######## design 1 ########
[config.mk]
export PLATFORM = sky130hd
export DESIGN_NAME = mem_arbiter
export DESIGN_NICKNAME = d
export VERILOG_FILES = /design/src/rtl/mem_arb_pkg.sv /design/src/rtl/mem_rr_pick.sv /design/src/rtl/mem_arbiter.sv
export SDC_FILE = /design/constraint.sdc
export NUM_CORES = 1
export LEC_CHECK = 0
export CAP_MARGIN = 20
export CELL_PAD_IN_SITES_DETAIL_PLACEMENT = 0
export CELL_PAD_IN_SITES_GLOBAL_PLACEMENT = 1
export CORE_MARGIN = 4
export CORE_UTILIZATION = 28
export CTS_CLUSTER_SIZE = 40
export DETAILED_ROUTE_END_ITERATION = 12
export GPL_ROUTABILITY_DRIVEN = 0
export PLACE_DENSITY_LB_ADDON = 0.1
export SETUP_SLACK_MARGIN = 0.3
export SLEW_MARGIN = 20
export SYNTH_ARGS = -nofsm -noshare
export SYNTH_HDL_FRONTEND = slang
export SYNTH_HIERARCHICAL = 1
export SYNTH_SLANG_ARGS = --single-unit
[constraint.sdc]
create_clock -name clk -period 1.61 [get_ports clk]
set_input_delay 0.322 -clock clk [delete_from_list [all_inputs] [get_ports clk]]
set_output_delay 0.322 -clock clk [all_outputs]
set_load 0.01 [all_outputs]
[src/rtl/mem_arb_pkg.sv]
// Shared definitions for the round-robin memory arbiter: FSM encoding,
// default bus widths and a width helper usable in parameter expressions.
package mem_arb_pkg;

  typedef enum logic [1:0] {
    IDLE = 2'd0,
    BUSY = 2'd1,
    RESP = 2'd2
  } arb_state_e;

  localparam int DEF_ADDR_W = 8;
  localparam int DEF_DATA_W = 8;

  // Never returns 0 so a 1-requester build still gets a legal index width.
  function automatic int clog2_f(input int n);
    int r;
    r = 0;
    while ((1 << r) < n) r++;
    return (r < 1) ? 1 : r;
  endfunction

endpackage

[src/rtl/mem_rr_pick.sv]
// Combinational round-robin picker: first set request bit scanning upward
// from last_grant+1 with wrap-around.
module mem_rr_pick
  import mem_arb_pkg::*;
#(
  parameter int NUM_REQ = 2,
  parameter int IDW     = clog2_f(NUM_REQ)
) (
  input  logic [NUM_REQ-1:0] req,
  input  logic [IDW-1:0]     last_grant,
  output logic               any_req,
  output logic [IDW-1:0]     winner
);

  logic [IDW:0]   sum;
  logic [IDW-1:0] idx;

  // One extra bit holds last_grant+i before the modulo fold.
  always_comb begin
    any_req = 1'b0;
    winner  = '0;
    sum     = '0;
    idx     = '0;
    for (int i = 1; i <= NUM_REQ; i++) begin
      sum = {1'b0, last_grant} + (IDW+1)'(i);
      if (sum >= (IDW+1)'(NUM_REQ)) sum = sum - (IDW+1)'(NUM_REQ);
      idx = sum[IDW-1:0];
      if (!any_req && req[idx]) begin
        any_req = 1'b1;
        winner  = idx;
      end
    end
  end

endmodule

[src/rtl/mem_arbiter.sv]
// Round-robin arbiter sharing one memory port between NUM_REQ requesters,
// one transaction in flight, with a bus timeout that returns an error flag.
module mem_arbiter
  import mem_arb_pkg::*;
#(
  parameter int NUM_REQ = 2,
  parameter int ADDR_W  = DEF_ADDR_W,
  parameter int DATA_W  = DEF_DATA_W,
  parameter int TIMEOUT = 16,
  localparam int IDW    = clog2_f(NUM_REQ)
) (
  input  logic                      clk,
  input  logic                      rst,
  input  logic [NUM_REQ-1:0]        req_valid,
  input  logic [NUM_REQ-1:0]        req_we,
  input  logic [NUM_REQ*ADDR_W-1:0] req_addr,
  input  logic [NUM_REQ*DATA_W-1:0] req_wdata,
  output logic [NUM_REQ-1:0]        req_ready,
  output logic [NUM_REQ-1:0]        req_err,
  output logic [DATA_W-1:0]         req_rdata,
  output logic                      mem_req,
  output logic                      mem_we,
  output logic [ADDR_W-1:0]         mem_addr,
  output logic [DATA_W-1:0]         mem_wdata,
  input  logic [DATA_W-1:0]         mem_rdata,
  input  logic                      mem_ready,
  output logic [IDW-1:0]            grant_id
);

  localparam logic [7:0]         TO_LAST   = 8'(TIMEOUT - 1);
  localparam logic [NUM_REQ-1:0] ONE       = NUM_REQ'(1);
  localparam logic [IDW-1:0]     LAST_INIT = IDW'(NUM_REQ - 1);

  logic [NUM_REQ-1:0][ADDR_W-1:0] addr_a;
  logic [NUM_REQ-1:0][DATA_W-1:0] wdata_a;

  assign addr_a  = req_addr;
  assign wdata_a = req_wdata;

  arb_state_e          state, state_n;
  logic [IDW-1:0]      last_grant, last_grant_n, grant_id_n;
  logic [7:0]          cnt, cnt_n;
  logic [NUM_REQ-1:0]  ready_n, err_n;
  logic [DATA_W-1:0]   rdata_n, wdata_n;
  logic [ADDR_W-1:0]   addr_n;
  logic                mem_req_n, mem_we_n;
  logic                any_req;
  logic [IDW-1:0]      winner;

  mem_rr_pick #(
    .NUM_REQ (NUM_REQ),
    .IDW     (IDW)
  ) u_pick (
    .req        (req_valid),
    .last_grant (last_grant),
    .any_req    (any_req),
    .winner     (winner)
  );

  always_ff @(posedge clk) begin
    if (rst) begin
      state      <= IDLE;
      last_grant <= LAST_INIT;
      cnt        <= '0;
      grant_id   <= '0;
      mem_req    <= 1'b0;
      mem_we     <= 1'b0;
      mem_addr   <= '0;
      mem_wdata  <= '0;
      req_ready  <= '0;
      req_err    <= '0;
      req_rdata  <= '0;
    end else begin
      state      <= state_n;
      last_grant <= last_grant_n;
      cnt        <= cnt_n;
      grant_id   <= grant_id_n;
      mem_req    <= mem_req_n;
      mem_we     <= mem_we_n;
      mem_addr   <= addr_n;
      mem_wdata  <= wdata_n;
      req_ready  <= ready_n;
      req_err    <= err_n;
      req_rdata  <= rdata_n;
    end
  end

  // Every output is registered; this block only computes next values.
  always_comb begin
    state_n      = state;
    last_grant_n = last_grant;
    cnt_n        = cnt;
    grant_id_n   = grant_id;
    mem_req_n    = mem_req;
    mem_we_n     = mem_we;
    addr_n       = mem_addr;
    wdata_n      = mem_wdata;
    ready_n      = '0;
    err_n        = '0;
    rdata_n      = req_rdata;
    unique case (state)
      IDLE: begin
        if (any_req) begin
          addr_n     = addr_a[winner];
          wdata_n    = wdata_a[winner];
          mem_we_n   = req_we[winner];
          mem_req_n  = 1'b1;
          grant_id_n = winner;
          cnt_n      = '0;
          state_n    = BUSY;
        end
      end
      BUSY: begin
        if (mem_ready) begin
          mem_req_n    = 1'b0;
          mem_we_n     = 1'b0;
          rdata_n      = mem_we ? '0 : mem_rdata;
          ready_n      = ONE << grant_id;
          last_grant_n = grant_id;
          state_n      = RESP;
        end else if (TIMEOUT != 0 && cnt == TO_LAST) begin
          mem_req_n    = 1'b0;
          mem_we_n     = 1'b0;
          rdata_n      = '0;
          ready_n      = ONE << grant_id;
          err_n        = ONE << grant_id;
          last_grant_n = grant_id;
          state_n      = RESP;
        end else begin
          cnt_n = cnt + 8'd1;
        end
      end
      // Gap cycle so a requester dropping valid on ready is not re-granted.
      RESP: state_n = IDLE;
      default: state_n = IDLE;
    endcase
  end

endmodule

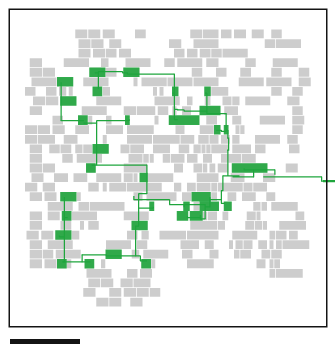
Design 1: port wiring
The bar under the picture is 20 um long.
[rst] green | direction: input | edge: east | end cells: 32 | wire: 322 um
I/O Buffers: 77
IO Count: 78

==> results_slide.txt <==
Run Summary

Synthesis
  • Synth Warn #: 6
  • Top cells by count, synth: dfxtp_1, nor2_1, mux2i_1, a211oi_1
  • Avg Cell Area, Syn: about 9.9 um2
  • Yosys cell types: 44
  • Synth mux share: 0.103
  • Synth logic family: AND-OR/OR-AND gates
  • Biggest area cells: dfxtp_1, mux2i_1, a211oi_1
  • Yosys adder share: 0.00668
  • Synth area leader: dfxtp_1
  • Post-synth top flop: dfxtp_1
  • Yosys stat chip area: ~1900 um2
  • Sequential element share of the synthesized area: 0.449
  • Flip-flops with a built-in enable: 0

Timing
  • RSZ-0062 raised after global routing: yes
  • Slew headroom: 0.755
  • Fin Clk Skew: between 0.009 and 0.01 ns
  • Worst-margin pin slew: around 0.37 ns

Global routing
  • Vias in the first global route: between 1500 and 2000
  • Global-route usage over all layers: 0.127
  • Met3 Resource Use GR: 0.0492
  • First-pass GRT wire length: between 8 and 9 mm
  • Aggregate global routing overflow: 0

Critical path
  • Worst-path maximum fanout: 8
  • Worst path cell trace: ha_4 -> and3_4 -> buf_6 -> a21o_4 -> a21oi_4 -> a22o_1
  • CP required: about 1.8 ns
  • Crit path launch type: register
  • Levels on crit path: 6
  • Crit end category: register
  • Worst R2R Setup Slack: ~0.12 ns
  • R2r worst-path depth: 6
  • End of the worst register-to-register path: req_rdata[0]

Clocking
  • Reg clk slew, reported paths: around 0.090 ns
  • Number of post-CTS setup repair buffers: 7
  • Hold_buf cts: 0
  • Post-CTS Resized: 56
  • CTS tree: built
  • Clock sink count: ~42

Cells and area
  • Fraction of area in multi-input gates: 0.331
  • Most frequent cells in the layout: clkdlybuf4s50_1, dfxtp_1, dlygate4sd2_1
  • Clock buffer count: 5
  • Number of signal-net inverters in the final layout: 7
  • Fill count: between 600 and 700
  • Share of cells above drive strength 1: 0.320
  • Fin nets: about 350

Floorplanning
  • Die area: approximately 8100 um2
  • Fp_density: 0.291
  • Die Y: about 90 um
  • Core area: 6420 um2

Pwr
  • Leak: about 1.4 nW
  • Pwr Density: ~760 nW/um2
  • Peak VDD IR: ~0.35 mV
  • Total power: between 2 and 2.5 mW

Routing
  • Number of detailed-route iterations in the first pass: 2
  • DR vias/cell: 4.73
  • DRT iter0 DRCs: roughly 58
  • DR WL met2: roughly 2.4 mm

Worst hold path
  • Hold Startpoint: grant_id
  • HP Class: register to register

Status
  • Status: complete, no violations
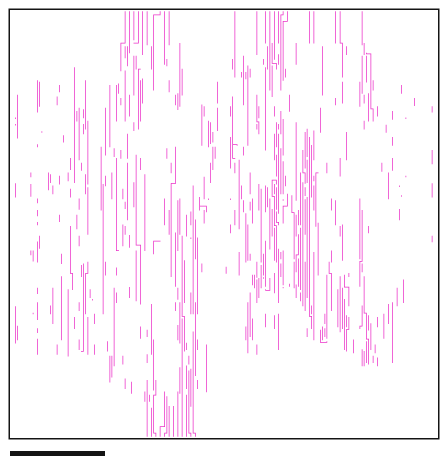
Design 1: the metal 2 layer
The bar under the picture is 20 um long.
longest straight run: 37.6 um
wire length on this layer: 2370 um
main direction: vertical
Vias: 1797
Total Wirelength: 5.26 mm
GR Util met2: 0.201

-- cells by family (layout without fill, tap and decap cells) --
kind of cell,Yosys count,count (layout)
and+or+nand+nor,54,54
adders and majority gates,1,1
muxes,19,19
DFF,42,42
buffers and inverters,19,132
AOI/OAI and AO/OA,55,55
-- sequential cells by signal, indices dropped and copies added (netlist names) --
signal      count
req_rdata       8
req_err         2
last_grant      1
req_ready       2
cnt             8
grant_id        1
mem_wdata       8
mem_req         1
mem_addr        8
state           2
mem_we          1
-- through the flow --
| step | cell area [um2] | TNS, ns | setup slack, ns | utilization |
|---|---|---|---|---|
| global route | 3290 | 0 | 0.0458 | 0.512 |
| CTS | 3160 | 0 | 0.119 | 0.493 |
| finish | 3290 | 0 | 0.125 | 0.512 |
| floorplan | 1900 | 0 | 0.0487 | - |
| global placement | 2940 | -3.23 | -0.157 | 0.458 |
| detailed placement | 2940 | -3.60 | -0.178 | 0.458 |
-- power breakdown --
part	internal (mW)	leakage (nW)	total (mW)	switching (mW)
clock network	0.292	0.0438	0.651	0.359
registers	1.11	0.349	1.15	0.0394
logic	0.392	1.02	0.687	0.296
total	1.79	1.41	2.49	0.694

######## design 2 ########
Design 2, where the registers sit:
Other sequential cells in the stronger gray, the rest of the logic in the fainter gray.
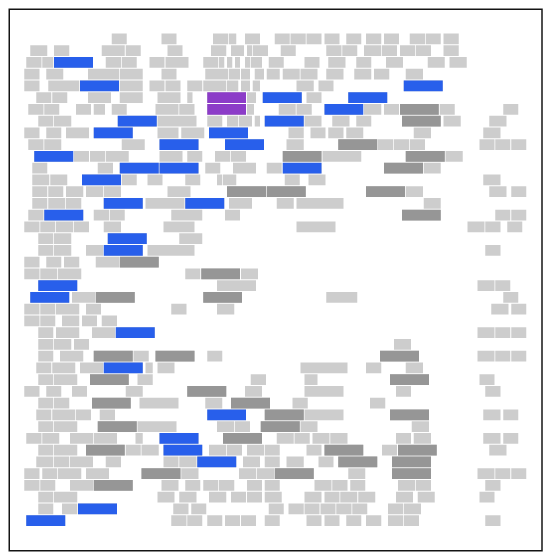
Design 2, cell outlines without signal wires:
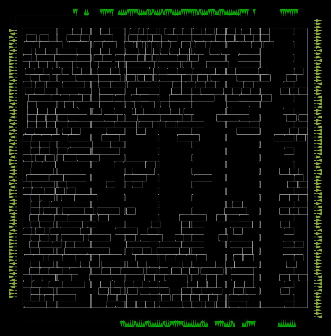
[src/rtl/sram_arbiter.sv]
// Two-master (fetch I, data D) to one-slave SRAM-like bus arbiter, one outstanding transaction.
// Define SRAM_ARB_RR_EN for round-robin on simultaneous requests; default is fixed priority D over I.
module sram_arbiter #(
  parameter int unsigned ADDR_W = 32,
  parameter int unsigned DATA_W = 32
) (
  input  logic              clk,
  input  logic              rst,
  input  logic              i_req,
  input  logic              i_wr,
  input  logic [1:0]        i_size,
  input  logic [ADDR_W-1:0] i_addr,
  input  logic [DATA_W-1:0] i_wdata,
  output logic              i_addr_ok,
  output logic              i_data_ok,
  output logic [DATA_W-1:0] i_rdata,
  input  logic              d_req,
  input  logic              d_wr,
  input  logic [1:0]        d_size,
  input  logic [ADDR_W-1:0] d_addr,
  input  logic [DATA_W-1:0] d_wdata,
  output logic              d_addr_ok,
  output logic              d_data_ok,
  output logic [DATA_W-1:0] d_rdata,
  output logic              s_req,
  output logic              s_wr,
  output logic [1:0]        s_size,
  output logic [ADDR_W-1:0] s_addr,
  output logic [DATA_W-1:0] s_wdata,
  input  logic              s_addr_ok,
  input  logic              s_data_ok,
  input  logic [DATA_W-1:0] s_rdata,
  output logic              busy,
  output logic              owner
);

  typedef enum logic [1:0] {
    ST_IDLE = 2'd0,
    ST_REQ  = 2'd1,
    ST_WAIT = 2'd2
  } state_t;

  typedef struct packed {
    logic              wr;
    logic [1:0]        size;
    logic [ADDR_W-1:0] addr;
    logic [DATA_W-1:0] wdata;
  } req_t;

  state_t state_q, state_d;
  logic   owner_q, owner_d;
  req_t   lat_q, lat_d;
  req_t   i_fields, d_fields;
  logic   pick_d;
  logic   addr_ok_c;
  logic   data_ok_c;

  assign i_fields = {i_wr, i_size, i_addr, i_wdata};
  assign d_fields = {d_wr, d_size, d_addr, d_wdata};

  // Arbitration: 1 selects D, 0 selects I; a lone requester always wins.
  always_comb begin
    pick_d = d_req;
`ifdef SRAM_ARB_RR_EN
    if (d_req && i_req) begin
      pick_d = ~owner_q;
    end
`endif
  end

  // Next-state: grant only from IDLE, request fields frozen until the next grant.
  always_comb begin
    state_d = state_q;
    owner_d = owner_q;
    lat_d   = lat_q;
    unique case (state_q)
      ST_IDLE: begin
        if (d_req || i_req) begin
          owner_d = pick_d;
          lat_d   = pick_d ? d_fields : i_fields;
          state_d = ST_REQ;
        end
      end
      ST_REQ: begin
        if (s_addr_ok) begin
          state_d = s_data_ok ? ST_IDLE : ST_WAIT;
        end
      end
      ST_WAIT: begin
        if (s_data_ok) begin
          state_d = ST_IDLE;
        end
      end
      default: state_d = ST_IDLE;
    endcase
  end

  always_ff @(posedge clk or negedge rst) begin
    if (!rst) begin
      state_q <= ST_IDLE;
      owner_q <= 1'b0;
      lat_q   <= '0;
    end else begin
      state_q <= state_d;
      owner_q <= owner_d;
      lat_q   <= lat_d;
    end
  end

  // Slave handshakes are forwarded to the owner in the same cycle.
  assign addr_ok_c = (state_q == ST_REQ) && s_addr_ok;
  assign data_ok_c = ((state_q == ST_REQ) && s_addr_ok && s_data_ok) ||
                     ((state_q == ST_WAIT) && s_data_ok);

  assign i_addr_ok = addr_ok_c & ~owner_q;
  assign i_data_ok = data_ok_c & ~owner_q;
  assign d_addr_ok = addr_ok_c & owner_q;
  assign d_data_ok = data_ok_c & owner_q;
  assign i_rdata   = s_rdata;
  assign d_rdata   = s_rdata;

  assign s_req   = (state_q == ST_REQ);
  assign s_wr    = lat_q.wr;
  assign s_size  = lat_q.size;
  assign s_addr  = lat_q.addr;
  assign s_wdata = lat_q.wdata;
  assign busy    = (state_q != ST_IDLE);
  assign owner   = owner_q;

endmodule
[config.mk]
export PLATFORM = sky130hd
export DESIGN_NAME = sram_arbiter
export DESIGN_NICKNAME = d
export VERILOG_FILES = /design/src/rtl/sram_arbiter.sv
export SDC_FILE = /design/constraint.sdc
export NUM_CORES = 1
export LEC_CHECK = 0
export CAP_MARGIN = 15
export CORE_AREA = 3 3 120 122
export CTS_CLUSTER_DIAMETER = 50
export DETAILED_ROUTE_END_ITERATION = 8
export DIE_AREA = 0 0 123 125
export PLACE_DENSITY = 0.7
export SYNTH_ARGS = -nofsm -noshare
export SYNTH_HDL_FRONTEND = slang
export SYNTH_SLANG_ARGS = --single-unit
[constraint.sdc]
create_clock -name clk -period 2.1 [get_ports clk]
set_clock_uncertainty 0.15 [all_clocks]
set_input_delay 0.315 -clock clk [delete_from_list [all_inputs] [get_ports clk]]
set_output_delay 0.315 -clock clk [all_outputs]
set_load 0.02 [all_outputs]
==> results_slide.txt <==
Run Summary

Floorplanning
  • Die Y: about 130 um
  • Core area: between 10000 and 15000 um2
  • IO Count: 310

Status
  • Status: complete, no violations

Routing
  • Number of detailed-route iterations in the first pass: 4
  • WL met3: roughly 1.4 mm
  • DR vias/cell: 4.39

Critical path
  • Worst path max stage delay: between 0.5 and 0.6 ns

Clocking
  • CTS tree: built
  • Root Buffer: clkbuf_16

Cells and area
  • Fin nets: between 600 and 700
  • Sequential cell area: roughly 1800 um2

Placed design
  • I/O Buffers: between 200 and 250

Synthesis
  • Yosys adder share: 0

Global routing
  • Initial antenna violation count: 0

Timing
  • Period minus WS final: between 2 and 2.5 ns
About 'where the registers sit' of design 2:
[s_addr] blue | flops: 32
[state_q] purple | flops: 2
Final Core Density: 0.474
Seq group: 2.43 mW

About 'cell outlines without signal wires' of design 2:
fill count: 1191
flip-flops: 70

## through the flow
step	cells	utilization
floorplan	300	-
global placement	617	0.448
detailed placement	617	0.448
CTS	634	0.475
global route	634	0.474
finish	634	0.474
## kinds of logic (layout without fill, tap and decap cells)
family / Yosys count / count (layout)
mux: 134 / 134
simple gates: 11 / 11
compound gates: 4 / 4
buf+inv: 81 / 239
flops: 70 / 70
## power by group through the flow
| stage | combinational, mW | sequential, mW | clock [mW] |
|---|---|---|---|
| 2_1_floorplan | 1.73 | 3.24 | 0 |
| 3_3_place_gp | 4.44 | 2.41 | 0 |
| 3_5_place_dp | 4.48 | 2.43 | 0 |
| 4_1_cts | 4.47 | 2.44 | 1.80 |
| 5_1_grt | 4.62 | 2.53 | 1.88 |
| 6_report | 4.38 | 2.43 | 1.76 |
## state kept, by name (all words and copies together), names as in the netlist
register	cells
s_wdata	32
s_addr	32
owner	1
s_size	2
s_wr	1
state_q	2
## cell type report
cell class,count,share of cell area
clock buffer,10,0.0379
clock inverter,6,0.0173
inverter,2,0.00119
multi-input combinational,149,0.276
sequential,70,0.278
tap,176,0.0349
timing repair buffer,221,0.355

######## design 3 ########
==> src/rtl/lfsr_sng_bank.sv <==
// Shared XNOR LFSR with programmable taps, seed load, lock-up recovery and a
// full-period marker, driving a bank of comparator-based stochastic number
// generators. Each channel compares its operand against a rotated copy of the
// LFSR state so the channels' bitstreams are decorrelated.
module lfsr_sng_bank #(
    parameter int               WIDTH    = 7,
    parameter logic [WIDTH-1:0] TAPS     = 7'b1100000,
    parameter int               CHANNELS = 2,
    parameter int               ROT_STEP = 1
) (
    input  logic                      clk,
    input  logic                      rst,
    input  logic                      en,
    input  logic                      load,
    input  logic [WIDTH-1:0]          seed,
    input  logic [CHANNELS*WIDTH-1:0] x,
    output logic [WIDTH-1:0]          lfsr_q,
    output logic [CHANNELS-1:0]       bs,
    output logic                      bs_valid,
    output logic                      period_done,
    output logic                      lockup
);

    // All-ones is the XNOR lock-up state; the counter wraps one below it so a
    // pulse marks every 2^WIDTH-1 enabled steps.
    localparam logic [WIDTH-1:0] ALL_ONES    = '1;
    localparam logic [WIDTH-1:0] PERIOD_LAST = ALL_ONES - 1'b1;

    logic [WIDTH-1:0]    cnt;
    logic [WIDTH-1:0]    step_nxt;
    logic [CHANNELS-1:0] cmp;

    // XNOR of the tapped state bits.
    function automatic logic feedback(input logic [WIDTH-1:0] s);
        return ~^(s & TAPS);
    endfunction

    // Rotate left by amt bits (amt already reduced modulo WIDTH).
    function automatic logic [WIDTH-1:0] rotl(input logic [WIDTH-1:0] v, input int amt);
        logic [2*WIDTH-1:0] d;
        d = {v, v} << amt;
        return d[2*WIDTH-1:WIDTH];
    endfunction

    // Next LFSR state, escaping lock-up by forcing the state back to zero.
    always_comb begin
        step_nxt = {lfsr_q[WIDTH-2:0], feedback(lfsr_q)};
        if (lfsr_q == ALL_ONES) begin
            step_nxt = '0;
        end
    end

    // Per-channel unsigned comparison against the rotated pre-step state.
    always_comb begin
        cmp = '0;
        for (int k = 0; k < CHANNELS; k++) begin
            cmp[k] = (x[k*WIDTH +: WIDTH] > rotl(lfsr_q, (k * ROT_STEP) % WIDTH));
        end
    end

    // LFSR state, lock-up flag and period counter.
    always_ff @(posedge clk) begin
        if (rst) begin
            lfsr_q      <= '0;
            cnt         <= '0;
            period_done <= 1'b0;
            lockup      <= 1'b0;
        end else if (load) begin
            lfsr_q      <= seed;
            cnt         <= '0;
            period_done <= 1'b0;
        end else if (en) begin
            lfsr_q <= step_nxt;
            if (lfsr_q == ALL_ONES) begin
                lockup <= 1'b1;
            end
            if (cnt == PERIOD_LAST) begin
                cnt         <= '0;
                period_done <= 1'b1;
            end else begin
                cnt         <= cnt + 1'b1;
                period_done <= 1'b0;
            end
        end else begin
            period_done <= 1'b0;
        end
    end

    // SNG output register: samples on enabled steps, holds otherwise.
    always_ff @(posedge clk) begin
        if (rst) begin
            bs       <= '0;
            bs_valid <= 1'b0;
        end else if (load) begin
            bs_valid <= 1'b0;
        end else if (en) begin
            bs       <= cmp;
            bs_valid <= 1'b1;
        end else begin
            bs_valid <= 1'b0;
        end
    end

endmodule
==> config.mk <==
export PLATFORM = sky130hd
export DESIGN_NAME = lfsr_sng_bank
export DESIGN_NICKNAME = d
export VERILOG_FILES = /design/src/rtl/lfsr_sng_bank.sv
export SDC_FILE = /design/constraint.sdc
export NUM_CORES = 1
export LEC_CHECK = 0
export CAP_MARGIN = 20
export CORE_MARGIN = 2
export CORE_UTILIZATION = 28
export DETAILED_ROUTE_END_ITERATION = 12
export MAX_ROUTING_LAYER = met4
export SYNTH_ARGS = -nofsm -noshare
export SYNTH_HDL_FRONTEND = slang
export SYNTH_SLANG_ARGS = --single-unit
==> constraint.sdc <==
create_clock -name clk -period 1.4 [get_ports clk]
set_input_delay 0.28 -clock clk [delete_from_list [all_inputs] [get_ports clk]]
set_output_delay 0.28 -clock clk [all_outputs]
set_load 0.05 [all_outputs]
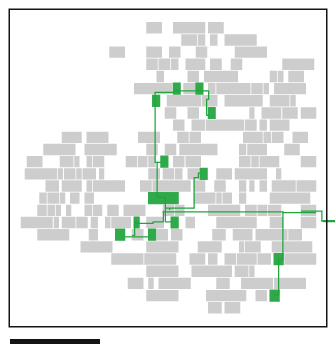
Design 3: port wiring
The bar under the picture is 20 um long.
[rst] green | direction: input | edge: east | end cells: 13 | wire: 149 um
IO Count: 37
I/O Buffers: 36

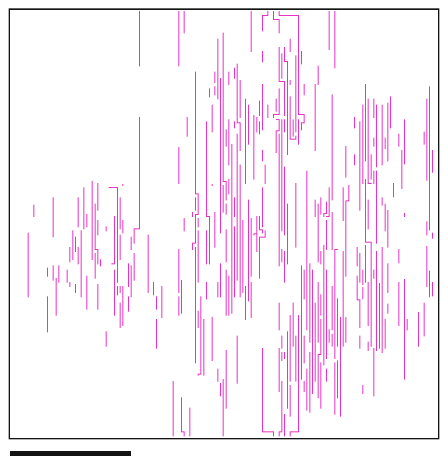
Design 3: the metal 2 layer
The bar under the picture is 20 um long.
wire length on this layer: 1920 um
share of all routed wire: 56%
longest straight run: 27.9 um
nets with wire on the layer: 211
main direction: vertical
Vias: 1217
GR Util met2: 0.265

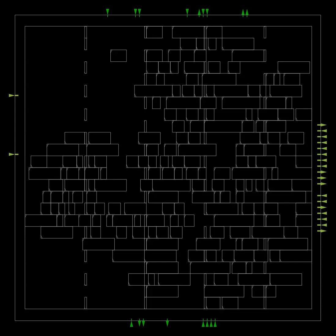
Design 3: cell outlines without signal wires
Final Core Density: 0.475
non-filler instance count after layout: 246
fill count: 416

==> results_slide.txt <==
Run Summary

Status
  • Status: complete, but fails checks
  • Violated checks: negative setup slack

Pwr
  • Total power: ~1.4 mW
  • Combinational power share: 0.323

Timing
  • Period minus WS final: roughly 1.4 ns
  • Final setup viols: 2
  • Tcrit/Tclk final: 1.02
  • WHS: ~0.5 ns
  • Max Fclk: around 700 MHz
  • Worst-margin pin slew: 0.238 ns
  • Fin Clk Skew: ~0.0068 ns
  • Fin worst setup slack: -0.0220 ns
  • Slew headroom: 0.841

Synthesis
  • Synth logic family: AND-OR/OR-AND gates
  • Post-synthesis sequential element count: 19
  • Simple share: 0.206
  • Synth mux share: 0
  • Post-Syn Nets: 179
  • Cell Area, Synth: ~1200 um2
  • Yosys Instances: 138

Floorplanning
  • Die area: between 4000 and 5000 um2
  • Die Width: a little over 70 um
  • Die Y: 70.6 um

Cells and area
  • Most frequent cells in the layout: a21oi_1, buf_4, clkdlybuf4s50_1
  • Clock-cell share: 0.0219
  • Comb. cell area: about 840 um2
  • Clock buffer count: 4

Placed design
  • DP HPWL: around 2.8 mm

Worst hold path
  • HP Class: register to register

Global routing
  • Initial antenna violation count: 0
  • Largest net degree at the start of global routing: 11

Job
  • OpenROAD warnings: 30

Critical path
  • End of the worst register-to-register path: bs[0]
  • Worst-path maximum fanout: 2
  • CP Launch Point: x[13]
  • Levels on crit path: 5

Routing
  • ANT nets after route: 0
==> synthesized netlist by cell type, drive strengths merged <==
cell type,n,area (um2)
nor4,1,6.26
nand2,5,18.8
a221o,2,20.0
a2bb2oi,2,17.5
nor3b,8,70.1
ha,16,200
nand4,6,52.6
nand3,3,20.0
or3,3,18.8
nor2b,3,18.8
dfxtp,19,380
inv,12,45.0
o211ai,7,52.6
o21a,2,15.0
nand2b,1,13.8
o31ai,1,12.5
nor2,6,22.5
xnor2,2,17.5
buf,6,48.8
nand3b,2,15.0
a21oi,21,105
a211o,2,17.5
xor2,3,26.3
a211oi,1,7.51
o21ai,4,20.0
==> routing by layer <==
metal	GRT usage	part of all wire
met1	0.148	0.40
met2	0.265	0.56
met3	0.0328	0.045
met4	0.0189	0.0020
met5	-	0
==> how the worst min path moves through the flow <==
stage                    end  startpoint  slack [ns]
global route          cnt[6]      cnt[6]        0.51
floorplan           bs_valid         rst        0.36
finish                cnt[6]      cnt[6]        0.49
detailed placement    cnt[6]      cnt[6]        0.49
global placement      cnt[5]      cnt[5]        0.47
CTS                   cnt[6]      cnt[6]        0.50

######## design 4 ########
Design 4, routed metal, one color a layer:
Two of the layers only.
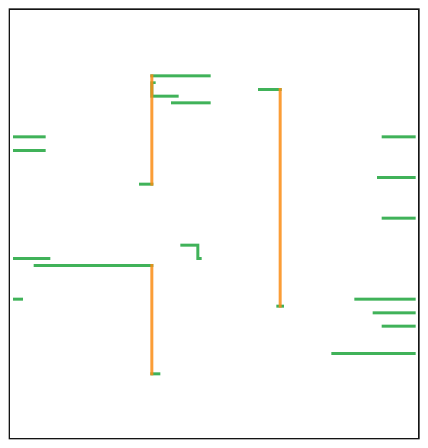
Design 4, wiring heat map:
8 x 9 tiles, from white (low) to dark blue (high), scaled to the fullest tile. Values are wire area over tile area, all layers added.
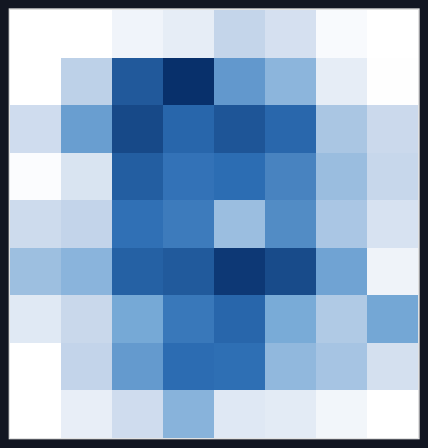
===== src/rtl/diamond_pkg.sv =====
// diamond_pkg
//   Shared definitions for the diamond-pattern checker and generator.
//   Contents: token class codes, error codes, checker state enum,
//   row/column/count widths and the registered result record.
package diamond_pkg;

    localparam int ROW_W = 5;   // rows 1..2n-1, n <= 15 -> up to 29
    localparam int COL_W = 4;   // column 0..n within a row
    localparam int CNT_W = 9;   // tokens per check, max 464

    // Token classes
    localparam logic [1:0] TOK_BLANK   = 2'd0;
    localparam logic [1:0] TOK_DIGIT   = 2'd1;
    localparam logic [1:0] TOK_NEWLINE = 2'd2;

    // Error codes
    localparam logic [1:0] ERR_NONE   = 2'd0;
    localparam logic [1:0] ERR_CLASS  = 2'd1;
    localparam logic [1:0] ERR_VALUE  = 2'd2;
    localparam logic [1:0] ERR_CONFIG = 2'd3;

    typedef enum logic [2:0] {
        ST_IDLE,
        ST_LEAD,
        ST_DIGS,
        ST_EOL,
        ST_DONE,
        ST_ERR
    } state_t;

    // Everything reported back once a check finishes
    typedef struct packed {
        logic             done;
        logic             pass;
        logic [1:0]       err_code;
        logic [ROW_W-1:0] err_row;
        logic [COL_W-1:0] err_col;
    } result_t;

endpackage


===== src/rtl/diamond_row_calc.sv =====
// diamond_row_calc
//   Combinational row geometry for a diamond of height n.
//   Row r (1..2n-1) carries i digits preceded by lead = n-i blanks, where
//   i = r on the rising half and 2n-r on the falling half.
// Ports:
//   n    in  VALW   diamond height
//   r    in  ROW_W  1-based row number
//   i    out ROW_W  digit count (and digit value) of row r
//   lead out ROW_W  leading blank count of row r
module diamond_row_calc
    import diamond_pkg::*;
#(
    parameter int VALW = 4
) (
    input  logic [VALW-1:0]  n,
    input  logic [ROW_W-1:0] r,
    output logic [ROW_W-1:0] i,
    output logic [ROW_W-1:0] lead
);

    logic [ROW_W-1:0] n_w;

    // 5 bits hold 2n = 30 for n = 15, so no term below overflows
    assign n_w = ROW_W'(n);

    always_comb begin
        i    = (r <= n_w) ? r : ((n_w << 1) - r);
        lead = n_w - i;
    end

endmodule


===== config.mk =====
export PLATFORM = sky130hd
export DESIGN_NAME = diamond_row_calc
export DESIGN_NICKNAME = d
export VERILOG_FILES = /design/src/rtl/diamond_pkg.sv /design/src/rtl/diamond_row_calc.sv
export SDC_FILE = /design/constraint.sdc
export NUM_CORES = 1
export LEC_CHECK = 0
export ABC_AREA = 1
export CORE_AREA = 2 2 39 41
export DETAILED_ROUTE_END_ITERATION = 8
export DIE_AREA = 0 0 41 43
export GPL_TIMING_DRIVEN = 0
export PLACE_DENSITY = 0.75
export SYNTH_ARGS = -nofsm -noshare
export SYNTH_HDL_FRONTEND = slang
export SYNTH_SLANG_ARGS = --single-unit

===== constraint.sdc =====
create_clock -name vclk -period 3.1
set_input_delay 0.62 -clock vclk [all_inputs]
set_output_delay 0.62 -clock vclk [all_outputs]
set_load 0.1 [all_outputs]

==> results_slide.txt <==
Run Summary

Status
  • Violated checks: negative setup slack
  • Status: complete, but fails checks

Floorplanning
  • IO Count: 19
  • Die Width: between 40 and 50 um

Pwr
  • Clock network fraction of total power: 0
  • Sequential power share: 0
  • Combinational power share: 1.000
  • Leak: between 0.5 and 0.6 nW

Critical path
  • Arrival time worst endpoint: around 2.7 ns
  • Worst-path maximum fanout: 4
  • CP required: between 2 and 2.5 ns
  • Levels on crit path: 17
  • Worst path max stage delay: between 0.2 and 0.3 ns

Routing
  • DR vias/cell: 5.12
  • DRT iter0 DRCs: 6
  • Number of detailed-route iterations in the first pass: 4

Synthesis
  • Yosys cell types: 20
  • Most numerous cell in the Yosys netlist: inv_1

Cells and area
  • Fraction of area in multi-input gates: 0.588
  • Area Growth Syn to Fin: 121%
  • Most frequent cells in the layout: inv_1, buf_4, nand2_1
  • Sequential cell area: 0 um2
  • Clock buffer count: 0
  • Non-filler instance count after layout: about 130

Global routing
  • Initial antenna violation count: 0
  • Vias in the first global route: around 660
  • Largest net degree at the start of global routing: 5
  • First-pass GRT wire length: 2.76 mm

Placed design
  • DP HPWL: about 1.1 mm
  • Dpl cells: 119

Worst hold path
  • Worst Hold Path EP: i[2]

Timing
  • Tcrit/Tclk final: 1.09
  • Fin worst setup slack: -0.265 ns
  • Worst-margin pin slew: around 0.98 ns
  • Final setup viols: 4
  • Final Hold Violation Tally: 0
  • Setup TNS: -0.582 ns

Job
  • Maxcap violations: 0
Notes on 'routed metal, one color a layer' of design 4 above:
[M4] orange | wire length: 43.5 um
[M3] green | wire length: 73.7 um
WL per Instance: 13.9 um
Total Wirelength: 1.82 mm
global-route usage over all layers: 0.218

Notes on 'wiring heat map' of design 4 above:
tiles over half the peak: 38%
mean over tiles: 0.16
fullest tile: 0.41
densest ninth of the die: center
nearly empty tiles: 13%
Vias: 671

[power by group through the flow]
stage | sequential (mW) | clock (mW) | combinational [mW]
2_1_floorplan | 0 | 0 | 0.434
3_5_place_dp | 0 | 0 | 0.533
5_1_grt | 0 | 0 | 0.671
4_1_cts | 0 | 0 | 0.578
6_report | 0 | 0 | 0.643
3_3_place_gp | 0 | 0 | 0.527
[metrics by stage]
stage	total power [mW]	utilization	cell area (um2)	hold WS [ns]	worst slack, ns
global route	0.671	0.845	1170	1.87	-0.375
detailed placement	0.533	0.685	948	2.89	-1.86
CTS	0.578	0.759	1050	1.82	-0.246
floorplan	0.434	-	738	1.44	-0.279
finish	0.643	0.845	1170	1.85	-0.265
global placement	0.527	0.685	948	2.87	-1.84
[layer usage]
metal,global-route usage,vias up,part of all wire
met3,0,6,0.040
met2,0.409,23,0.55
met1,0.262,318,0.39
met5,0,-,0
li1,-,324,-
met4,0.0333,0,0.024
[kinds of logic after synthesis]
family          Yosys count  synth area share
simple gates             36             0.351
xor+xnor                  4            0.0660
buf+inv                  24             0.177
fa+ha+maj                13             0.335
compound gates            7            0.0707

######## design 5 ########
Design 5, routed metal, one color a layer:
Two of the layers only.
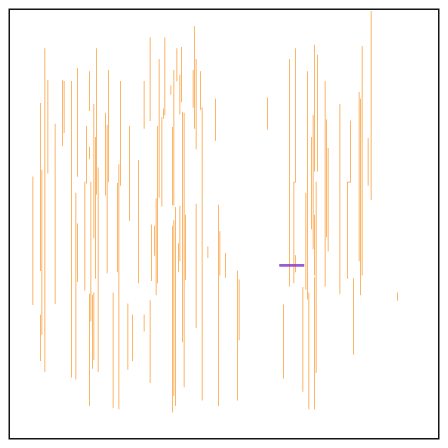
Design 5, where the registers sit:
Other sequential cells in the stronger gray, the rest of the logic in the fainter gray.
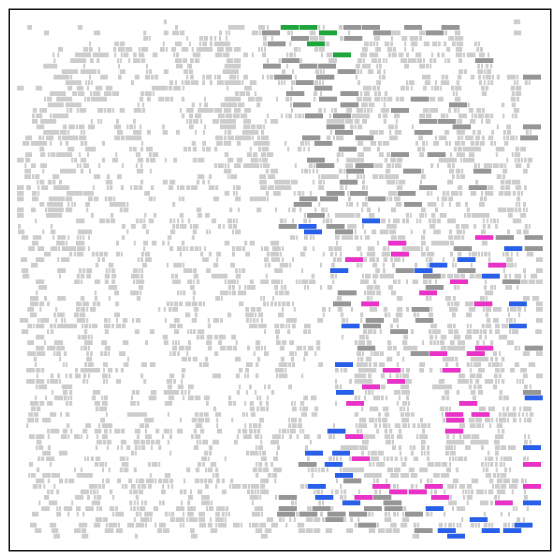
Design 5, port wiring:
The bar under the picture is 100 um long.
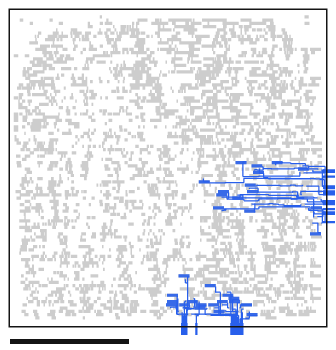
$ cat config.mk
export PLATFORM = sky130hd
export DESIGN_NAME = alu_seq
export DESIGN_NICKNAME = d
export VERILOG_FILES = /design/src/rtl/alu_seq_pkg.sv /design/src/rtl/alu_seq_comb.sv /design/src/rtl/alu_seq.sv
export SDC_FILE = /design/constraint.sdc
export NUM_CORES = 1
export LEC_CHECK = 0
export CAP_MARGIN = 10
export CELL_PAD_IN_SITES_DETAIL_PLACEMENT = 0
export CELL_PAD_IN_SITES_GLOBAL_PLACEMENT = 2
export CORE_MARGIN = 3
export CORE_UTILIZATION = 33
export CTS_CLUSTER_SIZE = 24
export DETAILED_ROUTE_END_ITERATION = 7
export PLACE_DENSITY_LB_ADDON = 0.2
export SLEW_MARGIN = 20
export SYNTH_ARGS = -nofsm -noshare
export SYNTH_HDL_FRONTEND = slang
export SYNTH_SLANG_ARGS = --single-unit
$ cat constraint.sdc
create_clock -name clk -period 6.15 [get_ports clk]
set_input_delay 1.23 -clock clk [delete_from_list [all_inputs] [get_ports clk]]
set_output_delay 1.23 -clock clk [all_outputs]
set_load 0.02 [all_outputs]
$ cat src/rtl/alu_seq_pkg.sv
// alu_seq_pkg: shared definitions for the sequential ALU.
//   - 4-bit operation codes (alucontrol encoding)
//   - is_iterative(): separates multi-cycle ops (MUL/DIVU/REMU) from single-cycle ops
//   - state_t: controller states IDLE / ITER / DONE
package alu_seq_pkg;

  localparam logic [3:0] OP_ADD  = 4'b0000;
  localparam logic [3:0] OP_SUB  = 4'b1000;
  localparam logic [3:0] OP_SLL  = 4'b0001;
  localparam logic [3:0] OP_SRL  = 4'b0101;
  localparam logic [3:0] OP_SRA  = 4'b1101;
  localparam logic [3:0] OP_SLT  = 4'b0010;
  localparam logic [3:0] OP_SLTU = 4'b0011;
  localparam logic [3:0] OP_XOR  = 4'b0100;
  localparam logic [3:0] OP_OR   = 4'b0110;
  localparam logic [3:0] OP_AND  = 4'b0111;
  localparam logic [3:0] OP_MUL  = 4'b1001;
  localparam logic [3:0] OP_DIVU = 4'b1011;
  localparam logic [3:0] OP_REMU = 4'b1111;

  typedef enum logic [1:0] {
    IDLE = 2'd0,
    ITER = 2'd1,
    DONE = 2'd2
  } state_t;

  function automatic logic is_iterative(input logic [3:0] op);
    return (op == OP_MUL) || (op == OP_DIVU) || (op == OP_REMU);
  endfunction

endpackage

$ cat src/rtl/alu_seq_comb.sv
// alu_seq_comb: purely combinational single-cycle ALU datapath.
// Ports:
//   srca, srcb  in  WIDTH  operands
//   alucontrol  in  4      operation code (alu_seq_pkg encoding)
//   shamt       in  SHW    shift amount (shifts never look at srcb)
//   result      out WIDTH  result; 0 for iterative or unknown codes
module alu_seq_comb
  import alu_seq_pkg::*;
#(
  parameter int WIDTH = 32,
  parameter int SHW   = $clog2(WIDTH)
) (
  input  logic [WIDTH-1:0] srca,
  input  logic [WIDTH-1:0] srcb,
  input  logic [3:0]       alucontrol,
  input  logic [SHW-1:0]   shamt,
  output logic [WIDTH-1:0] result
);

  always_comb begin
    result = '0;
    case (alucontrol)
      OP_ADD:  result = srca + srcb;
      OP_SUB:  result = srca - srcb;
      OP_SLL:  result = srca << shamt;
      OP_SRL:  result = srca >> shamt;
      OP_SRA:  result = WIDTH'($signed(srca) >>> shamt);
      OP_SLT:  result = {{(WIDTH-1){1'b0}}, ($signed(srca) < $signed(srcb))};
      OP_SLTU: result = {{(WIDTH-1){1'b0}}, (srca < srcb)};
      OP_XOR:  result = srca ^ srcb;
      OP_OR:   result = srca | srcb;
      OP_AND:  result = srca & srcb;
      default: result = '0;
    endcase
  end

endmodule

$ cat src/rtl/alu_seq.sv
// alu_seq: multi-cycle ALU with valid/ready handshakes on input and output.
// Single-cycle ops finish one cycle after accept; MUL (shift-add) and
// DIVU/REMU (restoring) take WIDTH iterations, i.e. WIDTH+1 cycles.
// Ports:
//   clk, reset            clock; asynchronous active-high reset
//   in_valid / in_ready   operand handshake (accept when both high)
//   srca, srcb            operands, latched at accept
//   alucontrol, shamt     operation code and shift amount
//   out_valid / out_ready result handshake (consume when both high)
//   aluout, zero          registered result and aluout==0 flag
module alu_seq
  import alu_seq_pkg::*;
#(
  parameter  int WIDTH = 32,
  localparam int SHW   = $clog2(WIDTH)
) (
  input  logic             clk,
  input  logic             reset,
  input  logic             in_valid,
  output logic             in_ready,
  input  logic [WIDTH-1:0] srca,
  input  logic [WIDTH-1:0] srcb,
  input  logic [3:0]       alucontrol,
  input  logic [SHW-1:0]   shamt,
  output logic             out_valid,
  input  logic             out_ready,
  output logic [WIDTH-1:0] aluout,
  output logic             zero
);

  state_t           state_reg, state_next;
  logic [SHW-1:0]   count_reg;
  logic [3:0]       op_reg;
  // a_reg: MUL multiplicand (shifts left) / DIV dividend that becomes the quotient
  // b_reg: MUL multiplier (shifts right) / DIV divisor (constant)
  logic [WIDTH-1:0] a_reg, a_next;
  logic [WIDTH-1:0] b_reg, b_next;
  logic [WIDTH-1:0] acc_reg, acc_next;
  logic [WIDTH:0]   rem_reg, rem_next;
  logic [WIDTH-1:0] aluout_reg;
  logic             zero_reg;

  logic [WIDTH-1:0] comb_result;
  logic [WIDTH+1:0] rem_shift;
  logic [WIDTH+1:0] rem_trial;
  logic [WIDTH-1:0] iter_result;
  logic             last_iter;

  alu_seq_comb #(.WIDTH(WIDTH), .SHW(SHW)) u_comb (
    .srca       (srca),
    .srcb       (srcb),
    .alucontrol (alucontrol),
    .shamt      (shamt),
    .result     (comb_result)
  );

  assign last_iter = (count_reg == SHW'(WIDTH - 1));

  // One iteration of the selected iterative algorithm.
  always_comb begin
    a_next   = a_reg;
    b_next   = b_reg;
    acc_next = acc_reg;
    rem_next = rem_reg;
    // Restoring step: bring in the next dividend bit, try subtracting the divisor.
    // A zero divisor always "fits", which yields all-ones quotient and
    // remainder == dividend without any special casing.
    rem_shift = {rem_reg, a_reg[WIDTH-1]};
    rem_trial = rem_shift - {2'b00, b_reg};
    if (op_reg == OP_MUL) begin
      acc_next = b_reg[0] ? (acc_reg + a_reg) : acc_reg;
      a_next   = a_reg << 1;
      b_next   = b_reg >> 1;
    end else if (!rem_trial[WIDTH+1]) begin
      rem_next = rem_trial[WIDTH:0];
      a_next   = {a_reg[WIDTH-2:0], 1'b1};
    end else begin
      rem_next = rem_shift[WIDTH:0];
      a_next   = {a_reg[WIDTH-2:0], 1'b0};
    end
  end

  always_comb begin
    case (op_reg)
      OP_MUL:  iter_result = acc_next;
      OP_DIVU: iter_result = a_next;
      default: iter_result = rem_next[WIDTH-1:0];
    endcase
  end

  // Controller: state register
  always_ff @(posedge clk or posedge reset) begin
    if (reset) state_reg <= IDLE;
    else       state_reg <= state_next;
  end

  // Controller: next state and handshake outputs
  always_comb begin
    state_next = state_reg;
    in_ready   = 1'b0;
    out_valid  = 1'b0;
    case (state_reg)
      IDLE: begin
        in_ready = 1'b1;
        if (in_valid) state_next = is_iterative(alucontrol) ? ITER : DONE;
      end
      ITER: begin
        if (last_iter) state_next = DONE;
      end
      DONE: begin
        out_valid = 1'b1;
        if (out_ready) state_next = IDLE;
      end
      default: state_next = IDLE;
    endcase
  end

  // Datapath registers
  always_ff @(posedge clk or posedge reset) begin
    if (reset) begin
      count_reg  <= '0;
      op_reg     <= OP_ADD;
      a_reg      <= '0;
      b_reg      <= '0;
      acc_reg    <= '0;
      rem_reg    <= '0;
      aluout_reg <= '0;
      zero_reg   <= 1'b1;
    end else begin
      case (state_reg)
        IDLE: begin
          if (in_valid) begin
            if (is_iterative(alucontrol)) begin
              op_reg    <= alucontrol;
              a_reg     <= srca;
              b_reg     <= srcb;
              acc_reg   <= '0;
              rem_reg   <= '0;
              count_reg <= '0;
            end else begin
              aluout_reg <= comb_result;
              zero_reg   <= (comb_result == '0);
            end
          end
        end
        ITER: begin
          a_reg     <= a_next;
          b_reg     <= b_next;
          acc_reg   <= acc_next;
          rem_reg   <= rem_next;
          // Wraps back to 0 after the last iteration.
          count_reg <= count_reg + SHW'(1);
          if (last_iter) begin
            aluout_reg <= iter_result;
            zero_reg   <= (iter_result == '0);
          end
        end
        default: ;
      endcase
    end
  end

  assign aluout = aluout_reg;
  assign zero   = zero_reg;

endmodule

==> results_slide.txt <==
Run Summary

Critical path
  • Reg-to-reg startpoint: rem_reg[26]
  • Arrival time worst endpoint: between 5 and 6 ns
  • End of the worst register-to-register path: zero
  • Setup CP Type: primary input to register
  • Worst-path maximum fanout: 11
  • Worst R2R Setup Slack: about 1.2 ns

Cells and area
  • Fraction of area in multi-input gates: 0.653
  • Comb_multi_in: 2399
  • Fin area: approximately 25000 um2
  • Most frequent cells in the layout: nand2_1, nor2_1, a21oi_1, o21ai_0, dfrtp_1
  • Clock-cell share: 0.0253
  • Flip-flops: ~170
  • Comb. cell area: approximately 16000 um2
  • Fill count: around 7000
  • Leading cell kind: combinational gates
  • Non-filler instance count after layout: between 3000 and 4000
  • Area Growth Syn to Fin: 12.5%
  • Max FFs per register: 33

Clocking
  • Root Buffer: clkbuf_16
  • Reg clk slew, reported paths: 0.08 ns
  • Clock Path Buffers: 2
  • Late-Pin Clk Latency: around 0.46 ns
  • Hold_buf cts: 0
  • CTS Buf Count: 17
  • Clock sink count: around 170
  • Post-CTS Resized: 0

Timing
  • RSZ-0062 raised after global routing: no
  • Fin Clk Skew: approximately 0.015 ns
  • Slew headroom: 0.214
  • Setup TNS: 0 ns
  • Worst-margin pin slew: between 1 and 1.5 ns
  • Max Fclk: 181 MHz
  • Max-slew violations: 0

Routing
  • ANT nets after route: 0
  • DR WL met2: 52.1 mm
  • DRC viols: 0
  • DRT iter0 DRCs: 2576
  • WL met3: between 7 and 8 mm

Global routing
  • Initial antenna violation count: 3
  • Vias in the first global route: 23300
  • First-pass GRT wire length: about 170 mm
  • Most Crowded Layer GR: met2
  • Largest net degree at the start of global routing: approximately 84
  • Aggregate global routing overflow: 0
  • GR Util met1: 0.432

Synthesis
  • Avg Cell Area, Syn: about 7.5 um2
  • Synth mux share: 0.113
  • Sequential element share of the synthesized area: 0.195
  • Yosys stat chip area: 22200 um2
  • Ys async rst share: 1.00
  • Mapped Cells: 2974
  • Xor+xnor area frac: 0.0280
  • Yosys adder share: 0.0959
  • Simple share: 0.197
  • Biggest area cells: dfrtp_1, ha_1, nand2_1
  • Top cells by count, synth: nand2_1, nor2_1, a21oi_1, o21ai_0, dfrtp_1
  • Most numerous cell in the Yosys netlist: nand2_1
  • Synth Warn #: 0

Placed design
  • DP HPWL: 92.2 mm
  • Dpl cells: roughly 3800

Floorplanning
  • Die Y: about 270 um
  • Die Width: approximately 270 um
  • Core area: about 66000 um2
  • Fp_density: 0.336

Pwr
  • P_int: between 4 and 5 mW
  • Sw Pwr: 5.89 mW

Status
  • Status: complete, no violations

Worst hold path
  • WHS Path Cells: 1

Job
  • Maxcap violations: 0
About 'routed metal, one color a layer' of design 5:
[M4] orange | wire length: 7220 um
[M5] purple | wire length: 13.8 um
Vias: 24200
Total Wirelength: 117 mm
global-route usage over all layers: 0.323
WL per Instance: 30.2 um

About 'where the registers sit' of design 5:
[count_reg] green | flops: 5 | where: north
[b_reg] blue | flops: 32
[rem_reg] magenta | flops: 33
flop share of the area: 0.173
Seq group: 2.14 mW
Final Core Density: 0.378
sequential cell area: 4330 um2

About 'port wiring' of design 5:
[aluout] blue | direction: output | edge: 17 south, 15 east | end cells: 32 | wire: 1640 um
IO Count: 112
I/O Buffers: 111

## power groups by stage
| stage | sequential [mW] | combinational [mW] | clock, mW |
|---|---|---|---|
| 6_report | 2.14 | 7.35 | 1.18 |
| 2_1_floorplan | 2.04 | 4.69 | 0 |
| 4_1_cts | 2.12 | 7.28 | 1.21 |
| 3_5_place_dp | 2.14 | 7.24 | 0 |
| 3_3_place_gp | 2.12 | 7.23 | 0 |
| 5_1_grt | 2.20 | 7.92 | 1.25 |
## critical path, cell delays in order
cell and delay (ns):
clkdlybuf4s50_1 0.59, inv_1 0.10, ha_1 0.46, a21o_1 0.25, a31o_2 0.26, a31oi_1 0.46, nand2_1 0.33, nand2b_1 0.17
nand2b_1 0.08, a221o_1 0.35, a221oi_1 0.91, a221oi_1 0.31, buf_4 0.21, a21o_1 0.14
## worst max path at each step
stage	startpoint	to	slack [ns]	cells past startpoint
detailed placement	srca[10]	zero	0.32	15
floorplan	reset	a_reg[0]	0.23	1
CTS	srca[10]	zero	0.79	15
global placement	srca[10]	zero	0.20	15
global route	srca[10]	zero	0.51	15
finish	srcb[8]	aluout[17]	0.63	14

######## design 6 ########
## src/rtl/vga_pkg.sv

```systemverilog
`default_nettype none
// +----------------------------------------------------------------------------+
// | Module   : vga_pkg                                                         |
// | Purpose  : Shared VGA timing presets, control-bit struct and size helpers. |
// | Revision : 1.0                                                             |
// +----------------------------------------------------------------------------+
package vga_pkg;

    // 800x600 @ 72 Hz, positive syncs
    localparam int c_SVGA_H_ACTIVE = 800;
    localparam int c_SVGA_H_FP     = 56;
    localparam int c_SVGA_H_SYNC   = 120;
    localparam int c_SVGA_H_BP     = 64;
    localparam int c_SVGA_V_ACTIVE = 600;
    localparam int c_SVGA_V_FP     = 37;
    localparam int c_SVGA_V_SYNC   = 6;
    localparam int c_SVGA_V_BP     = 23;
    localparam bit c_SVGA_HS_POL   = 1'b1;
    localparam bit c_SVGA_VS_POL   = 1'b1;

    // 640x480 @ 60 Hz, negative syncs
    localparam int c_VGA_H_ACTIVE  = 640;
    localparam int c_VGA_H_FP      = 16;
    localparam int c_VGA_H_SYNC    = 96;
    localparam int c_VGA_H_BP      = 48;
    localparam int c_VGA_V_ACTIVE  = 480;
    localparam int c_VGA_V_FP      = 10;
    localparam int c_VGA_V_SYNC    = 2;
    localparam int c_VGA_V_BP      = 33;
    localparam bit c_VGA_HS_POL    = 1'b0;
    localparam bit c_VGA_VS_POL    = 1'b0;

    typedef struct packed {
        logic active;
        logic hs;
        logic vs;
    } vga_ctl_t;

    function automatic int vga_total(input int active, input int fp, input int sync, input int bp);
        return active + fp + sync + bp;
    endfunction

    function automatic int vga_cnt_w(input int active, input int fp, input int sync, input int bp);
        return $clog2(vga_total(active, fp, sync, bp));
    endfunction

endpackage
`default_nettype wire

```

## src/rtl/vga_timing_gen_if.sv

```systemverilog
`default_nettype none
// +----------------------------------------------------------------------------+
// | Module   : vga_timing_gen_if                                               |
// | Purpose  : Framebuffer read port: pixel request out, colour data back.     |
// | Revision : 1.0                                                             |
// +----------------------------------------------------------------------------+
interface vga_timing_gen_if #(
    parameter int X_W     = 10,
    parameter int Y_W     = 10,
    parameter int COLOR_W = 4
);
    logic               req_valid;
    logic [X_W-1:0]     req_x;
    logic [Y_W-1:0]     req_y;
    logic [COLOR_W-1:0] pix_r;
    logic [COLOR_W-1:0] pix_g;
    logic [COLOR_W-1:0] pix_b;

    modport master (output req_valid, req_x, req_y, input pix_r, pix_g, pix_b);
    modport slave  (input req_valid, req_x, req_y, output pix_r, pix_g, pix_b);
endinterface
`default_nettype wire

```

## src/rtl/vga_axis_counter.sv

```systemverilog
`default_nettype none
// +----------------------------------------------------------------------------+
// | Module   : vga_axis_counter                                                |
// | Purpose  : One raster axis: wrapping position counter plus region decode.  |
// | Revision : 1.0                                                             |
// +----------------------------------------------------------------------------+
module vga_axis_counter
    import vga_pkg::*;
#(
    parameter int ACTIVE = 800,
    parameter int FP     = 56,
    parameter int SYNC   = 120,
    parameter int BP     = 64
) (
    input  wire                                       clk,
    input  wire                                       rst_n,
    input  wire                                       i_step,
    output logic [vga_cnt_w(ACTIVE, FP, SYNC, BP)-1:0] o_cnt,
    output logic                                      o_active,
    output logic                                      o_sync_raw,
    output logic                                      o_wrap
);
    localparam int c_TOTAL = vga_total(ACTIVE, FP, SYNC, BP);
    localparam int c_CW    = vga_cnt_w(ACTIVE, FP, SYNC, BP);

    localparam logic [c_CW-1:0] c_LAST      = c_CW'(c_TOTAL - 1);
    localparam logic [c_CW-1:0] c_ACT_END   = c_CW'(ACTIVE);
    localparam logic [c_CW-1:0] c_SYNC_BEG  = c_CW'(ACTIVE + FP);
    localparam logic [c_CW-1:0] c_SYNC_END  = c_CW'(ACTIVE + FP + SYNC);

    logic [c_CW-1:0] r_cnt;

    always_ff @(posedge clk or negedge rst_n) begin
        if (!rst_n) begin
            r_cnt <= '0;
        end else if (i_step) begin
            r_cnt <= (r_cnt == c_LAST) ? '0 : r_cnt + c_CW'(1);
        end
    end

    assign o_cnt      = r_cnt;
    assign o_active   = (r_cnt < c_ACT_END);
    assign o_sync_raw = (r_cnt >= c_SYNC_BEG) && (r_cnt < c_SYNC_END);
    assign o_wrap     = i_step && (r_cnt == c_LAST);

endmodule
`default_nettype wire

```

## src/rtl/vga_timing_gen.sv

```systemverilog
`default_nettype none
// +----------------------------------------------------------------------------+
// | Module   : vga_timing_gen                                                  |
// | Purpose  : VGA raster timing, pixel request and latency-aligned pin stage. |
// | Revision : 1.0                                                             |
// +----------------------------------------------------------------------------+
module vga_timing_gen
    import vga_pkg::*;
#(
    parameter int H_ACTIVE = c_SVGA_H_ACTIVE,
    parameter int H_FP     = c_SVGA_H_FP,
    parameter int H_SYNC   = c_SVGA_H_SYNC,
    parameter int H_BP     = c_SVGA_H_BP,
    parameter int V_ACTIVE = c_SVGA_V_ACTIVE,
    parameter int V_FP     = c_SVGA_V_FP,
    parameter int V_SYNC   = c_SVGA_V_SYNC,
    parameter int V_BP     = c_SVGA_V_BP,
    parameter bit HS_POL   = c_SVGA_HS_POL,
    parameter bit VS_POL   = c_SVGA_VS_POL,
    parameter int COLOR_W  = 4,
    parameter int RD_LAT   = 1
) (
    input  wire                 MAX10_CLK1_50,
    input  wire                 RESET_N,
    input  wire                 pix_en,
    vga_timing_gen_if.master    fb,
    output logic                line_start,
    output logic                frame_start,
    output logic [COLOR_W-1:0]  VGA_R,
    output logic [COLOR_W-1:0]  VGA_G,
    output logic [COLOR_W-1:0]  VGA_B,
    output logic                VGA_HS,
    output logic                VGA_VS
);
    localparam int c_HW = vga_cnt_w(H_ACTIVE, H_FP, H_SYNC, H_BP);
    localparam int c_VW = vga_cnt_w(V_ACTIVE, V_FP, V_SYNC, V_BP);
    localparam int c_XW = $clog2(H_ACTIVE);
    localparam int c_YW = $clog2(V_ACTIVE);

    generate
        if (RD_LAT < 1 || RD_LAT > 4 ||
            H_ACTIVE == 0 || H_FP == 0 || H_SYNC == 0 || H_BP == 0 ||
            V_ACTIVE == 0 || V_FP == 0 || V_SYNC == 0 || V_BP == 0) begin : g_param_check
            $fatal(1, "vga_timing_gen: RD_LAT must be 1..4 and all timing values nonzero");
        end
    endgenerate

    logic [c_HW-1:0] w_h_cnt;
    logic [c_VW-1:0] w_v_cnt;
    logic            w_h_active, w_h_sync, w_h_wrap;
    logic            w_v_active, w_v_sync, w_v_wrap;
    logic            w_v_step, w_active;
    vga_ctl_t        w_ctl_d;

    vga_axis_counter #(.ACTIVE(H_ACTIVE), .FP(H_FP), .SYNC(H_SYNC), .BP(H_BP)) u_h_axis (
        .clk        (MAX10_CLK1_50),
        .rst_n      (RESET_N),
        .i_step     (pix_en),
        .o_cnt      (w_h_cnt),
        .o_active   (w_h_active),
        .o_sync_raw (w_h_sync),
        .o_wrap     (w_h_wrap)
    );

    assign w_v_step = w_h_wrap & pix_en;

    vga_axis_counter #(.ACTIVE(V_ACTIVE), .FP(V_FP), .SYNC(V_SYNC), .BP(V_BP)) u_v_axis (
        .clk        (MAX10_CLK1_50),
        .rst_n      (RESET_N),
        .i_step     (w_v_step),
        .o_cnt      (w_v_cnt),
        .o_active   (w_v_active),
        .o_sync_raw (w_v_sync),
        .o_wrap     (w_v_wrap)
    );

    // Frame wrap is implied by (0,0) decode; kept on the port for other users.
    logic w_unused_ok;
    assign w_unused_ok = w_v_wrap;

    assign w_active     = w_h_active & w_v_active;
    assign fb.req_valid = w_active;
    assign fb.req_x     = w_active ? w_h_cnt[c_XW-1:0] : '0;
    assign fb.req_y     = w_active ? w_v_cnt[c_YW-1:0] : '0;

    // Counters sit at (0,0) during reset, so the pulses are also held off by RESET_N.
    assign line_start  = RESET_N & pix_en & (w_h_cnt == '0);
    assign frame_start = line_start & (w_v_cnt == '0);

    vga_ctl_t r_dly [RD_LAT];

    always_ff @(posedge MAX10_CLK1_50 or negedge RESET_N) begin
        if (!RESET_N) begin
            for (int i = 0; i < RD_LAT; i++) begin
                r_dly[i] <= '0;
            end
        end else if (pix_en) begin
            r_dly[0] <= '{active: w_active, hs: w_h_sync, vs: w_v_sync};
            for (int i = 1; i < RD_LAT; i++) begin
                r_dly[i] <= r_dly[i-1];
            end
        end
    end

    assign w_ctl_d = r_dly[RD_LAT-1];

    logic [COLOR_W-1:0] r_vga_r, r_vga_g, r_vga_b;
    logic               r_vga_hs, r_vga_vs;

    always_ff @(posedge MAX10_CLK1_50 or negedge RESET_N) begin
        if (!RESET_N) begin
            r_vga_r  <= '0;
            r_vga_g  <= '0;
            r_vga_b  <= '0;
            r_vga_hs <= ~HS_POL;
            r_vga_vs <= ~VS_POL;
        end else if (pix_en) begin
            r_vga_r  <= w_ctl_d.active ? fb.pix_r : '0;
            r_vga_g  <= w_ctl_d.active ? fb.pix_g : '0;
            r_vga_b  <= w_ctl_d.active ? fb.pix_b : '0;
            r_vga_hs <= w_ctl_d.hs ? HS_POL : ~HS_POL;
            r_vga_vs <= w_ctl_d.vs ? VS_POL : ~VS_POL;
        end
    end

    assign VGA_R  = r_vga_r;
    assign VGA_G  = r_vga_g;
    assign VGA_B  = r_vga_b;
    assign VGA_HS = r_vga_hs;
    assign VGA_VS = r_vga_vs;

endmodule
`default_nettype wire

```

## src/flat_wrapper.sv

```systemverilog
// flat-port wrapper written by rule: the top's interface ports become plain ports
module vga_timing_gen_flat import vga_pkg::*;
#(
    parameter int H_ACTIVE = c_SVGA_H_ACTIVE,
    parameter int H_FP     = c_SVGA_H_FP,
    parameter int H_SYNC   = c_SVGA_H_SYNC,
    parameter int H_BP     = c_SVGA_H_BP,
    parameter int V_ACTIVE = c_SVGA_V_ACTIVE,
    parameter int V_FP     = c_SVGA_V_FP,
    parameter int V_SYNC   = c_SVGA_V_SYNC,
    parameter int V_BP     = c_SVGA_V_BP,
    parameter bit HS_POL   = c_SVGA_HS_POL,
    parameter bit VS_POL   = c_SVGA_VS_POL,
    parameter int COLOR_W  = 4,
    parameter int RD_LAT   = 1
)
  (MAX10_CLK1_50, RESET_N, pix_en, line_start, frame_start, VGA_R, VGA_G, VGA_B, VGA_HS, VGA_VS, fb_req_valid, fb_req_x, fb_req_y, fb_pix_r, fb_pix_g, fb_pix_b);
  vga_timing_gen_if #(.X_W($clog2((16))), .Y_W($clog2((10))), .COLOR_W(COLOR_W)) fb_i ();
  input  wire MAX10_CLK1_50;
  input  wire RESET_N;
  input  wire pix_en;
  output logic line_start;
  output logic frame_start;
  output logic [COLOR_W-1:0] VGA_R;
  output logic [COLOR_W-1:0] VGA_G;
  output logic [COLOR_W-1:0] VGA_B;
  output logic VGA_HS;
  output logic VGA_VS;
  output wire logic [$bits(fb_i.req_valid)-1:0] fb_req_valid;
  output wire logic [$bits(fb_i.req_x)-1:0] fb_req_x;
  output wire logic [$bits(fb_i.req_y)-1:0] fb_req_y;
  input wire logic [$bits(fb_i.pix_r)-1:0] fb_pix_r;
  input wire logic [$bits(fb_i.pix_g)-1:0] fb_pix_g;
  input wire logic [$bits(fb_i.pix_b)-1:0] fb_pix_b;
  assign fb_req_valid = fb_i.req_valid;
  assign fb_req_x = fb_i.req_x;
  assign fb_req_y = fb_i.req_y;
  assign fb_i.pix_r = fb_pix_r;
  assign fb_i.pix_g = fb_pix_g;
  assign fb_i.pix_b = fb_pix_b;
  vga_timing_gen #(.H_ACTIVE(H_ACTIVE), .H_FP(H_FP), .H_SYNC(H_SYNC), .H_BP(H_BP), .V_ACTIVE(V_ACTIVE), .V_FP(V_FP), .V_SYNC(V_SYNC), .V_BP(V_BP), .HS_POL(HS_POL), .VS_POL(VS_POL), .COLOR_W(COLOR_W), .RD_LAT(RD_LAT)) u_core (.MAX10_CLK1_50(MAX10_CLK1_50), .RESET_N(RESET_N), .pix_en(pix_en), .fb(fb_i), .line_start(line_start), .frame_start(frame_start), .VGA_R(VGA_R), .VGA_G(VGA_G), .VGA_B(VGA_B), .VGA_HS(VGA_HS), .VGA_VS(VGA_VS));
endmodule
```

## config.mk

```make
export PLATFORM = sky130hd
export DESIGN_NAME = vga_timing_gen_flat
export DESIGN_NICKNAME = d
export VERILOG_FILES = /design/src/rtl/vga_pkg.sv /design/src/rtl/vga_timing_gen_if.sv /design/src/rtl/vga_axis_counter.sv /design/src/rtl/vga_timing_gen.sv /design/src/flat_wrapper.sv
export SDC_FILE = /design/constraint.sdc
export NUM_CORES = 1
export LEC_CHECK = 0
export ABC_AREA = 0
export CAP_MARGIN = 20
export CORE_MARGIN = 2
export CORE_UTILIZATION = 28
export DETAILED_ROUTE_END_ITERATION = 10
export PLACE_DENSITY = 0.54
export SYNTH_ARGS = -nofsm -noshare
export SYNTH_HDL_FRONTEND = slang
export SYNTH_SLANG_ARGS = --single-unit
```

## constraint.sdc

```tcl
create_clock -name MAX10_CLK1_50 -period 5.5 [get_ports MAX10_CLK1_50]
set_input_delay 1.1 -clock MAX10_CLK1_50 [delete_from_list [all_inputs] [get_ports MAX10_CLK1_50]]
set_output_delay 1.1 -clock MAX10_CLK1_50 [all_outputs]
set_load 0.02 [all_outputs]
```

==> results_slide.txt <==
Run Summary

Status
  • Status: complete, no violations

Synthesis
  • Synth logic family: simple AND/OR/NAND/NOR gates
  • Yosys Instances: between 200 and 250
  • Post-synthesis sequential element count: 38
  • Synth Warn #: 0
  • Synth mux share: 0.0313
  • Biggest area cells: dfrtp_1, nand3_1, o21ai_0
  • Cell Area, Synth: about 2000 um2
  • Post-synth top flop: dfrtp_1
  • Top cells by count, synth: dfrtp_1, nand3_1, o21ai_0, inv_1
  • Flip-flops with a built-in enable: 0
  • Mapped Cells: ~220
  • AND-OR/OR-AND Cells, Area Fraction: 0.116
  • Avg Cell Area, Syn: roughly 9.5 um2

Cells and area
  • Number of signal-net inverters in the final layout: 21
  • NonClk Buf Share: 0.156
  • Flop share of the area: 0.370
  • Clock buffer count: 7
  • Fin nets: approximately 270
  • Non-filler instance count after layout: 349
  • Ant. Diodes: 0
  • Flip-flops: 38
  • Nonclk buf count: 41
  • Share of cells above drive strength 1: 0.0800

Placed design
  • GP Congestion: just under 0.8

Routing
  • Met1 Wirelength: about 2.2 mm
  • Number of detailed-route iterations in the first pass: 4
  • DR vias/cell: 4.66
  • DRC viols: 0
  • DRT iter0 DRCs: 82

Pwr
  • Sequential power share: 0.420
  • Net Sw Frac: 0.362
  • Pwr Density: 391 nW/um2

Floorplanning
  • Die area: ~8000 um2
  • Fp_density: 0.286
  • Tapcell count: ~99
  • Die Y: between 80 and 90 um
  • Std-Cell Rows: 31

Timing
  • Setup TNS: 0 ns
  • RSZ-0062 raised after global routing: no
  • Final Hold Violation Tally: 0
  • Max Fclk: 242 MHz
  • Tcrit/Tclk final: 0.752

Critical path
  • Crit path launch type: register
  • End of the worst register-to-register path: u_core.r_dly[2]
  • Levels on crit path: 4
  • CP bufs+invs: 1
  • Worst R2R Setup Slack: approximately 3.3 ns
  • R2r worst-path depth: 3
  • CP endpoint: fb_req_x[2]
  • CP delay by family, top: AND-OR/OR-AND gates
  • Setup CP Type: register to output port
  • CP Launch Point: u_core.u_h_axis.o_cnt[5]

Worst hold path
  • WHS Path Cells: 1
  • HP Class: register to register
  • Hold Startpoint: u_core.r_dly[1]

Global routing
  • Aggregate global routing overflow: 0
  • Met3 Resource Use GR: 0.0360
  • GR Util met2: 0.168
  • Initial antenna violation count: 0
  • Most Crowded Layer GR: met1

Clocking
  • Late-Pin Clk Latency: between 0.2 and 0.3 ns
  • Post-CTS Resized: 0
  • CTS Buf Count: 5
  • Reg clk slew, reported paths: 0.07 ns
  • Root Buffer: clkbuf_8
==> state kept, by name (all words and copies together) (netlist names) <==
signal / flops
u_core.VGA_B: 4
u_core.VGA_G: 4
u_core.VGA_HS: 1
u_core.VGA_R: 4
u_core.VGA_VS: 1
u_core.r_dly: 3
u_core.u_h_axis.o_cnt: 11
u_core.u_v_axis.o_cnt: 10
==> stage by stage <==
stage,worst slack (ns),power (mW),utilization,hold WS (ns)
floorplan,2.22,0.635,-,0.472
global placement,1.43,0.779,0.345,0.490
detailed placement,1.41,0.781,0.345,0.495
CTS,1.31,1.02,0.360,0.513
global route,1.13,1.07,0.360,0.530
finish,1.36,1.00,0.360,0.508
==> power groups by stage <==
| stage | Combinational (mW) | Sequential, mW | Clock, mW |
|---|---|---|---|
| CTS | 0.354 | 0.423 | 0.239 |
| global placement | 0.351 | 0.428 | 0 |
| global route | 0.388 | 0.436 | 0.251 |
| finish | 0.351 | 0.422 | 0.231 |
| floorplan | 0.227 | 0.409 | 0 |
| detailed placement | 0.353 | 0.428 | 0 |
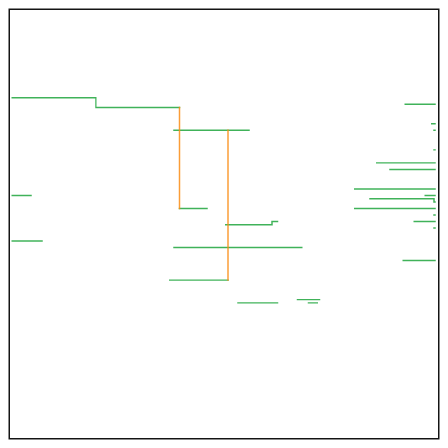
Design 6: routed metal, one color a layer
Two of the layers only.
[M3] green | wire length: 224 um
[M4] orange | wire length: 52.4 um
WL per Instance: 12.9 um
Total Wirelength: 4.51 mm
Vias: 1625
global-route usage over all layers: 0.118

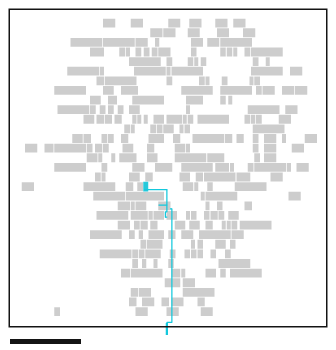
Design 6: port wiring
The bar under the picture is 20 um long.
[line_start] cyan | direction: output | edge: south | end cells: 1 | wire: 52.1 um
I/O Buffers: 39
IO Count: 40


######## design 7 ########
Design 7, routed metal, one color a layer:
Two of the layers only.
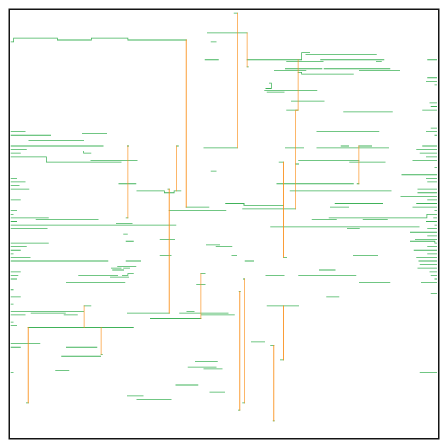
Design 7, cell outlines without signal wires:
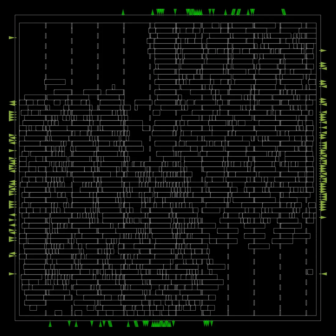
**config.mk**
```make
export PLATFORM = sky130hd
export DESIGN_NAME = ntt_stream_driver
export DESIGN_NICKNAME = d
export VERILOG_FILES = /design/src/rtl/ntt_pkg.sv /design/src/rtl/ntt_drv_buf.sv /design/src/rtl/ntt_stream_driver.sv
export SDC_FILE = /design/constraint.sdc
export NUM_CORES = 1
export LEC_CHECK = 0
export ABC_AREA = 1
export CORE_MARGIN = 2
export CORE_UTILIZATION = 50
export CTS_CLUSTER_SIZE = 16
export DETAILED_ROUTE_END_ITERATION = 16
export PLACE_DENSITY = 0.8
export SETUP_SLACK_MARGIN = 0.05
export SKIP_CTS_REPAIR_TIMING = 1
export SLEW_MARGIN = 20
export SYNTH_ARGS = -nofsm -noshare
export SYNTH_HDL_FRONTEND = slang
export SYNTH_SLANG_ARGS = --single-unit
```
**constraint.sdc**
```tcl
create_clock -name clk -period 5.2 [get_ports clk]
set_clock_uncertainty 0.1 [all_clocks]
set_input_delay 1.04 -clock clk [delete_from_list [all_inputs] [get_ports clk]]
set_output_delay 1.04 -clock clk [all_outputs]
set_load 0.01 [all_outputs]
```
**src/rtl/ntt_pkg.sv**
```systemverilog
// ntt_pkg: shared types and constants for the simple_ntt stream driver.
// Holds the driver state enum, err_code values and default geometry.
package ntt_pkg;
  localparam int NTT_DATA_WIDTH = 32;
  localparam int NTT_FRAME_LEN = 4;
  localparam logic [1:0] NTT_ERR_NONE = 2'd0;
  localparam logic [1:0] NTT_ERR_REJECT = 2'd1;
  localparam logic [1:0] NTT_ERR_TIMEOUT = 2'd2;
  typedef enum logic [2:0] {
    IDLE,
    ARM,
    SEND,
    GAP,
    COLLECT,
    WAIT_RDY
  } ntt_drv_state_t;
endpackage

```
**src/rtl/ntt_drv_buf.sv**
```systemverilog
// ntt_drv_buf: DEPTH x DW register array, one write port, one registered read port.
// Ports: clk, reset (async active-low, clears the read register only),
//   we/waddr/wdata write port; re/raddr read request; rdata read word one cycle
//   later, or 0 when re was low.
module ntt_drv_buf
  import ntt_pkg::*;
#(
  parameter int DW = NTT_DATA_WIDTH,
  parameter int DEPTH = NTT_FRAME_LEN,
  parameter int AW = $clog2(DEPTH)
) (
  input  logic          clk,
  input  logic          reset,
  input  logic          we,
  input  logic [AW-1:0] waddr,
  input  logic [DW-1:0] wdata,
  input  logic          re,
  input  logic [AW-1:0] raddr,
  output logic [DW-1:0] rdata
);
  logic [DW-1:0] mem [DEPTH];
  always_ff @(posedge clk)
    if (we) mem[waddr] <= wdata;
  // A low re zeroes the output so the tx copy can drive in_stream directly.
  always_ff @(posedge clk or negedge reset)
    if (!reset) rdata <= '0;
    else rdata <= re ? mem[raddr] : '0;
endmodule

```
**src/rtl/ntt_stream_driver.sv**
```systemverilog
// ntt_stream_driver: host-side initiator that streams one tx frame into simple_ntt
// and captures the returned frame into an rx buffer.
// Ports: clk, reset (async active-low); host side wr_en/wr_addr/wr_data (tx load,
//   IDLE only), go, rd_addr/rd_data (rx read, 1-cycle latency), busy, done, err,
//   err_code; downstream side start, in_stream, ready, out_stream.
// Optional watchdog on ARM/WAIT_RDY: define NTT_DRV_TIMEOUT_EN.
module ntt_stream_driver
  import ntt_pkg::*;
#(
  parameter int DATA_WIDTH = NTT_DATA_WIDTH,
  parameter int FRAME_LEN = NTT_FRAME_LEN,
  parameter int TIMEOUT = 64
) (
  input  logic                         clk,
  input  logic                         reset,
  input  logic                         wr_en,
  input  logic [$clog2(FRAME_LEN)-1:0] wr_addr,
  input  logic [DATA_WIDTH-1:0]        wr_data,
  input  logic                         go,
  input  logic [$clog2(FRAME_LEN)-1:0] rd_addr,
  output logic [DATA_WIDTH-1:0]        rd_data,
  output logic                         busy,
  output logic                         done,
  output logic                         err,
  output logic [1:0]                   err_code,
  output logic                         start,
  output logic [DATA_WIDTH-1:0]        in_stream,
  input  logic                         ready,
  input  logic [DATA_WIDTH-1:0]        out_stream
);
  localparam int AW = $clog2(FRAME_LEN);
  localparam int CW = AW + 1;
  localparam logic [CW-1:0] LAST = CW'(FRAME_LEN - 1);
  ntt_drv_state_t state, nxt;
  logic [CW-1:0] cnt, cnt_d;
  logic start_d, done_d, err_d;
  logic [1:0] code_d;
  logic tx_re;
  logic [AW-1:0] tx_ra;
  logic wd_hit;
`ifdef NTT_DRV_TIMEOUT_EN
  localparam int WW = $clog2(TIMEOUT + 1);
  logic [WW-1:0] wd;
  // Counts consecutive cycles in the current ARM or WAIT_RDY visit.
  always_ff @(posedge clk or negedge reset)
    if (!reset) wd <= '0;
    else wd <= ((state == ARM || state == WAIT_RDY) && nxt == state) ? wd + 1'b1 : '0;
  assign wd_hit = wd == WW'(TIMEOUT - 1);
`else
  assign wd_hit = 1'b0;
`endif
  always_ff @(posedge clk or negedge reset)
    if (!reset) begin
      state <= IDLE;
      cnt <= '0;
      start <= 1'b0;
      busy <= 1'b0;
      done <= 1'b0;
      err <= 1'b0;
      err_code <= NTT_ERR_NONE;
    end else begin
      state <= nxt;
      cnt <= cnt_d;
      start <= start_d;
      busy <= nxt != IDLE;
      done <= done_d;
      err <= err_d;
      err_code <= code_d;
    end
  // tx is read one cycle ahead: the word for cycle Ck is fetched in C(k-1).
  always_comb begin
    nxt = state;
    cnt_d = cnt;
    done_d = 1'b0;
    err_d = 1'b0;
    code_d = err_code;
    tx_re = 1'b0;
    tx_ra = AW'(cnt + 1'b1);
    case (state)
      IDLE:
        if (go) begin
          nxt = ARM;
          code_d = NTT_ERR_NONE;
        end
      ARM:
        if (ready) begin
          nxt = SEND;
          cnt_d = '0;
          tx_re = 1'b1;
          tx_ra = '0;
        end else if (wd_hit) begin
          nxt = IDLE;
          err_d = 1'b1;
          code_d = NTT_ERR_TIMEOUT;
        end
      SEND:
        if (cnt == '0 && ready) begin
          nxt = IDLE;
          err_d = 1'b1;
          code_d = NTT_ERR_REJECT;
        end else if (cnt == LAST) begin
          nxt = GAP;
        end else begin
          cnt_d = cnt + 1'b1;
          tx_re = 1'b1;
        end
      GAP: begin
        nxt = COLLECT;
        cnt_d = '0;
      end
      COLLECT: begin
        nxt = cnt == LAST ? WAIT_RDY : COLLECT;
        cnt_d = cnt == LAST ? cnt : cnt + 1'b1;
      end
      WAIT_RDY:
        if (ready) begin
          nxt = IDLE;
          done_d = 1'b1;
        end else if (wd_hit) begin
          nxt = IDLE;
          err_d = 1'b1;
          code_d = NTT_ERR_TIMEOUT;
        end
      default: nxt = IDLE;
    endcase
    start_d = nxt == ARM;
  end
  ntt_drv_buf #(.DW(DATA_WIDTH), .DEPTH(FRAME_LEN), .AW(AW)) u_tx (
    .clk(clk),
    .reset(reset),
    .we(wr_en && state == IDLE),
    .waddr(wr_addr),
    .wdata(wr_data),
    .re(tx_re),
    .raddr(tx_ra),
    .rdata(in_stream)
  );
  ntt_drv_buf #(.DW(DATA_WIDTH), .DEPTH(FRAME_LEN), .AW(AW)) u_rx (
    .clk(clk),
    .reset(reset),
    .we(state == COLLECT),
    .waddr(cnt[AW-1:0]),
    .wdata(out_stream),
    .re(1'b1),
    .raddr(rd_addr),
    .rdata(rd_data)
  );
endmodule

```
==> results_slide.txt <==
Run Summary

Pwr
  • Seq group: 3.26 mW
  • Net Sw Frac: 0.290
  • Leak: 5.93 nW
  • Leading power group: registers

Clocking
  • Clock sink count: 331
  • Clock Path Buffers: 3
  • CTS Buf Count: 34
  • Late-Pin Clk Latency: approximately 0.51 ns
  • H-tree levels: 2

Timing
  • Max Fclk: between 300 and 400 MHz
  • Max-slew violations: 0
  • Worst-margin pin slew: ~1.1 ns
  • Final setup viols: 0
  • Final Hold Violation Tally: 0
  • Setup TNS: 0 ns

Critical path
  • Reg-to-reg startpoint: cnt[0]
  • Worst R2R Setup Slack: 2.27 ns
  • CP required: between 5 and 6 ns
  • CP Launch Point: ready

Synthesis
  • AND-OR/OR-AND Cells, Area Fraction: 0.0584
  • Simple share: 0.123
  • Synth Warn #: 0
  • Avg Cell Area, Syn: about 13 um2
  • Post-synth top flop: edfxtp_1
  • Yosys cell types: 26
  • Synth area leader: edfxtp_1
  • Top cell type's share of synthesized area: 0.616
  • Post-synthesis sequential element count: 331
  • Top cells by count, synth: edfxtp_1, nor2_1, nand2_1, inv_1, dfrtp_1
  • Post-Syn Nets: 1022

Job
  • OpenROAD warnings: 29

Routing
  • Vias: between 7000 and 8000
  • Number of detailed-route iterations in the first pass: 5
  • WL met3: ~1.8 mm

Cells and area
  • Area Growth Syn to Fin: 23.6%

Placed design
  • I/O Buffers: ~140

Global routing
  • Initial antenna violation count: 1
  • Met3 Resource Use GR: 0.0401
  • GR Util met2: 0.336

Floorplanning
  • Die area: ~26000 um2

Status
  • Status: complete, no violations
About 'routed metal, one color a layer' of design 7:
[M3] green | wire length: 1840 um
[M4] orange | wire length: 531 um
Total Wirelength: 26.0 mm
global-route usage over all layers: 0.196
WL per Instance: 18.1 um

About 'cell outlines without signal wires' of design 7:
flop share of the area: 0.620
tapcell count: 324
fill count: 1717
non-filler instance count after layout: 1438

-- cells by family after synthesis --
family          Yosys count
simple gates            337
flops                   331
compound gates          136
buf+inv                 134
fa+ha+maj                 5
other cells               1
-- area by class of cell --
| cell class | instances | area, um2 | area share |
|---|---|---|---|
| antenna | 1 | 2.50 | 0.000162 |
| clock buffer | 48 | 965 | 0.0626 |
| clock inverter | 14 | 190 | 0.0123 |
| inverter | 85 | 320 | 0.0208 |
| multi-input combinational | 479 | 2400 | 0.155 |
| sequential | 331 | 9560 | 0.620 |
| tap | 324 | 405 | 0.0263 |
| timing repair buffer | 156 | 1580 | 0.102 |
-- registers in the layout, indices dropped and copies added (netlist names) --
register	flops
busy	1
cnt	3
done	1
err	1
err_code	1
start	1
state	3
u_rx.mem	128
u_rx.rdata	32
u_tx.mem	128
u_tx.rdata	32
-- through the flow --
step / std cells / util / instance area (um2) / setup WS, ns
final: 1438 / 0.632 / 15400 / 2.01
after global routing: 1437 / 0.632 / 15400 / 1.81
after CTS: 1434 / 0.629 / 15300 / 2.07
after detailed placement: 1372 / 0.581 / 14200 / 1.55
after global placement: 1372 / 0.581 / 14200 / 1.64
after floorplan: 944 / - / 12500 / 1.30

######## design 8 ########
Design 8, cell outlines without signal wires:
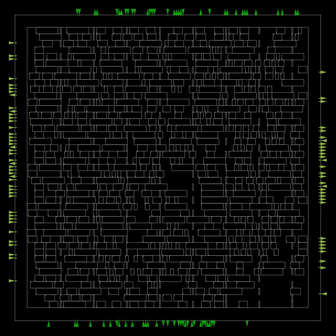
Design 8, the metal 2 layer:
The bar under the picture is 50 um long.
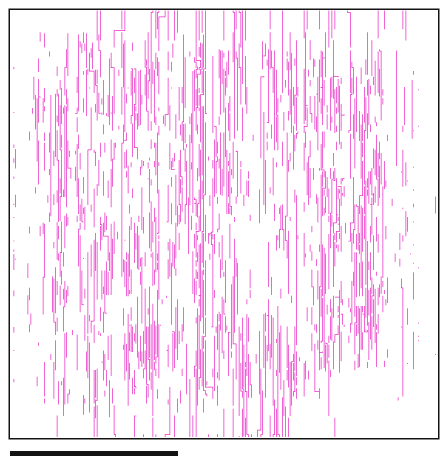
Design 8, where the registers sit:
Other sequential cells in the stronger gray, the rest of the logic in the fainter gray.
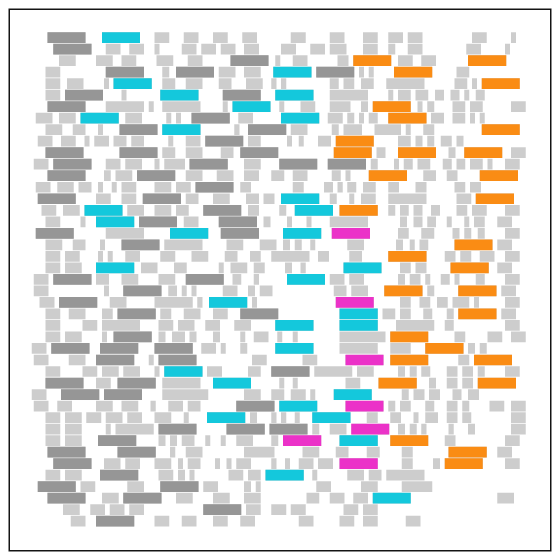
[src/rtl/instr_encoder.sv]
// Streaming RV32I instruction encoder: field bundle + 32-bit immediate -> instruction word
// with a running byte address. Optional IMM_RANGE_CHECK_EN flags non-encodable immediates.
module instr_encoder #(
   parameter int                 ADDR_W    = 32,
   parameter logic [ADDR_W-1:0]  BASE_ADDR = '0
) (
   input  logic              clk,
   input  logic              rst_n,
   input  logic              addr_clr,
   input  logic              in_valid,
   output logic              in_ready,
   input  logic [2:0]        in_fmt,
   input  logic [6:0]        in_opcode,
   input  logic [4:0]        in_rd,
   input  logic [4:0]        in_rs1,
   input  logic [4:0]        in_rs2,
   input  logic [2:0]        in_funct3,
   input  logic [6:0]        in_funct7,
   input  logic [31:0]       in_imm,
   output logic              out_valid,
   input  logic              out_ready,
   output logic [31:0]       out_instr,
   output logic [ADDR_W-1:0] out_addr,
   output logic              out_err
);

   typedef enum logic [2:0] {
      FMT_R = 3'd0, FMT_I = 3'd1, FMT_S = 3'd2,
      FMT_B = 3'd3, FMT_U = 3'd4, FMT_J = 3'd5
   } fmt_e;

   logic              r_s1_vld;
   fmt_e              r_s1_fmt;
   logic [6:0]        r_s1_op;
   logic [4:0]        r_s1_rd;
   logic [4:0]        r_s1_rs1;
   logic [4:0]        r_s1_rs2;
   logic [2:0]        r_s1_f3;
   logic [6:0]        r_s1_f7;
   logic [31:0]       r_s1_imm;

   logic              r_s2_vld;
   logic [31:0]       r_s2_instr;
   logic              r_s2_err;
   logic [ADDR_W-1:0] r_addr;

   logic              w_s2_en;
   logic              w_in_fire;
   logic              w_out_fire;
   logic [31:0]       w_pack;
   logic              w_fmt_err;
   logic              w_rng_err;

   assign w_s2_en    = !r_s2_vld || out_ready;
   assign in_ready   = !r_s1_vld || w_s2_en;
   assign w_in_fire  = in_valid && in_ready;
   assign w_out_fire = r_s2_vld && out_ready;

   assign out_valid = r_s2_vld;
   assign out_instr = r_s2_instr;
   assign out_err   = r_s2_err;
   assign out_addr  = r_addr;

   // S1: capture the raw field bundle
   always_ff @(posedge clk or negedge rst_n) begin
      if (!rst_n) begin
         r_s1_vld <= 1'b0;
         r_s1_fmt <= FMT_R;
         r_s1_op  <= '0;
         r_s1_rd  <= '0;
         r_s1_rs1 <= '0;
         r_s1_rs2 <= '0;
         r_s1_f3  <= '0;
         r_s1_f7  <= '0;
         r_s1_imm <= '0;
      end else begin
         if (in_ready) r_s1_vld <= in_valid;
         if (w_in_fire) begin
            r_s1_fmt <= fmt_e'(in_fmt);
            r_s1_op  <= in_opcode;
            r_s1_rd  <= in_rd;
            r_s1_rs1 <= in_rs1;
            r_s1_rs2 <= in_rs2;
            r_s1_f3  <= in_funct3;
            r_s1_f7  <= in_funct7;
            r_s1_imm <= in_imm;
         end
      end
   end

   always_comb begin
      w_pack    = 32'h0000_0013;
      w_fmt_err = 1'b0;
      case (r_s1_fmt)
         FMT_R: w_pack = {r_s1_f7, r_s1_rs2, r_s1_rs1, r_s1_f3, r_s1_rd, r_s1_op};
         FMT_I: w_pack = {r_s1_imm[11:0], r_s1_rs1, r_s1_f3, r_s1_rd, r_s1_op};
         FMT_S: w_pack = {r_s1_imm[11:5], r_s1_rs2, r_s1_rs1, r_s1_f3,
                          r_s1_imm[4:0], r_s1_op};
         FMT_B: w_pack = {r_s1_imm[12], r_s1_imm[10:5], r_s1_rs2, r_s1_rs1, r_s1_f3,
                          r_s1_imm[4:1], r_s1_imm[11], r_s1_op};
         FMT_U: w_pack = {r_s1_imm[31:12], r_s1_rd, r_s1_op};
         FMT_J: w_pack = {r_s1_imm[20], r_s1_imm[10:1], r_s1_imm[11],
                          r_s1_imm[19:12], r_s1_rd, r_s1_op};
         default: begin
            w_pack    = 32'h0000_0013;
            w_fmt_err = 1'b1;
         end
      endcase
   end

`ifdef IMM_RANGE_CHECK_EN
   // An immediate fits in N signed bits when bits [31:N-1] are all equal
   logic w_fit12, w_fit13, w_fit21;
   assign w_fit12 = (&r_s1_imm[31:11]) || !(|r_s1_imm[31:11]);
   assign w_fit13 = (&r_s1_imm[31:12]) || !(|r_s1_imm[31:12]);
   assign w_fit21 = (&r_s1_imm[31:20]) || !(|r_s1_imm[31:20]);

   always_comb begin
      w_rng_err = 1'b0;
      case (r_s1_fmt)
         FMT_I, FMT_S: w_rng_err = !w_fit12;
         FMT_B:        w_rng_err = !w_fit13 || r_s1_imm[0];
         FMT_J:        w_rng_err = !w_fit21 || r_s1_imm[0];
         FMT_U:        w_rng_err = |r_s1_imm[11:0];
         default:      w_rng_err = 1'b0;
      endcase
   end
`else
   logic w_unused_imm0;
   assign w_unused_imm0 = r_s1_imm[0];
   assign w_rng_err     = 1'b0;
`endif

   // S2: output register, advances whenever the consumer is not stalling it
   always_ff @(posedge clk or negedge rst_n) begin
      if (!rst_n) begin
         r_s2_vld   <= 1'b0;
         r_s2_instr <= '0;
         r_s2_err   <= 1'b0;
      end else if (w_s2_en) begin
         r_s2_vld <= r_s1_vld;
         if (r_s1_vld) begin
            r_s2_instr <= w_pack;
            r_s2_err   <= w_fmt_err || w_rng_err;
         end
      end
   end

   // addr_clr takes priority over the per-transfer increment
   always_ff @(posedge clk or negedge rst_n) begin
      if (!rst_n)          r_addr <= BASE_ADDR;
      else if (addr_clr)   r_addr <= BASE_ADDR;
      else if (w_out_fire) r_addr <= r_addr + ADDR_W'(4);
   end

endmodule
[config.mk]
export PLATFORM = sky130hd
export DESIGN_NAME = instr_encoder
export DESIGN_NICKNAME = d
export VERILOG_FILES = /design/src/rtl/instr_encoder.sv
export SDC_FILE = /design/constraint.sdc
export NUM_CORES = 1
export LEC_CHECK = 0
export CAP_MARGIN = 20
export CELL_PAD_IN_SITES_DETAIL_PLACEMENT = 1
export CELL_PAD_IN_SITES_GLOBAL_PLACEMENT = 1
export CORE_MARGIN = 5
export CORE_UTILIZATION = 42
export DETAILED_ROUTE_END_ITERATION = 12
export PLACE_DENSITY_LB_ADDON = 0.1
export SYNTH_ARGS = -nofsm -noshare
export SYNTH_HDL_FRONTEND = slang
export SYNTH_SLANG_ARGS = --single-unit
[constraint.sdc]
create_clock -name clk -period 3.8 [get_ports clk]
set_clock_uncertainty 0.05 [all_clocks]
set_input_delay 0.76 -clock clk [delete_from_list [all_inputs] [get_ports clk]]
set_output_delay 0.76 -clock clk [all_outputs]
set_load 0.05 [all_outputs]
==> results_slide.txt <==
Run Summary

Status
  • Status: complete, no violations

Job
  • OpenROAD warnings: 26

Cells and area
  • Top logic cell by instance count in the layout: clkdlybuf4s50_1
  • Most frequent cells in the layout: clkdlybuf4s50_1, dfrtp_1, mux2_2
  • Ant. Diodes: 0

Synthesis
  • Yosys cell types: 45
  • Avg Cell Area, Syn: between 10 and 15 um2
  • Biggest area cells: dfrtp_1, mux2_2, nor2_1
  • Xor+xnor area frac: 0.0151
  • Cell Area, Synth: 5800 um2
  • Mapped Cells: ~490
  • Flip-flops with a built-in enable: 0
  • Synth area leader: dfrtp_1
  • AND-OR/OR-AND Cells, Area Fraction: 0.109
  • Synth mux share: 0.151
  • Top cell type's share of synthesized area: 0.569
  • Sequential element share of the synthesized area: 0.569

Timing
  • Setup TNS: 0 ns
  • RSZ-0062 raised after global routing: no
  • Final Hold Violation Tally: 0

Clocking
  • Clock sink count: roughly 130
  • Clock Path Buffers: 2
  • CTS Buf Count: 17
  • Number of post-CTS setup repair buffers: 0
  • H-tree levels: 4
  • Late-Pin Clk Latency: slightly above 0.4 ns

Pwr
  • Pwr Density: around 550 nW/um2
  • Net Sw Frac: 0.309
  • Leading power group: registers
  • Clock network fraction of total power: 0.362
  • Combinational power share: 0.240
  • Clock-net power: 1.59 mW
  • Total power: ~4.4 mW
  • Sw Pwr: between 1 and 1.5 mW
  • Comb power: ~1.1 mW

Global routing
  • Largest net degree at the start of global routing: 78
  • Global-route usage over all layers: 0.202
  • Initial antenna violation count: 1

Critical path
  • Setup CP Type: primary input to output port
  • Crit path launch type: primary input
  • R2r worst-path depth: 5
  • CP max-delay cell: clkdlybuf4s50_1
  • CP dominant cell by count: clkdlybuf4s50_1

Floorplanning
  • Die Width: between 100 and 150 um
  • IO Count: 139

Routing
  • DR vias/cell: about 5.5
  • Number of detailed-route iterations in the first pass: 4
  • DRC viols: 0
  • ANT nets after route: 0

Placed design
  • GP Congestion: about 0.84
  • Setup WS pre-CTS: a little over 0.7 ns
  • I/O Buffers: about 140
About 'cell outlines without signal wires' of design 8:
flop share of the area: 0.417
fill count: 1456
Std-Cell Rows: 43
core area: 13700 um2
non-filler instance count after layout: 818

About 'the metal 2 layer' of design 8:
longest straight run: 44.5 um
share of all routed wire: 51%
Total Wirelength: 16.0 mm
Vias: 4493

About 'where the registers sit' of design 8:
[out_instr] cyan | flops: 32
[out_addr] orange | flops: 30
[r_s1_op] magenta | flops: 7
Seq group: 1.75 mW
Final Core Density: 0.578
sequential cell area: 3300 um2

[state kept, by name (all words and copies together), names as in the netlist]
name	flops
r_s1_f3	3
r_s1_imm	32
r_s1_f7	7
out_instr	32
r_s1_vld	1
r_s1_rd	5
r_s1_rs2	5
out_addr	30
out_valid	1
r_s1_rs1	5
r_s1_fmt	3
out_err	1
r_s1_op	7
[layer usage]
metal  global-route usage  part of all wire  wire length, um  up-vias
li1                     -                 -                -     2072
met4               0.0719             0.022              353        2
met1                0.246              0.41             6470     2273
met3               0.0635             0.063             1010       25
met2                0.339              0.51             8130      121
met5                    0           0.00069               11        -
[cell type report]
type	instances	area (um2)	share of cell area
Clock buffer	22	474	0.0598
Timing Repair Buffer	144	1450	0.183
Tap cell	180	225	0.0284
Sequential cell	132	3300	0.417
Multi-Input combinational cell	324	2350	0.296
Clock inverter	10	105	0.0133
Inverter	6	22.5	0.00284
[worst max-delay path, delay by kind of cell]
kind	cells	cell delay, ns
buf+inv	2	1.32
simple gates	1	0.20
[metrics by stage]
step	instance area, um2	hold WS, ns	util
detailed placement	7350	0.421	0.535
floorplan	5810	0.404	-
finish	7930	0.330	0.578
global placement	7350	0.411	0.535
global route	7930	0.373	0.578
CTS	7930	0.352	0.578

######## design 9 ########
Design 9, cell outlines without signal wires:
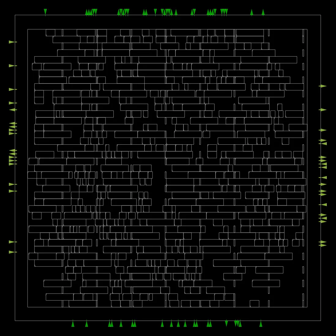
File: src/rtl/cp0_fwd_tracker.sv
// CP0 forwarding / interlock tracker. Sits beside ID and keeps a private shift
// register of in-flight mtc0 writes and barriers. An mfc0 or eret in ID is
// served the youngest pending write to the same register. Registers the
// hardware updates on its own (NOFWD_MASK) are never forwarded; ID stalls
// until the pending write retires instead.
module cp0_fwd_tracker #(
    parameter int          DEPTH      = 3,
    parameter int          DW         = 32,
    parameter logic [31:0] NOFWD_MASK = 32'h0000_2200,
    parameter logic [4:0]  EPC_CS     = 5'd14,
    parameter logic [2:0]  EPC_SEL    = 3'd0
) (
    input  logic                       clk,
    input  logic                       rst_n,
    input  logic                       hold,
    input  logic [DEPTH:0]             flush,
    input  logic                       id_valid,
    input  logic [2:0]                 id_cp0op,
    input  logic [4:0]                 id_cs,
    input  logic [2:0]                 id_sel,
    input  logic [DW-1:0]              id_wdata,
    output logic [$clog2(DEPTH+1)-1:0] fwd_stage,
    output logic [DW-1:0]              fwd_data,
    output logic                       cp0_stall,
    output logic [$clog2(DEPTH+1)-1:0] pending_cnt
);
    localparam int SW = $clog2(DEPTH+1);
    localparam logic [2:0] OP_MFC0 = 3'b001;
    localparam logic [2:0] OP_MTC0 = 3'b010;
    localparam logic [2:0] OP_BAR  = 3'b011;
    localparam logic [2:0] OP_ERET = 3'b100;

    // Entry k (1 = EX ... DEPTH = WB)
    logic [DEPTH:1]         e_v;
    logic [DEPTH:1][2:0]    e_op;
    logic [DEPTH:1][4:0]    e_cs;
    logic [DEPTH:1][2:0]    e_sel;
    logic [DEPTH:1][DW-1:0] e_data;

    logic [4:0]    tgt_cs;
    logic [2:0]    tgt_sel;
    logic          lookup;
    logic          blocked;
    logic [SW-1:0] hit;
    logic [DW-1:0] hit_data;
    logic          nofwd;
    logic          capture;
    logic [DEPTH:1] v_kept;
    logic [DEPTH:1] v_nxt;
    logic [SW-1:0]  cnt_nxt;

    // Lookup: youngest matching mtc0, ignoring anything older than a barrier
    always_comb begin
        tgt_cs   = (id_cp0op == OP_ERET) ? EPC_CS  : id_cs;
        tgt_sel  = (id_cp0op == OP_ERET) ? EPC_SEL : id_sel;
        lookup   = id_valid && !flush[0] &&
                   (id_cp0op == OP_MFC0 || id_cp0op == OP_ERET);
        blocked  = 1'b0;
        hit      = '0;
        hit_data = '0;
        for (int k = 1; k <= DEPTH; k++) begin
            if (lookup && !blocked && hit == '0 && e_v[k] && e_op[k] == OP_MTC0 &&
                e_cs[k] == tgt_cs && e_sel[k] == tgt_sel) begin
                hit      = SW'(k);
                hit_data = e_data[k];
            end
            if (e_v[k] && e_op[k] == OP_BAR)
                blocked = 1'b1;
        end
        nofwd     = (tgt_sel == 3'd0) && NOFWD_MASK[tgt_cs] && (hit != '0);
        cp0_stall = nofwd;
        fwd_stage = nofwd ? '0 : hit;
        fwd_data  = nofwd ? '0 : hit_data;
    end

    // Next valid bits: flush first, then shift when not held; count pending mtc0s
    always_comb begin
        capture = id_valid && !flush[0] && !nofwd &&
                  (id_cp0op == OP_MTC0 || id_cp0op == OP_BAR);
        v_kept  = e_v & ~flush[DEPTH:1];
        v_nxt   = v_kept;
        if (!hold) begin
            for (int k = DEPTH; k >= 2; k--)
                v_nxt[k] = v_kept[k-1];
            v_nxt[1] = capture;
        end
        cnt_nxt = '0;
        for (int k = 1; k <= DEPTH; k++) begin
            if (v_nxt[k] && (hold ? e_op[k] : (k == 1 ? id_cp0op : e_op[k-1])) == OP_MTC0)
                cnt_nxt = cnt_nxt + SW'(1);
        end
    end

    // Valid bits and pending count; reset discards everything in flight
    always_ff @(posedge clk) begin
        if (!rst_n) begin
            e_v         <= '0;
            pending_cnt <= '0;
        end else begin
            e_v         <= v_nxt;
            pending_cnt <= cnt_nxt;
        end
    end

    // Entry payload shifts with the pipeline; only meaningful where valid
    always_ff @(posedge clk) begin
        if (!hold) begin
            for (int k = DEPTH; k >= 2; k--) begin
                e_op[k]   <= e_op[k-1];
                e_cs[k]   <= e_cs[k-1];
                e_sel[k]  <= e_sel[k-1];
                e_data[k] <= e_data[k-1];
            end
            e_op[1]   <= id_cp0op;
            e_cs[1]   <= id_cs;
            e_sel[1]  <= id_sel;
            e_data[1] <= id_wdata;
        end
    end
endmodule

File: config.mk
export PLATFORM = sky130hd
export DESIGN_NAME = cp0_fwd_tracker
export DESIGN_NICKNAME = d
export VERILOG_FILES = /design/src/rtl/cp0_fwd_tracker.sv
export SDC_FILE = /design/constraint.sdc
export NUM_CORES = 1
export LEC_CHECK = 0
export CELL_PAD_IN_SITES_DETAIL_PLACEMENT = 0
export CELL_PAD_IN_SITES_GLOBAL_PLACEMENT = 1
export CORE_MARGIN = 5
export CORE_UTILIZATION = 48
export CTS_CLUSTER_DIAMETER = 100
export DETAILED_ROUTE_END_ITERATION = 10
export PLACE_DENSITY_LB_ADDON = 0.2
export SYNTH_ARGS = -nofsm -noshare
export SYNTH_HDL_FRONTEND = slang
export SYNTH_SLANG_ARGS = --single-unit
File: constraint.sdc
create_clock -name clk -period 6.7 [get_ports clk]
set_clock_uncertainty 0.05 [all_clocks]
set_input_delay 1.34 -clock clk [delete_from_list [all_inputs] [get_ports clk]]
set_output_delay 1.34 -clock clk [all_outputs]
set_load 0.05 [all_outputs]
==> results_slide.txt <==
Run Summary

Synthesis
  • Simple share: 0.140
  • Flip-flops with a built-in enable: roughly 130
  • Yosys Instances: roughly 430
  • Synth Warn #: 0
  • Synth area leader: edfxtp_1
  • Top cells by count, synth: edfxtp_1, nand3_1, mux2i_1, a21oi_1, and4_1
  • Mapped Cells: 427
  • AND-OR/OR-AND Cells, Area Fraction: 0.0798
  • Yosys stat chip area: between 6000 and 7000 um2
  • Synth logic family: simple AND/OR/NAND/NOR gates
  • Ys async rst share: 0
  • Post-synth top flop: edfxtp_1

Routing
  • DRC viols: 0
  • Top Layer Used: met4
  • Total Wirelength: around 13 mm
  • WL per Instance: roughly 18 um
  • DR vias/cell: approximately 5.6
  • Vias: 3864
  • WL met3: between 600 and 700 um
  • DRT iter0 DRCs: slightly above 300
  • Number of detailed-route iterations in the first pass: 8

Pwr
  • Leak: 2.88 nW
  • Pwr Density: roughly 250 nW/um2
  • Peak VDD IR: 0.203 mV

Clocking
  • CTS Buf Count: 17
  • Post-CTS Resized: 0
  • Clock Path Buffers: 2
  • Clock sink count: 134
  • Number of post-CTS setup repair buffers: 0
  • H-tree levels: 4

Floorplanning
  • Die area: approximately 15000 um2
  • Die Width: between 100 and 150 um
  • Fp_density: 0.487

Worst hold path
  • Hold Startpoint: e_data[35]
  • Worst Hold Path EP: e_data[67]
  • HP Class: register to register

Global routing
  • GR Util met2: 0.277
  • First-pass GRT wire length: 20.1 mm
  • Aggregate global routing overflow: 0
  • Initial antenna violation count: 0
  • Met3 Resource Use GR: 0.0567
  • GR Util met1: 0.227

Critical path
  • End of the worst register-to-register path: pending_cnt[0]
  • Worst R2R Setup Slack: between 4 and 5 ns
  • CP max-delay cell: and3_2
  • Worst path max stage delay: about 0.65 ns
  • CP required: 5.31 ns
  • Worst path cell trace: clkdlybuf4s50_1 -> nor3b_4 -> nor2_1 -> o32ai_1 -> and3_2 -> a2111oi_4 -> o31a_4 -> a21oi_1 -> buf_4
  • CP endpoint: fwd_data[9]

Cells and area
  • Comb. cell area: approximately 1800 um2
  • Area Growth Syn to Fin: 25.0%
  • Sequential cell area: roughly 4000 um2
  • Share of cells above drive strength 1: 0.191

Timing
  • Period minus WS final: 6.17 ns
  • RSZ-0062 raised after global routing: no
  • Final Hold Violation Tally: 0
  • Setup TNS: 0 ns
  • Max-slew violations: 0
  • Worst-margin pin slew: ~1 ns
  • Max Fclk: 162 MHz
  • Slew headroom: 0.342

Status
  • Status: complete, no violations

Placed design
  • DP HPWL: 8.04 mm

Job
  • OpenROAD warnings: 27
About 'cell outlines without signal wires' of design 9:
core area: 12500 um2
Std-Cell Rows: 41
non-filler instance count after layout: 695
fill count: 997

==> metrics by stage <==
| step | std cells | hold WS (ns) | power (mW) | setup slack (ns) | instance area [um2] |
|---|---|---|---|---|---|
| after floorplan | 427 | 0.367 | 1.08 | 1.28 | 6100 |
| after global placement | 663 | 0.370 | 1.13 | 0.605 | 7100 |
| after detailed placement | 663 | 0.375 | 1.13 | 0.473 | 7100 |
| after CTS | 695 | 0.388 | 1.96 | 0.480 | 7620 |
| after global routing | 695 | 0.398 | 2.01 | 0.214 | 7620 |
| final | 695 | 0.386 | 1.94 | 0.529 | 7620 |
==> registers in the layout, summed over array words and instances (netlist names) <==
register and count:
e_cs 15, e_sel 9, e_op 9, e_v 3, pending_cnt 2, e_data 96
==> area by class of cell <==
cell class / count / share of cell area
Tap cell: 172 / 0.0282
Sequential cell: 134 / 0.522
Clock buffer: 18 / 0.0563
Inverter: 14 / 0.00723
Timing Repair Buffer: 96 / 0.135
Clock inverter: 14 / 0.0122
Multi-Input combinational cell: 247 / 0.240
==> power by group <==
group,internal [mW],switching (mW)
registers,0.987,0.0318
clock network,0.496,0.328
logic,0.0462,0.0506

######## design 10 ########
Design 10, cell outlines without signal wires:
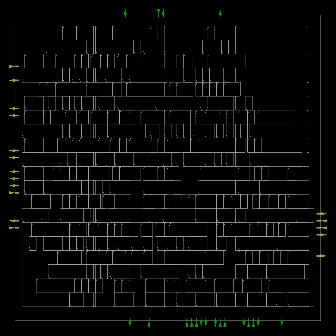
Design 10, port wiring:
The bar under the picture is 20 um long.
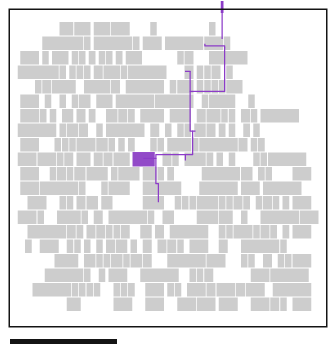
## config.mk

```make
export PLATFORM = sky130hd
export DESIGN_NAME = rom_read_sequencer
export DESIGN_NICKNAME = d
export VERILOG_FILES = /design/src/rtl/rom_read_sequencer.sv
export SDC_FILE = /design/constraint.sdc
export NUM_CORES = 1
export LEC_CHECK = 0
export ABC_AREA = 1
export CAP_MARGIN = 10
export CORE_UTILIZATION = 50
export DETAILED_ROUTE_END_ITERATION = 10
export GPL_TIMING_DRIVEN = 0
export PLACE_DENSITY = 0.87
export SYNTH_ARGS = -nofsm -noshare
export SYNTH_HDL_FRONTEND = slang
export SYNTH_SLANG_ARGS = --single-unit
```

## constraint.sdc

```tcl
create_clock -name clk -period 2.1 [get_ports clk]
set_input_delay 0.21 -clock clk [delete_from_list [all_inputs] [get_ports clk]]
set_output_delay 0.21 -clock clk [all_outputs]
set_load 0.005 [all_outputs]
```

## src/rtl/rom_read_sequencer.sv

```systemverilog
// Sequences a complete read of a parallel ROM from address 0 to LAST_ADDR,
// with a programmable output-enable access time and a valid/ready byte handoff.
module rom_read_sequencer #(
    parameter int unsigned ADDR_WIDTH    = 9,
    parameter int unsigned DATA_WIDTH    = 8,
    parameter int unsigned ACCESS_CYCLES = 8,
    parameter int unsigned LAST_ADDR     = 511
) (
    input  logic                  clk,
    input  logic                  reset,
    input  logic                  start,
    input  logic                  step_mode,
    input  logic                  step,
    input  logic [DATA_WIDTH-1:0] rom_data,
    output logic [ADDR_WIDTH-1:0] rom_address,
    output logic                  rom_cs_n,
    output logic                  rom_oe_n,
    output logic [DATA_WIDTH-1:0] data_out,
    output logic                  data_valid,
    input  logic                  data_ready,
    output logic                  busy,
    output logic                  done
);

    typedef enum logic [2:0] {
        S_IDLE,
        S_SETUP,
        S_ACCESS,
        S_HANDOFF,
        S_ADVANCE,
        S_WAIT_STEP,
        S_DONE
    } state_t;

    localparam logic [ADDR_WIDTH-1:0] LAST     = ADDR_WIDTH'(LAST_ADDR);
    localparam logic [7:0]            CNT_LOAD = 8'(ACCESS_CYCLES - 1);

    state_t                state_q, state_d;
    logic [ADDR_WIDTH-1:0] addr_q,  addr_d;
    logic [7:0]            cnt_q,   cnt_d;
    logic [DATA_WIDTH-1:0] data_q,  data_d;
    logic                  valid_q, valid_d;

    always_ff @(posedge clk) begin
        if (reset) begin
            state_q <= S_IDLE;
            addr_q  <= '0;
            cnt_q   <= '0;
            data_q  <= '0;
            valid_q <= 1'b0;
        end else begin
            state_q <= state_d;
            addr_q  <= addr_d;
            cnt_q   <= cnt_d;
            data_q  <= data_d;
            valid_q <= valid_d;
        end
    end

    always_comb begin
        state_d = state_q;
        addr_d  = addr_q;
        cnt_d   = cnt_q;
        data_d  = data_q;
        valid_d = valid_q;
        unique case (state_q)
            S_IDLE, S_DONE: begin
                if (start) begin
                    addr_d  = '0;
                    state_d = S_SETUP;
                end
            end
            S_SETUP: begin
                cnt_d   = CNT_LOAD;
                state_d = S_ACCESS;
            end
            S_ACCESS: begin
                // Counter runs ACCESS_CYCLES-1 down to 0; capture on the final cycle.
                if (cnt_q == '0) begin
                    data_d  = rom_data;
                    valid_d = 1'b1;
                    state_d = S_HANDOFF;
                end else begin
                    cnt_d = cnt_q - 8'd1;
                end
            end
            S_HANDOFF: begin
                if (valid_q && data_ready) begin
                    valid_d = 1'b0;
                    state_d = S_ADVANCE;
                end
            end
            S_ADVANCE: begin
                if (addr_q == LAST) begin
                    state_d = S_DONE;
                end else begin
                    addr_d  = addr_q + 1'b1;
                    state_d = step_mode ? S_WAIT_STEP : S_SETUP;
                end
            end
            S_WAIT_STEP: begin
                if (step) begin
                    state_d = S_SETUP;
                end
            end
            default: state_d = S_IDLE;
        endcase
    end

    assign rom_address = addr_q;
    assign rom_cs_n    = !((state_q == S_SETUP) || (state_q == S_ACCESS));
    assign rom_oe_n    = (state_q != S_ACCESS);
    assign data_out    = data_q;
    assign data_valid  = valid_q;
    assign busy        = (state_q != S_IDLE) && (state_q != S_DONE);
    assign done        = (state_q == S_DONE);

endmodule

```

==> results_slide.txt <==
Run Summary

Pwr
  • Clock-net power: roughly 400 uW
  • Net Sw Frac: 0.441
  • Leading power group: combinational logic
  • Leak: approximately 0.92 nW

Cells and area
  • Ant. Diodes: 0
  • Top logic cell by instance count in the layout: nor2_1
  • Most frequent cells in the layout: nor2_1, nand2_1, clkdlybuf4s50_1

Routing
  • Top Layer Used: met4
  • ANT nets after route: 0
  • Number of detailed-route iterations in the first pass: 4
  • Total Wirelength: between 3 and 4 mm

Synthesis
  • Xor+xnor area frac: 0.0267
  • Avg Cell Area, Syn: around 7 um2
  • Post-Syn Nets: about 260
  • Yosys cell types: 26

Job
  • OpenROAD warnings: 28

Critical path
  • CP Launch Point: rom_address[0]
  • Levels on crit path: 12
  • CP max-delay cell: dfxtp_2
  • CP endpoint: rom_address[8]
  • R2r worst-path depth: 12
  • CP bufs+invs: 2

Floorplanning
  • Die Width: around 60 um
  • Fp_density: 0.533

Clocking
  • Late-Pin Clk Latency: roughly 0.33 ns

Timing
  • Fin Clk Skew: around 0.007 ns
  • Final Hold Violation Tally: 0
  • Slew headroom: 0.741
  • Period minus WS final: between 1.5 and 2 ns
  • Setup TNS: 0 ns

Status
  • Status: complete, no violations

Global routing
  • GR Util met2: 0.368
About 'cell outlines without signal wires' of design 10:
flop share of the area: 0.275
Final Core Density: 0.689
tapcell count: 44
flip-flops: 29
Std-Cell Rows: 20

About 'port wiring' of design 10:
[rom_oe_n] purple | direction: output | edge: north | end cells: 1 | wire: 60.9 um
I/O Buffers: 34
IO Count: 36

-- flip-flops by register name (all words and copies together), names as in the netlist --
signal       cells
data_out         8
cnt_q            8
rom_address      9
data_valid       1
state_q          3
-- per-stage QoR --
step | total power, mW | cell area [um2] | util | cells | hold WS (ns)
2_1_floorplan | 1.83 | 1640 | - | 238 | 0.373
3_3_place_gp | 2.19 | 2040 | 0.661 | 316 | 0.462
3_5_place_dp | 2.23 | 2040 | 0.661 | 316 | 0.471
4_1_cts | 2.64 | 2110 | 0.684 | 324 | 0.228
5_1_grt | 2.84 | 2120 | 0.689 | 325 | 0.252
6_report | 2.62 | 2120 | 0.689 | 325 | 0.233
-- layout make-up --
| type | instances | area, um2 | share of cell area |
|---|---|---|---|
| multi-input combinational | 172 | 908 | 0.428 |
| inverter | 33 | 126 | 0.0596 |
| tap | 44 | 55.1 | 0.0260 |
| timing repair buffer | 35 | 348 | 0.164 |
| sequential | 29 | 583 | 0.275 |
| buffer | 4 | 30.0 | 0.0142 |
| clock buffer | 7 | 65.1 | 0.0307 |
| clock inverter | 1 | 5.00 | 0.00236 |

######## design 11 ########
--- src/rtl/axi_default_param_pkg.sv ---
// Shared grid types for the AXI grid fabric: node IDs and the fork skid buffer sizing.
package axi_default_param_pkg;

    // Default grid dimensions: up to 16 columns by 16 rows.
    localparam int unsigned GridXWidth = 4;
    localparam int unsigned GridYWidth = 4;

    typedef logic [GridXWidth-1:0] grid_x_t;
    typedef logic [GridYWidth-1:0] grid_y_t;

    // Node ID carried with every beat as destination and source.
    typedef struct packed {
        grid_x_t x;
        grid_y_t y;
    } grid_id_t;

    // The fork buffer holds a head entry plus one skid entry.
    localparam int unsigned SkidDepth = 2;

    typedef logic [1:0] skid_cnt_t;

    // Occupancy below which the buffer can take another beat next cycle.
    function automatic logic skid_has_room(input skid_cnt_t count);
        return count < skid_cnt_t'(SkidDepth);
    endfunction

endpackage

--- src/rtl/axi_grid_skid_buf.sv ---
// Two-entry skid buffer with a registered input ready.
// The head entry drives the output; the skid entry absorbs the beat that arrives
// while the head is stalled, so ready_o never depends on ready_i combinationally.
module axi_grid_skid_buf
    import axi_default_param_pkg::*;
#(
    parameter type data_t = logic [7:0]
) (
    input  logic  clk_i,
    input  logic  arst_i,
    input  data_t data_i,
    input  logic  valid_i,
    output logic  ready_o,
    output data_t data_o,
    output logic  valid_o,
    input  logic  ready_i
);

    data_t     head_q, head_d;
    data_t     skid_q, skid_d;
    skid_cnt_t count_q, count_d;
    logic      ready_q;
    logic      push, pop;

    assign ready_o = ready_q;
    assign valid_o = (count_q != 2'd0);
    assign data_o  = head_q;

    assign push = valid_i & ready_q;
    assign pop  = valid_o & ready_i;

    // Next-state for the two entries and the occupancy count.
    always_comb begin
        head_d  = head_q;
        skid_d  = skid_q;
        count_d = count_q;
        unique case ({push, pop})
            2'b10: begin
                if (count_q == 2'd0) begin
                    head_d = data_i;
                end else begin
                    skid_d = data_i;
                end
                count_d = count_q + 2'd1;
            end
            2'b01: begin
                head_d  = skid_q;
                count_d = count_q - 2'd1;
            end
            2'b11: begin
                // Count stays put; the entries shift toward the head.
                if (count_q == 2'd2) begin
                    head_d = skid_q;
                    skid_d = data_i;
                end else begin
                    head_d = data_i;
                end
            end
            default: begin
            end
        endcase
    end

    // State registers; ready is registered from the next occupancy.
    always_ff @(posedge clk_i or posedge arst_i) begin
        if (arst_i) begin
            head_q  <= '0;
            skid_q  <= '0;
            count_q <= 2'd0;
            ready_q <= 1'b1;
        end else begin
            head_q  <= head_d;
            skid_q  <= skid_d;
            count_q <= count_d;
            ready_q <= skid_has_room(count_d);
        end
    end

endmodule

--- src/rtl/axi_grid_vh_fork.sv ---
// Grid node ingress fork: steers each beat to the vertical output when it has
// reached its destination column, otherwise keeps it on the horizontal output.
// Beats are buffered in order behind a two-entry skid buffer; only the head is
// visible, so a stalled head blocks the beats behind it.
module axi_grid_vh_fork
    import axi_default_param_pkg::*;
#(
    parameter type         grid_id_t = axi_default_param_pkg::grid_id_t,
    parameter type         chan_t    = axi_default_param_pkg::grid_id_t,
    parameter int unsigned MY_X      = 0
) (
    input  logic     clk_i,
    input  logic     arst_i,
    input  grid_id_t did_i,
    input  grid_id_t sid_i,
    input  chan_t    chan_i,
    input  logic     valid_i,
    output logic     ready_o,
    output grid_id_t v_did_o,
    output grid_id_t v_sid_o,
    output chan_t    v_chan_o,
    output logic     v_valid_o,
    input  logic     v_ready_i,
    output grid_id_t h_did_o,
    output grid_id_t h_sid_o,
    output chan_t    h_chan_o,
    output logic     h_valid_o,
    input  logic     h_ready_i
);

    // Route decision travels with the beat so the output side never re-compares.
    typedef struct packed {
        grid_id_t did;
        grid_id_t sid;
        chan_t    chan;
        logic     sel_v;
    } beat_t;

    beat_t       in_beat;
    beat_t       head;
    logic        head_valid;
    logic        head_ready;
    logic [31:0] did_x_ext;

    // XY compare at the buffer input; did_i.y is left for the downstream node.
    always_comb begin
        did_x_ext     = 32'(did_i.x);
        in_beat.did   = did_i;
        in_beat.sid   = sid_i;
        in_beat.chan  = chan_i;
        in_beat.sel_v = (did_x_ext == MY_X);
    end

    axi_grid_skid_buf #(
        .data_t (beat_t)
    ) u_skid_buf (
        .clk_i   (clk_i),
        .arst_i  (arst_i),
        .data_i  (in_beat),
        .valid_i (valid_i),
        .ready_o (ready_o),
        .data_o  (head),
        .valid_o (head_valid),
        .ready_i (head_ready)
    );

    // Output demux: both sides show the head fields, only the selected valid rises.
    always_comb begin
        v_did_o    = head.did;
        v_sid_o    = head.sid;
        v_chan_o   = head.chan;
        h_did_o    = head.did;
        h_sid_o    = head.sid;
        h_chan_o   = head.chan;
        v_valid_o  = head_valid & head.sel_v;
        h_valid_o  = head_valid & ~head.sel_v;
        head_ready = head.sel_v ? v_ready_i : h_ready_i;
    end

    // The two outputs are mutually exclusive by construction.
    assert property (@(posedge clk_i) disable iff (arst_i) !(v_valid_o && h_valid_o));

    // A stalled vertical beat holds its valid and payload until taken.
    assert property (@(posedge clk_i) disable iff (arst_i)
        (v_valid_o && !v_ready_i) |=> (v_valid_o && $stable(v_chan_o)));

    // A stalled horizontal beat holds its valid and payload until taken.
    assert property (@(posedge clk_i) disable iff (arst_i)
        (h_valid_o && !h_ready_i) |=> (h_valid_o && $stable(h_chan_o)));

endmodule

--- config.mk ---
export PLATFORM = sky130hd
export DESIGN_NAME = axi_grid_vh_fork
export DESIGN_NICKNAME = d
export VERILOG_FILES = /design/src/rtl/axi_default_param_pkg.sv /design/src/rtl/axi_grid_skid_buf.sv /design/src/rtl/axi_grid_vh_fork.sv
export SDC_FILE = /design/constraint.sdc
export NUM_CORES = 1
export LEC_CHECK = 0
export CAP_MARGIN = 15
export CORE_ASPECT_RATIO = 1.4
export CORE_MARGIN = 2
export CORE_UTILIZATION = 30
export DETAILED_ROUTE_END_ITERATION = 8
export SLEW_MARGIN = 20
export SYNTH_ARGS = -nofsm -noshare
export SYNTH_HDL_FRONTEND = slang
export SYNTH_SLANG_ARGS = --single-unit
export TNS_END_PERCENT = 50
--- constraint.sdc ---
create_clock -name clk_i -period 6.4 [get_ports clk_i]
set_clock_uncertainty 0.2 [all_clocks]
set_input_delay 1.92 -clock clk_i [delete_from_list [all_inputs] [get_ports clk_i]]
set_output_delay 1.92 -clock clk_i [all_outputs]
set_load 0.01 [all_outputs]
==> results_slide.txt <==
Run Summary

Clocking
  • CTS Buf Count: 5
  • Clock Path Buffers: 2
  • Root Buffer: clkbuf_16
  • CTS tree: built
  • Post-CTS Resized: 0

Critical path
  • Worst R2R Setup Slack: 3.90 ns
  • Crit end category: register
  • Arrival time worst endpoint: between 4 and 5 ns

Cells and area
  • Sequential cell area: around 1300 um2
  • Number of signal-net inverters in the final layout: 29
  • Non-filler instance count after layout: approximately 350
  • Flop share of the area: 0.405
  • Comb_multi_in: 74
  • Nonclk buf count: 79
  • Clock buffer count: 7
  • Fin area: 3280 um2

Worst hold path
  • WHS Path Cells: 1
  • HP Class: register to register

Routing
  • DRT iter0 DRCs: around 180
  • Met1 Wirelength: 2.03 mm
  • Top Layer Used: met4
  • WL per Instance: between 10 and 15 um
  • Total Wirelength: 4.91 mm
  • DR WL met2: 2.50 mm
  • DRC viols: 0

Placed design
  • Setup WS pre-CTS: approximately 1.6 ns
  • Post-DP Area: between 3000 and 4000 um2
  • I/O Buffers: 79

Global routing
  • GR Util met2: 0.180
  • Aggregate global routing overflow: 0
  • Initial antenna violation count: 0
  • Most Crowded Layer GR: met2
  • Met3 Resource Use GR: 0.0308

Status
  • Status: complete, no violations

Synthesis
  • Yosys stat chip area: 2610 um2
  • Post-synthesis sequential element count: 53
  • Ys async rst share: 1.00
  • Post-synth top flop: dfrtp_1
  • Biggest area cells: dfrtp_1, buf_4, a222oi_1
  • Post-Syn Nets: around 250
  • Top cells by count, synth: dfrtp_1, buf_4, inv_1, a222oi_1, mux2_2
  • Avg Cell Area, Syn: roughly 12 um2
  • Mapped Cells: between 200 and 250
  • Synth Warn #: 0

Timing
  • Tcrit/Tclk final: 0.634
  • Max-slew violations: 0
  • Setup TNS: 0 ns
  • Final setup viols: 0
  • Period minus WS final: ~4.1 ns
  • Worst-margin pin slew: ~0.9 ns

Floorplanning
  • IO Count: 80
  • Fp_density: 0.306
  • Die Width: between 80 and 90 um

Pwr
  • Leak: around 1.5 nW
  • Total power: 1.52 mW
-- cells by family after synthesis --
family          synth area share
simple gates              0.0288
mux                        0.114
fa+ha+maj                 0.0144
compound gates             0.114
buf+inv                    0.209
flops                      0.509
xor+xnor                  0.0101
-- critical path, stage by stage --
cell             delay [ns]
clkdlybuf4s50_1        0.39
mux2_4                 0.31
nand2_1                0.10
inv_1                  0.06
ha_1                   0.22
o22ai_1                0.16
nand2_2                0.39
mux2_1                 0.45
-- power breakdown --
part / internal [mW] / switching, mW
combinational: 0.368 / 0.267
clock: 0.195 / 0.112
sequential: 0.483 / 0.0939
total: 1.05 / 0.473
-- worst paths after layout --
kind,from,end
hold / removal,u_skid_buf.skid_q[1],u_skid_buf.skid_q[1]
min in group asynchronous,arst_i,u_skid_buf.data_o[3]
setup / recovery,h_ready_i,u_skid_buf.skid_q[11]
setup reg to reg,u_skid_buf.count_q[0],u_skid_buf.skid_q[11]
hold reg to reg,u_skid_buf.skid_q[1],u_skid_buf.skid_q[1]
max in group asynchronous,arst_i,u_skid_buf.data_o[0]
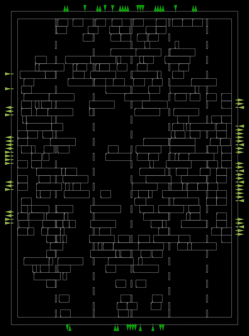
Design 11: cell outlines without signal wires
fill count: 861
tapcell count: 105
flip-flops: 53
Std-Cell Rows: 40
Final Core Density: 0.385



## Gallery

Where the registers sit.
Other sequential cells in the stronger gray, the rest of the logic in the fainter gray.
Plate I
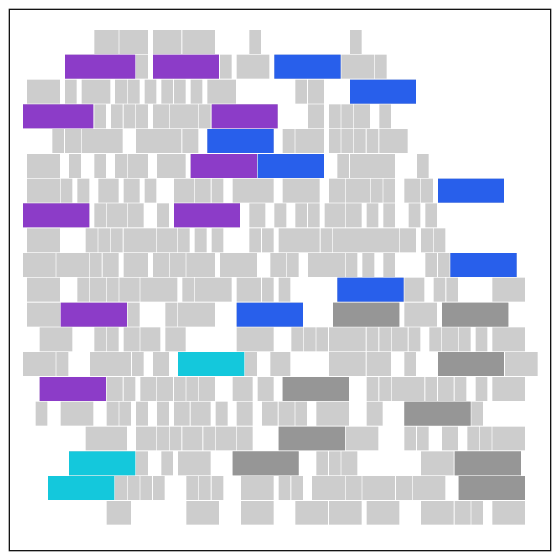
Plate II
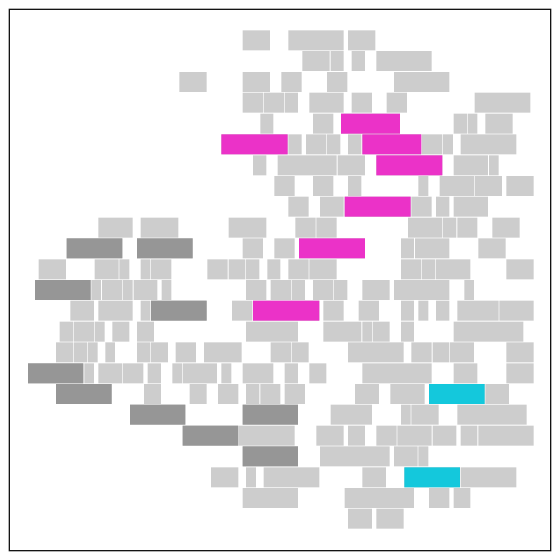
Plate III
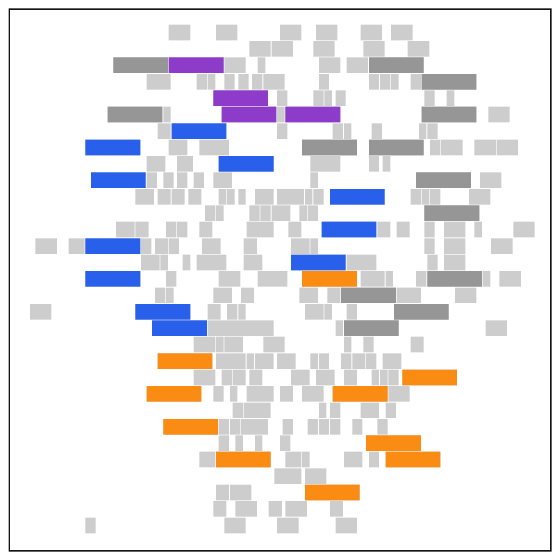
Plate IV
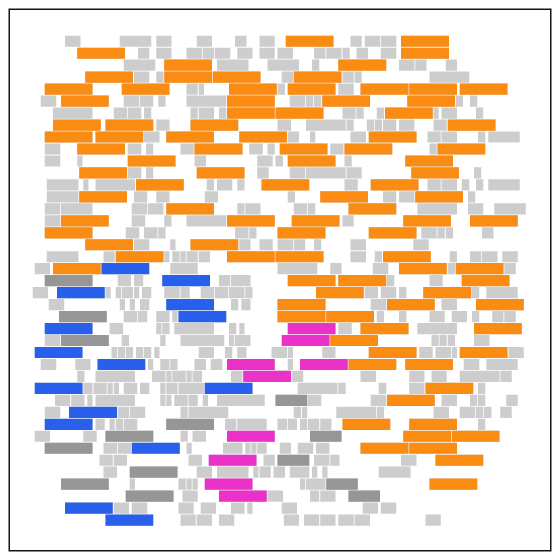
Plate V
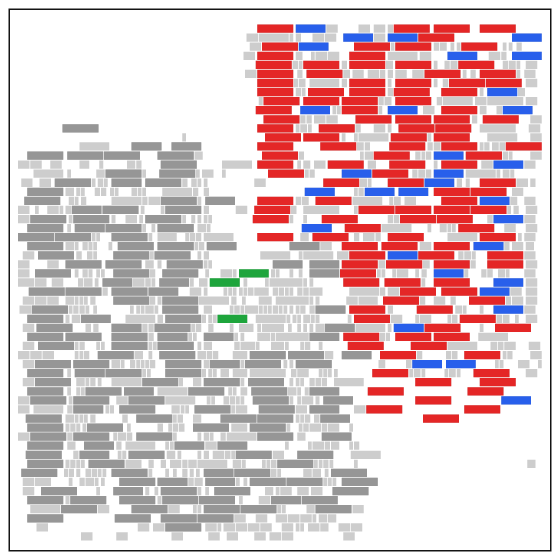
Plate V: design 7
Plate I: design 10
Plate IV: design 9
Plate II: design 3
Plate III: design 6

Key to Plate III:
[u_core.u_h_axis.o_cnt] blue | flops: 11
[u_core.u_v_axis.o_cnt] orange | flops: 10
[u_core.VGA_R] purple | flops: 4 | where: north


==> screenshots <==
Cell outlines without signal wires.
panel A
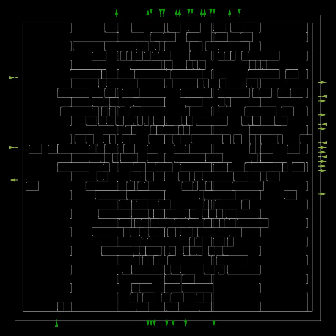
panel B
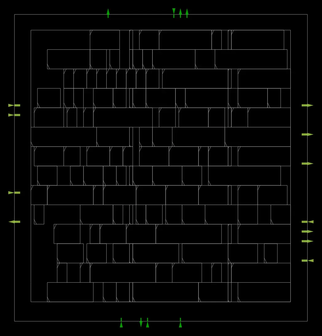
panel C
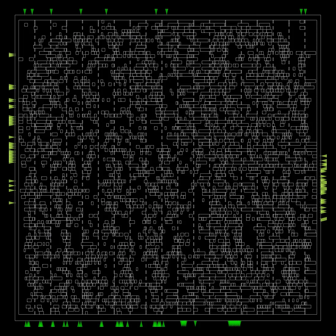
panel D
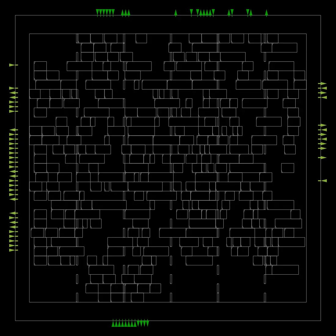
- most sequential cells: panel C
| picture | from |
|---|---|
| panel C | design 5 |
| panel D | design 1 |
| panel B | design 4 |
| panel A | design 6 |

Power and IR drop assume default switching activity.
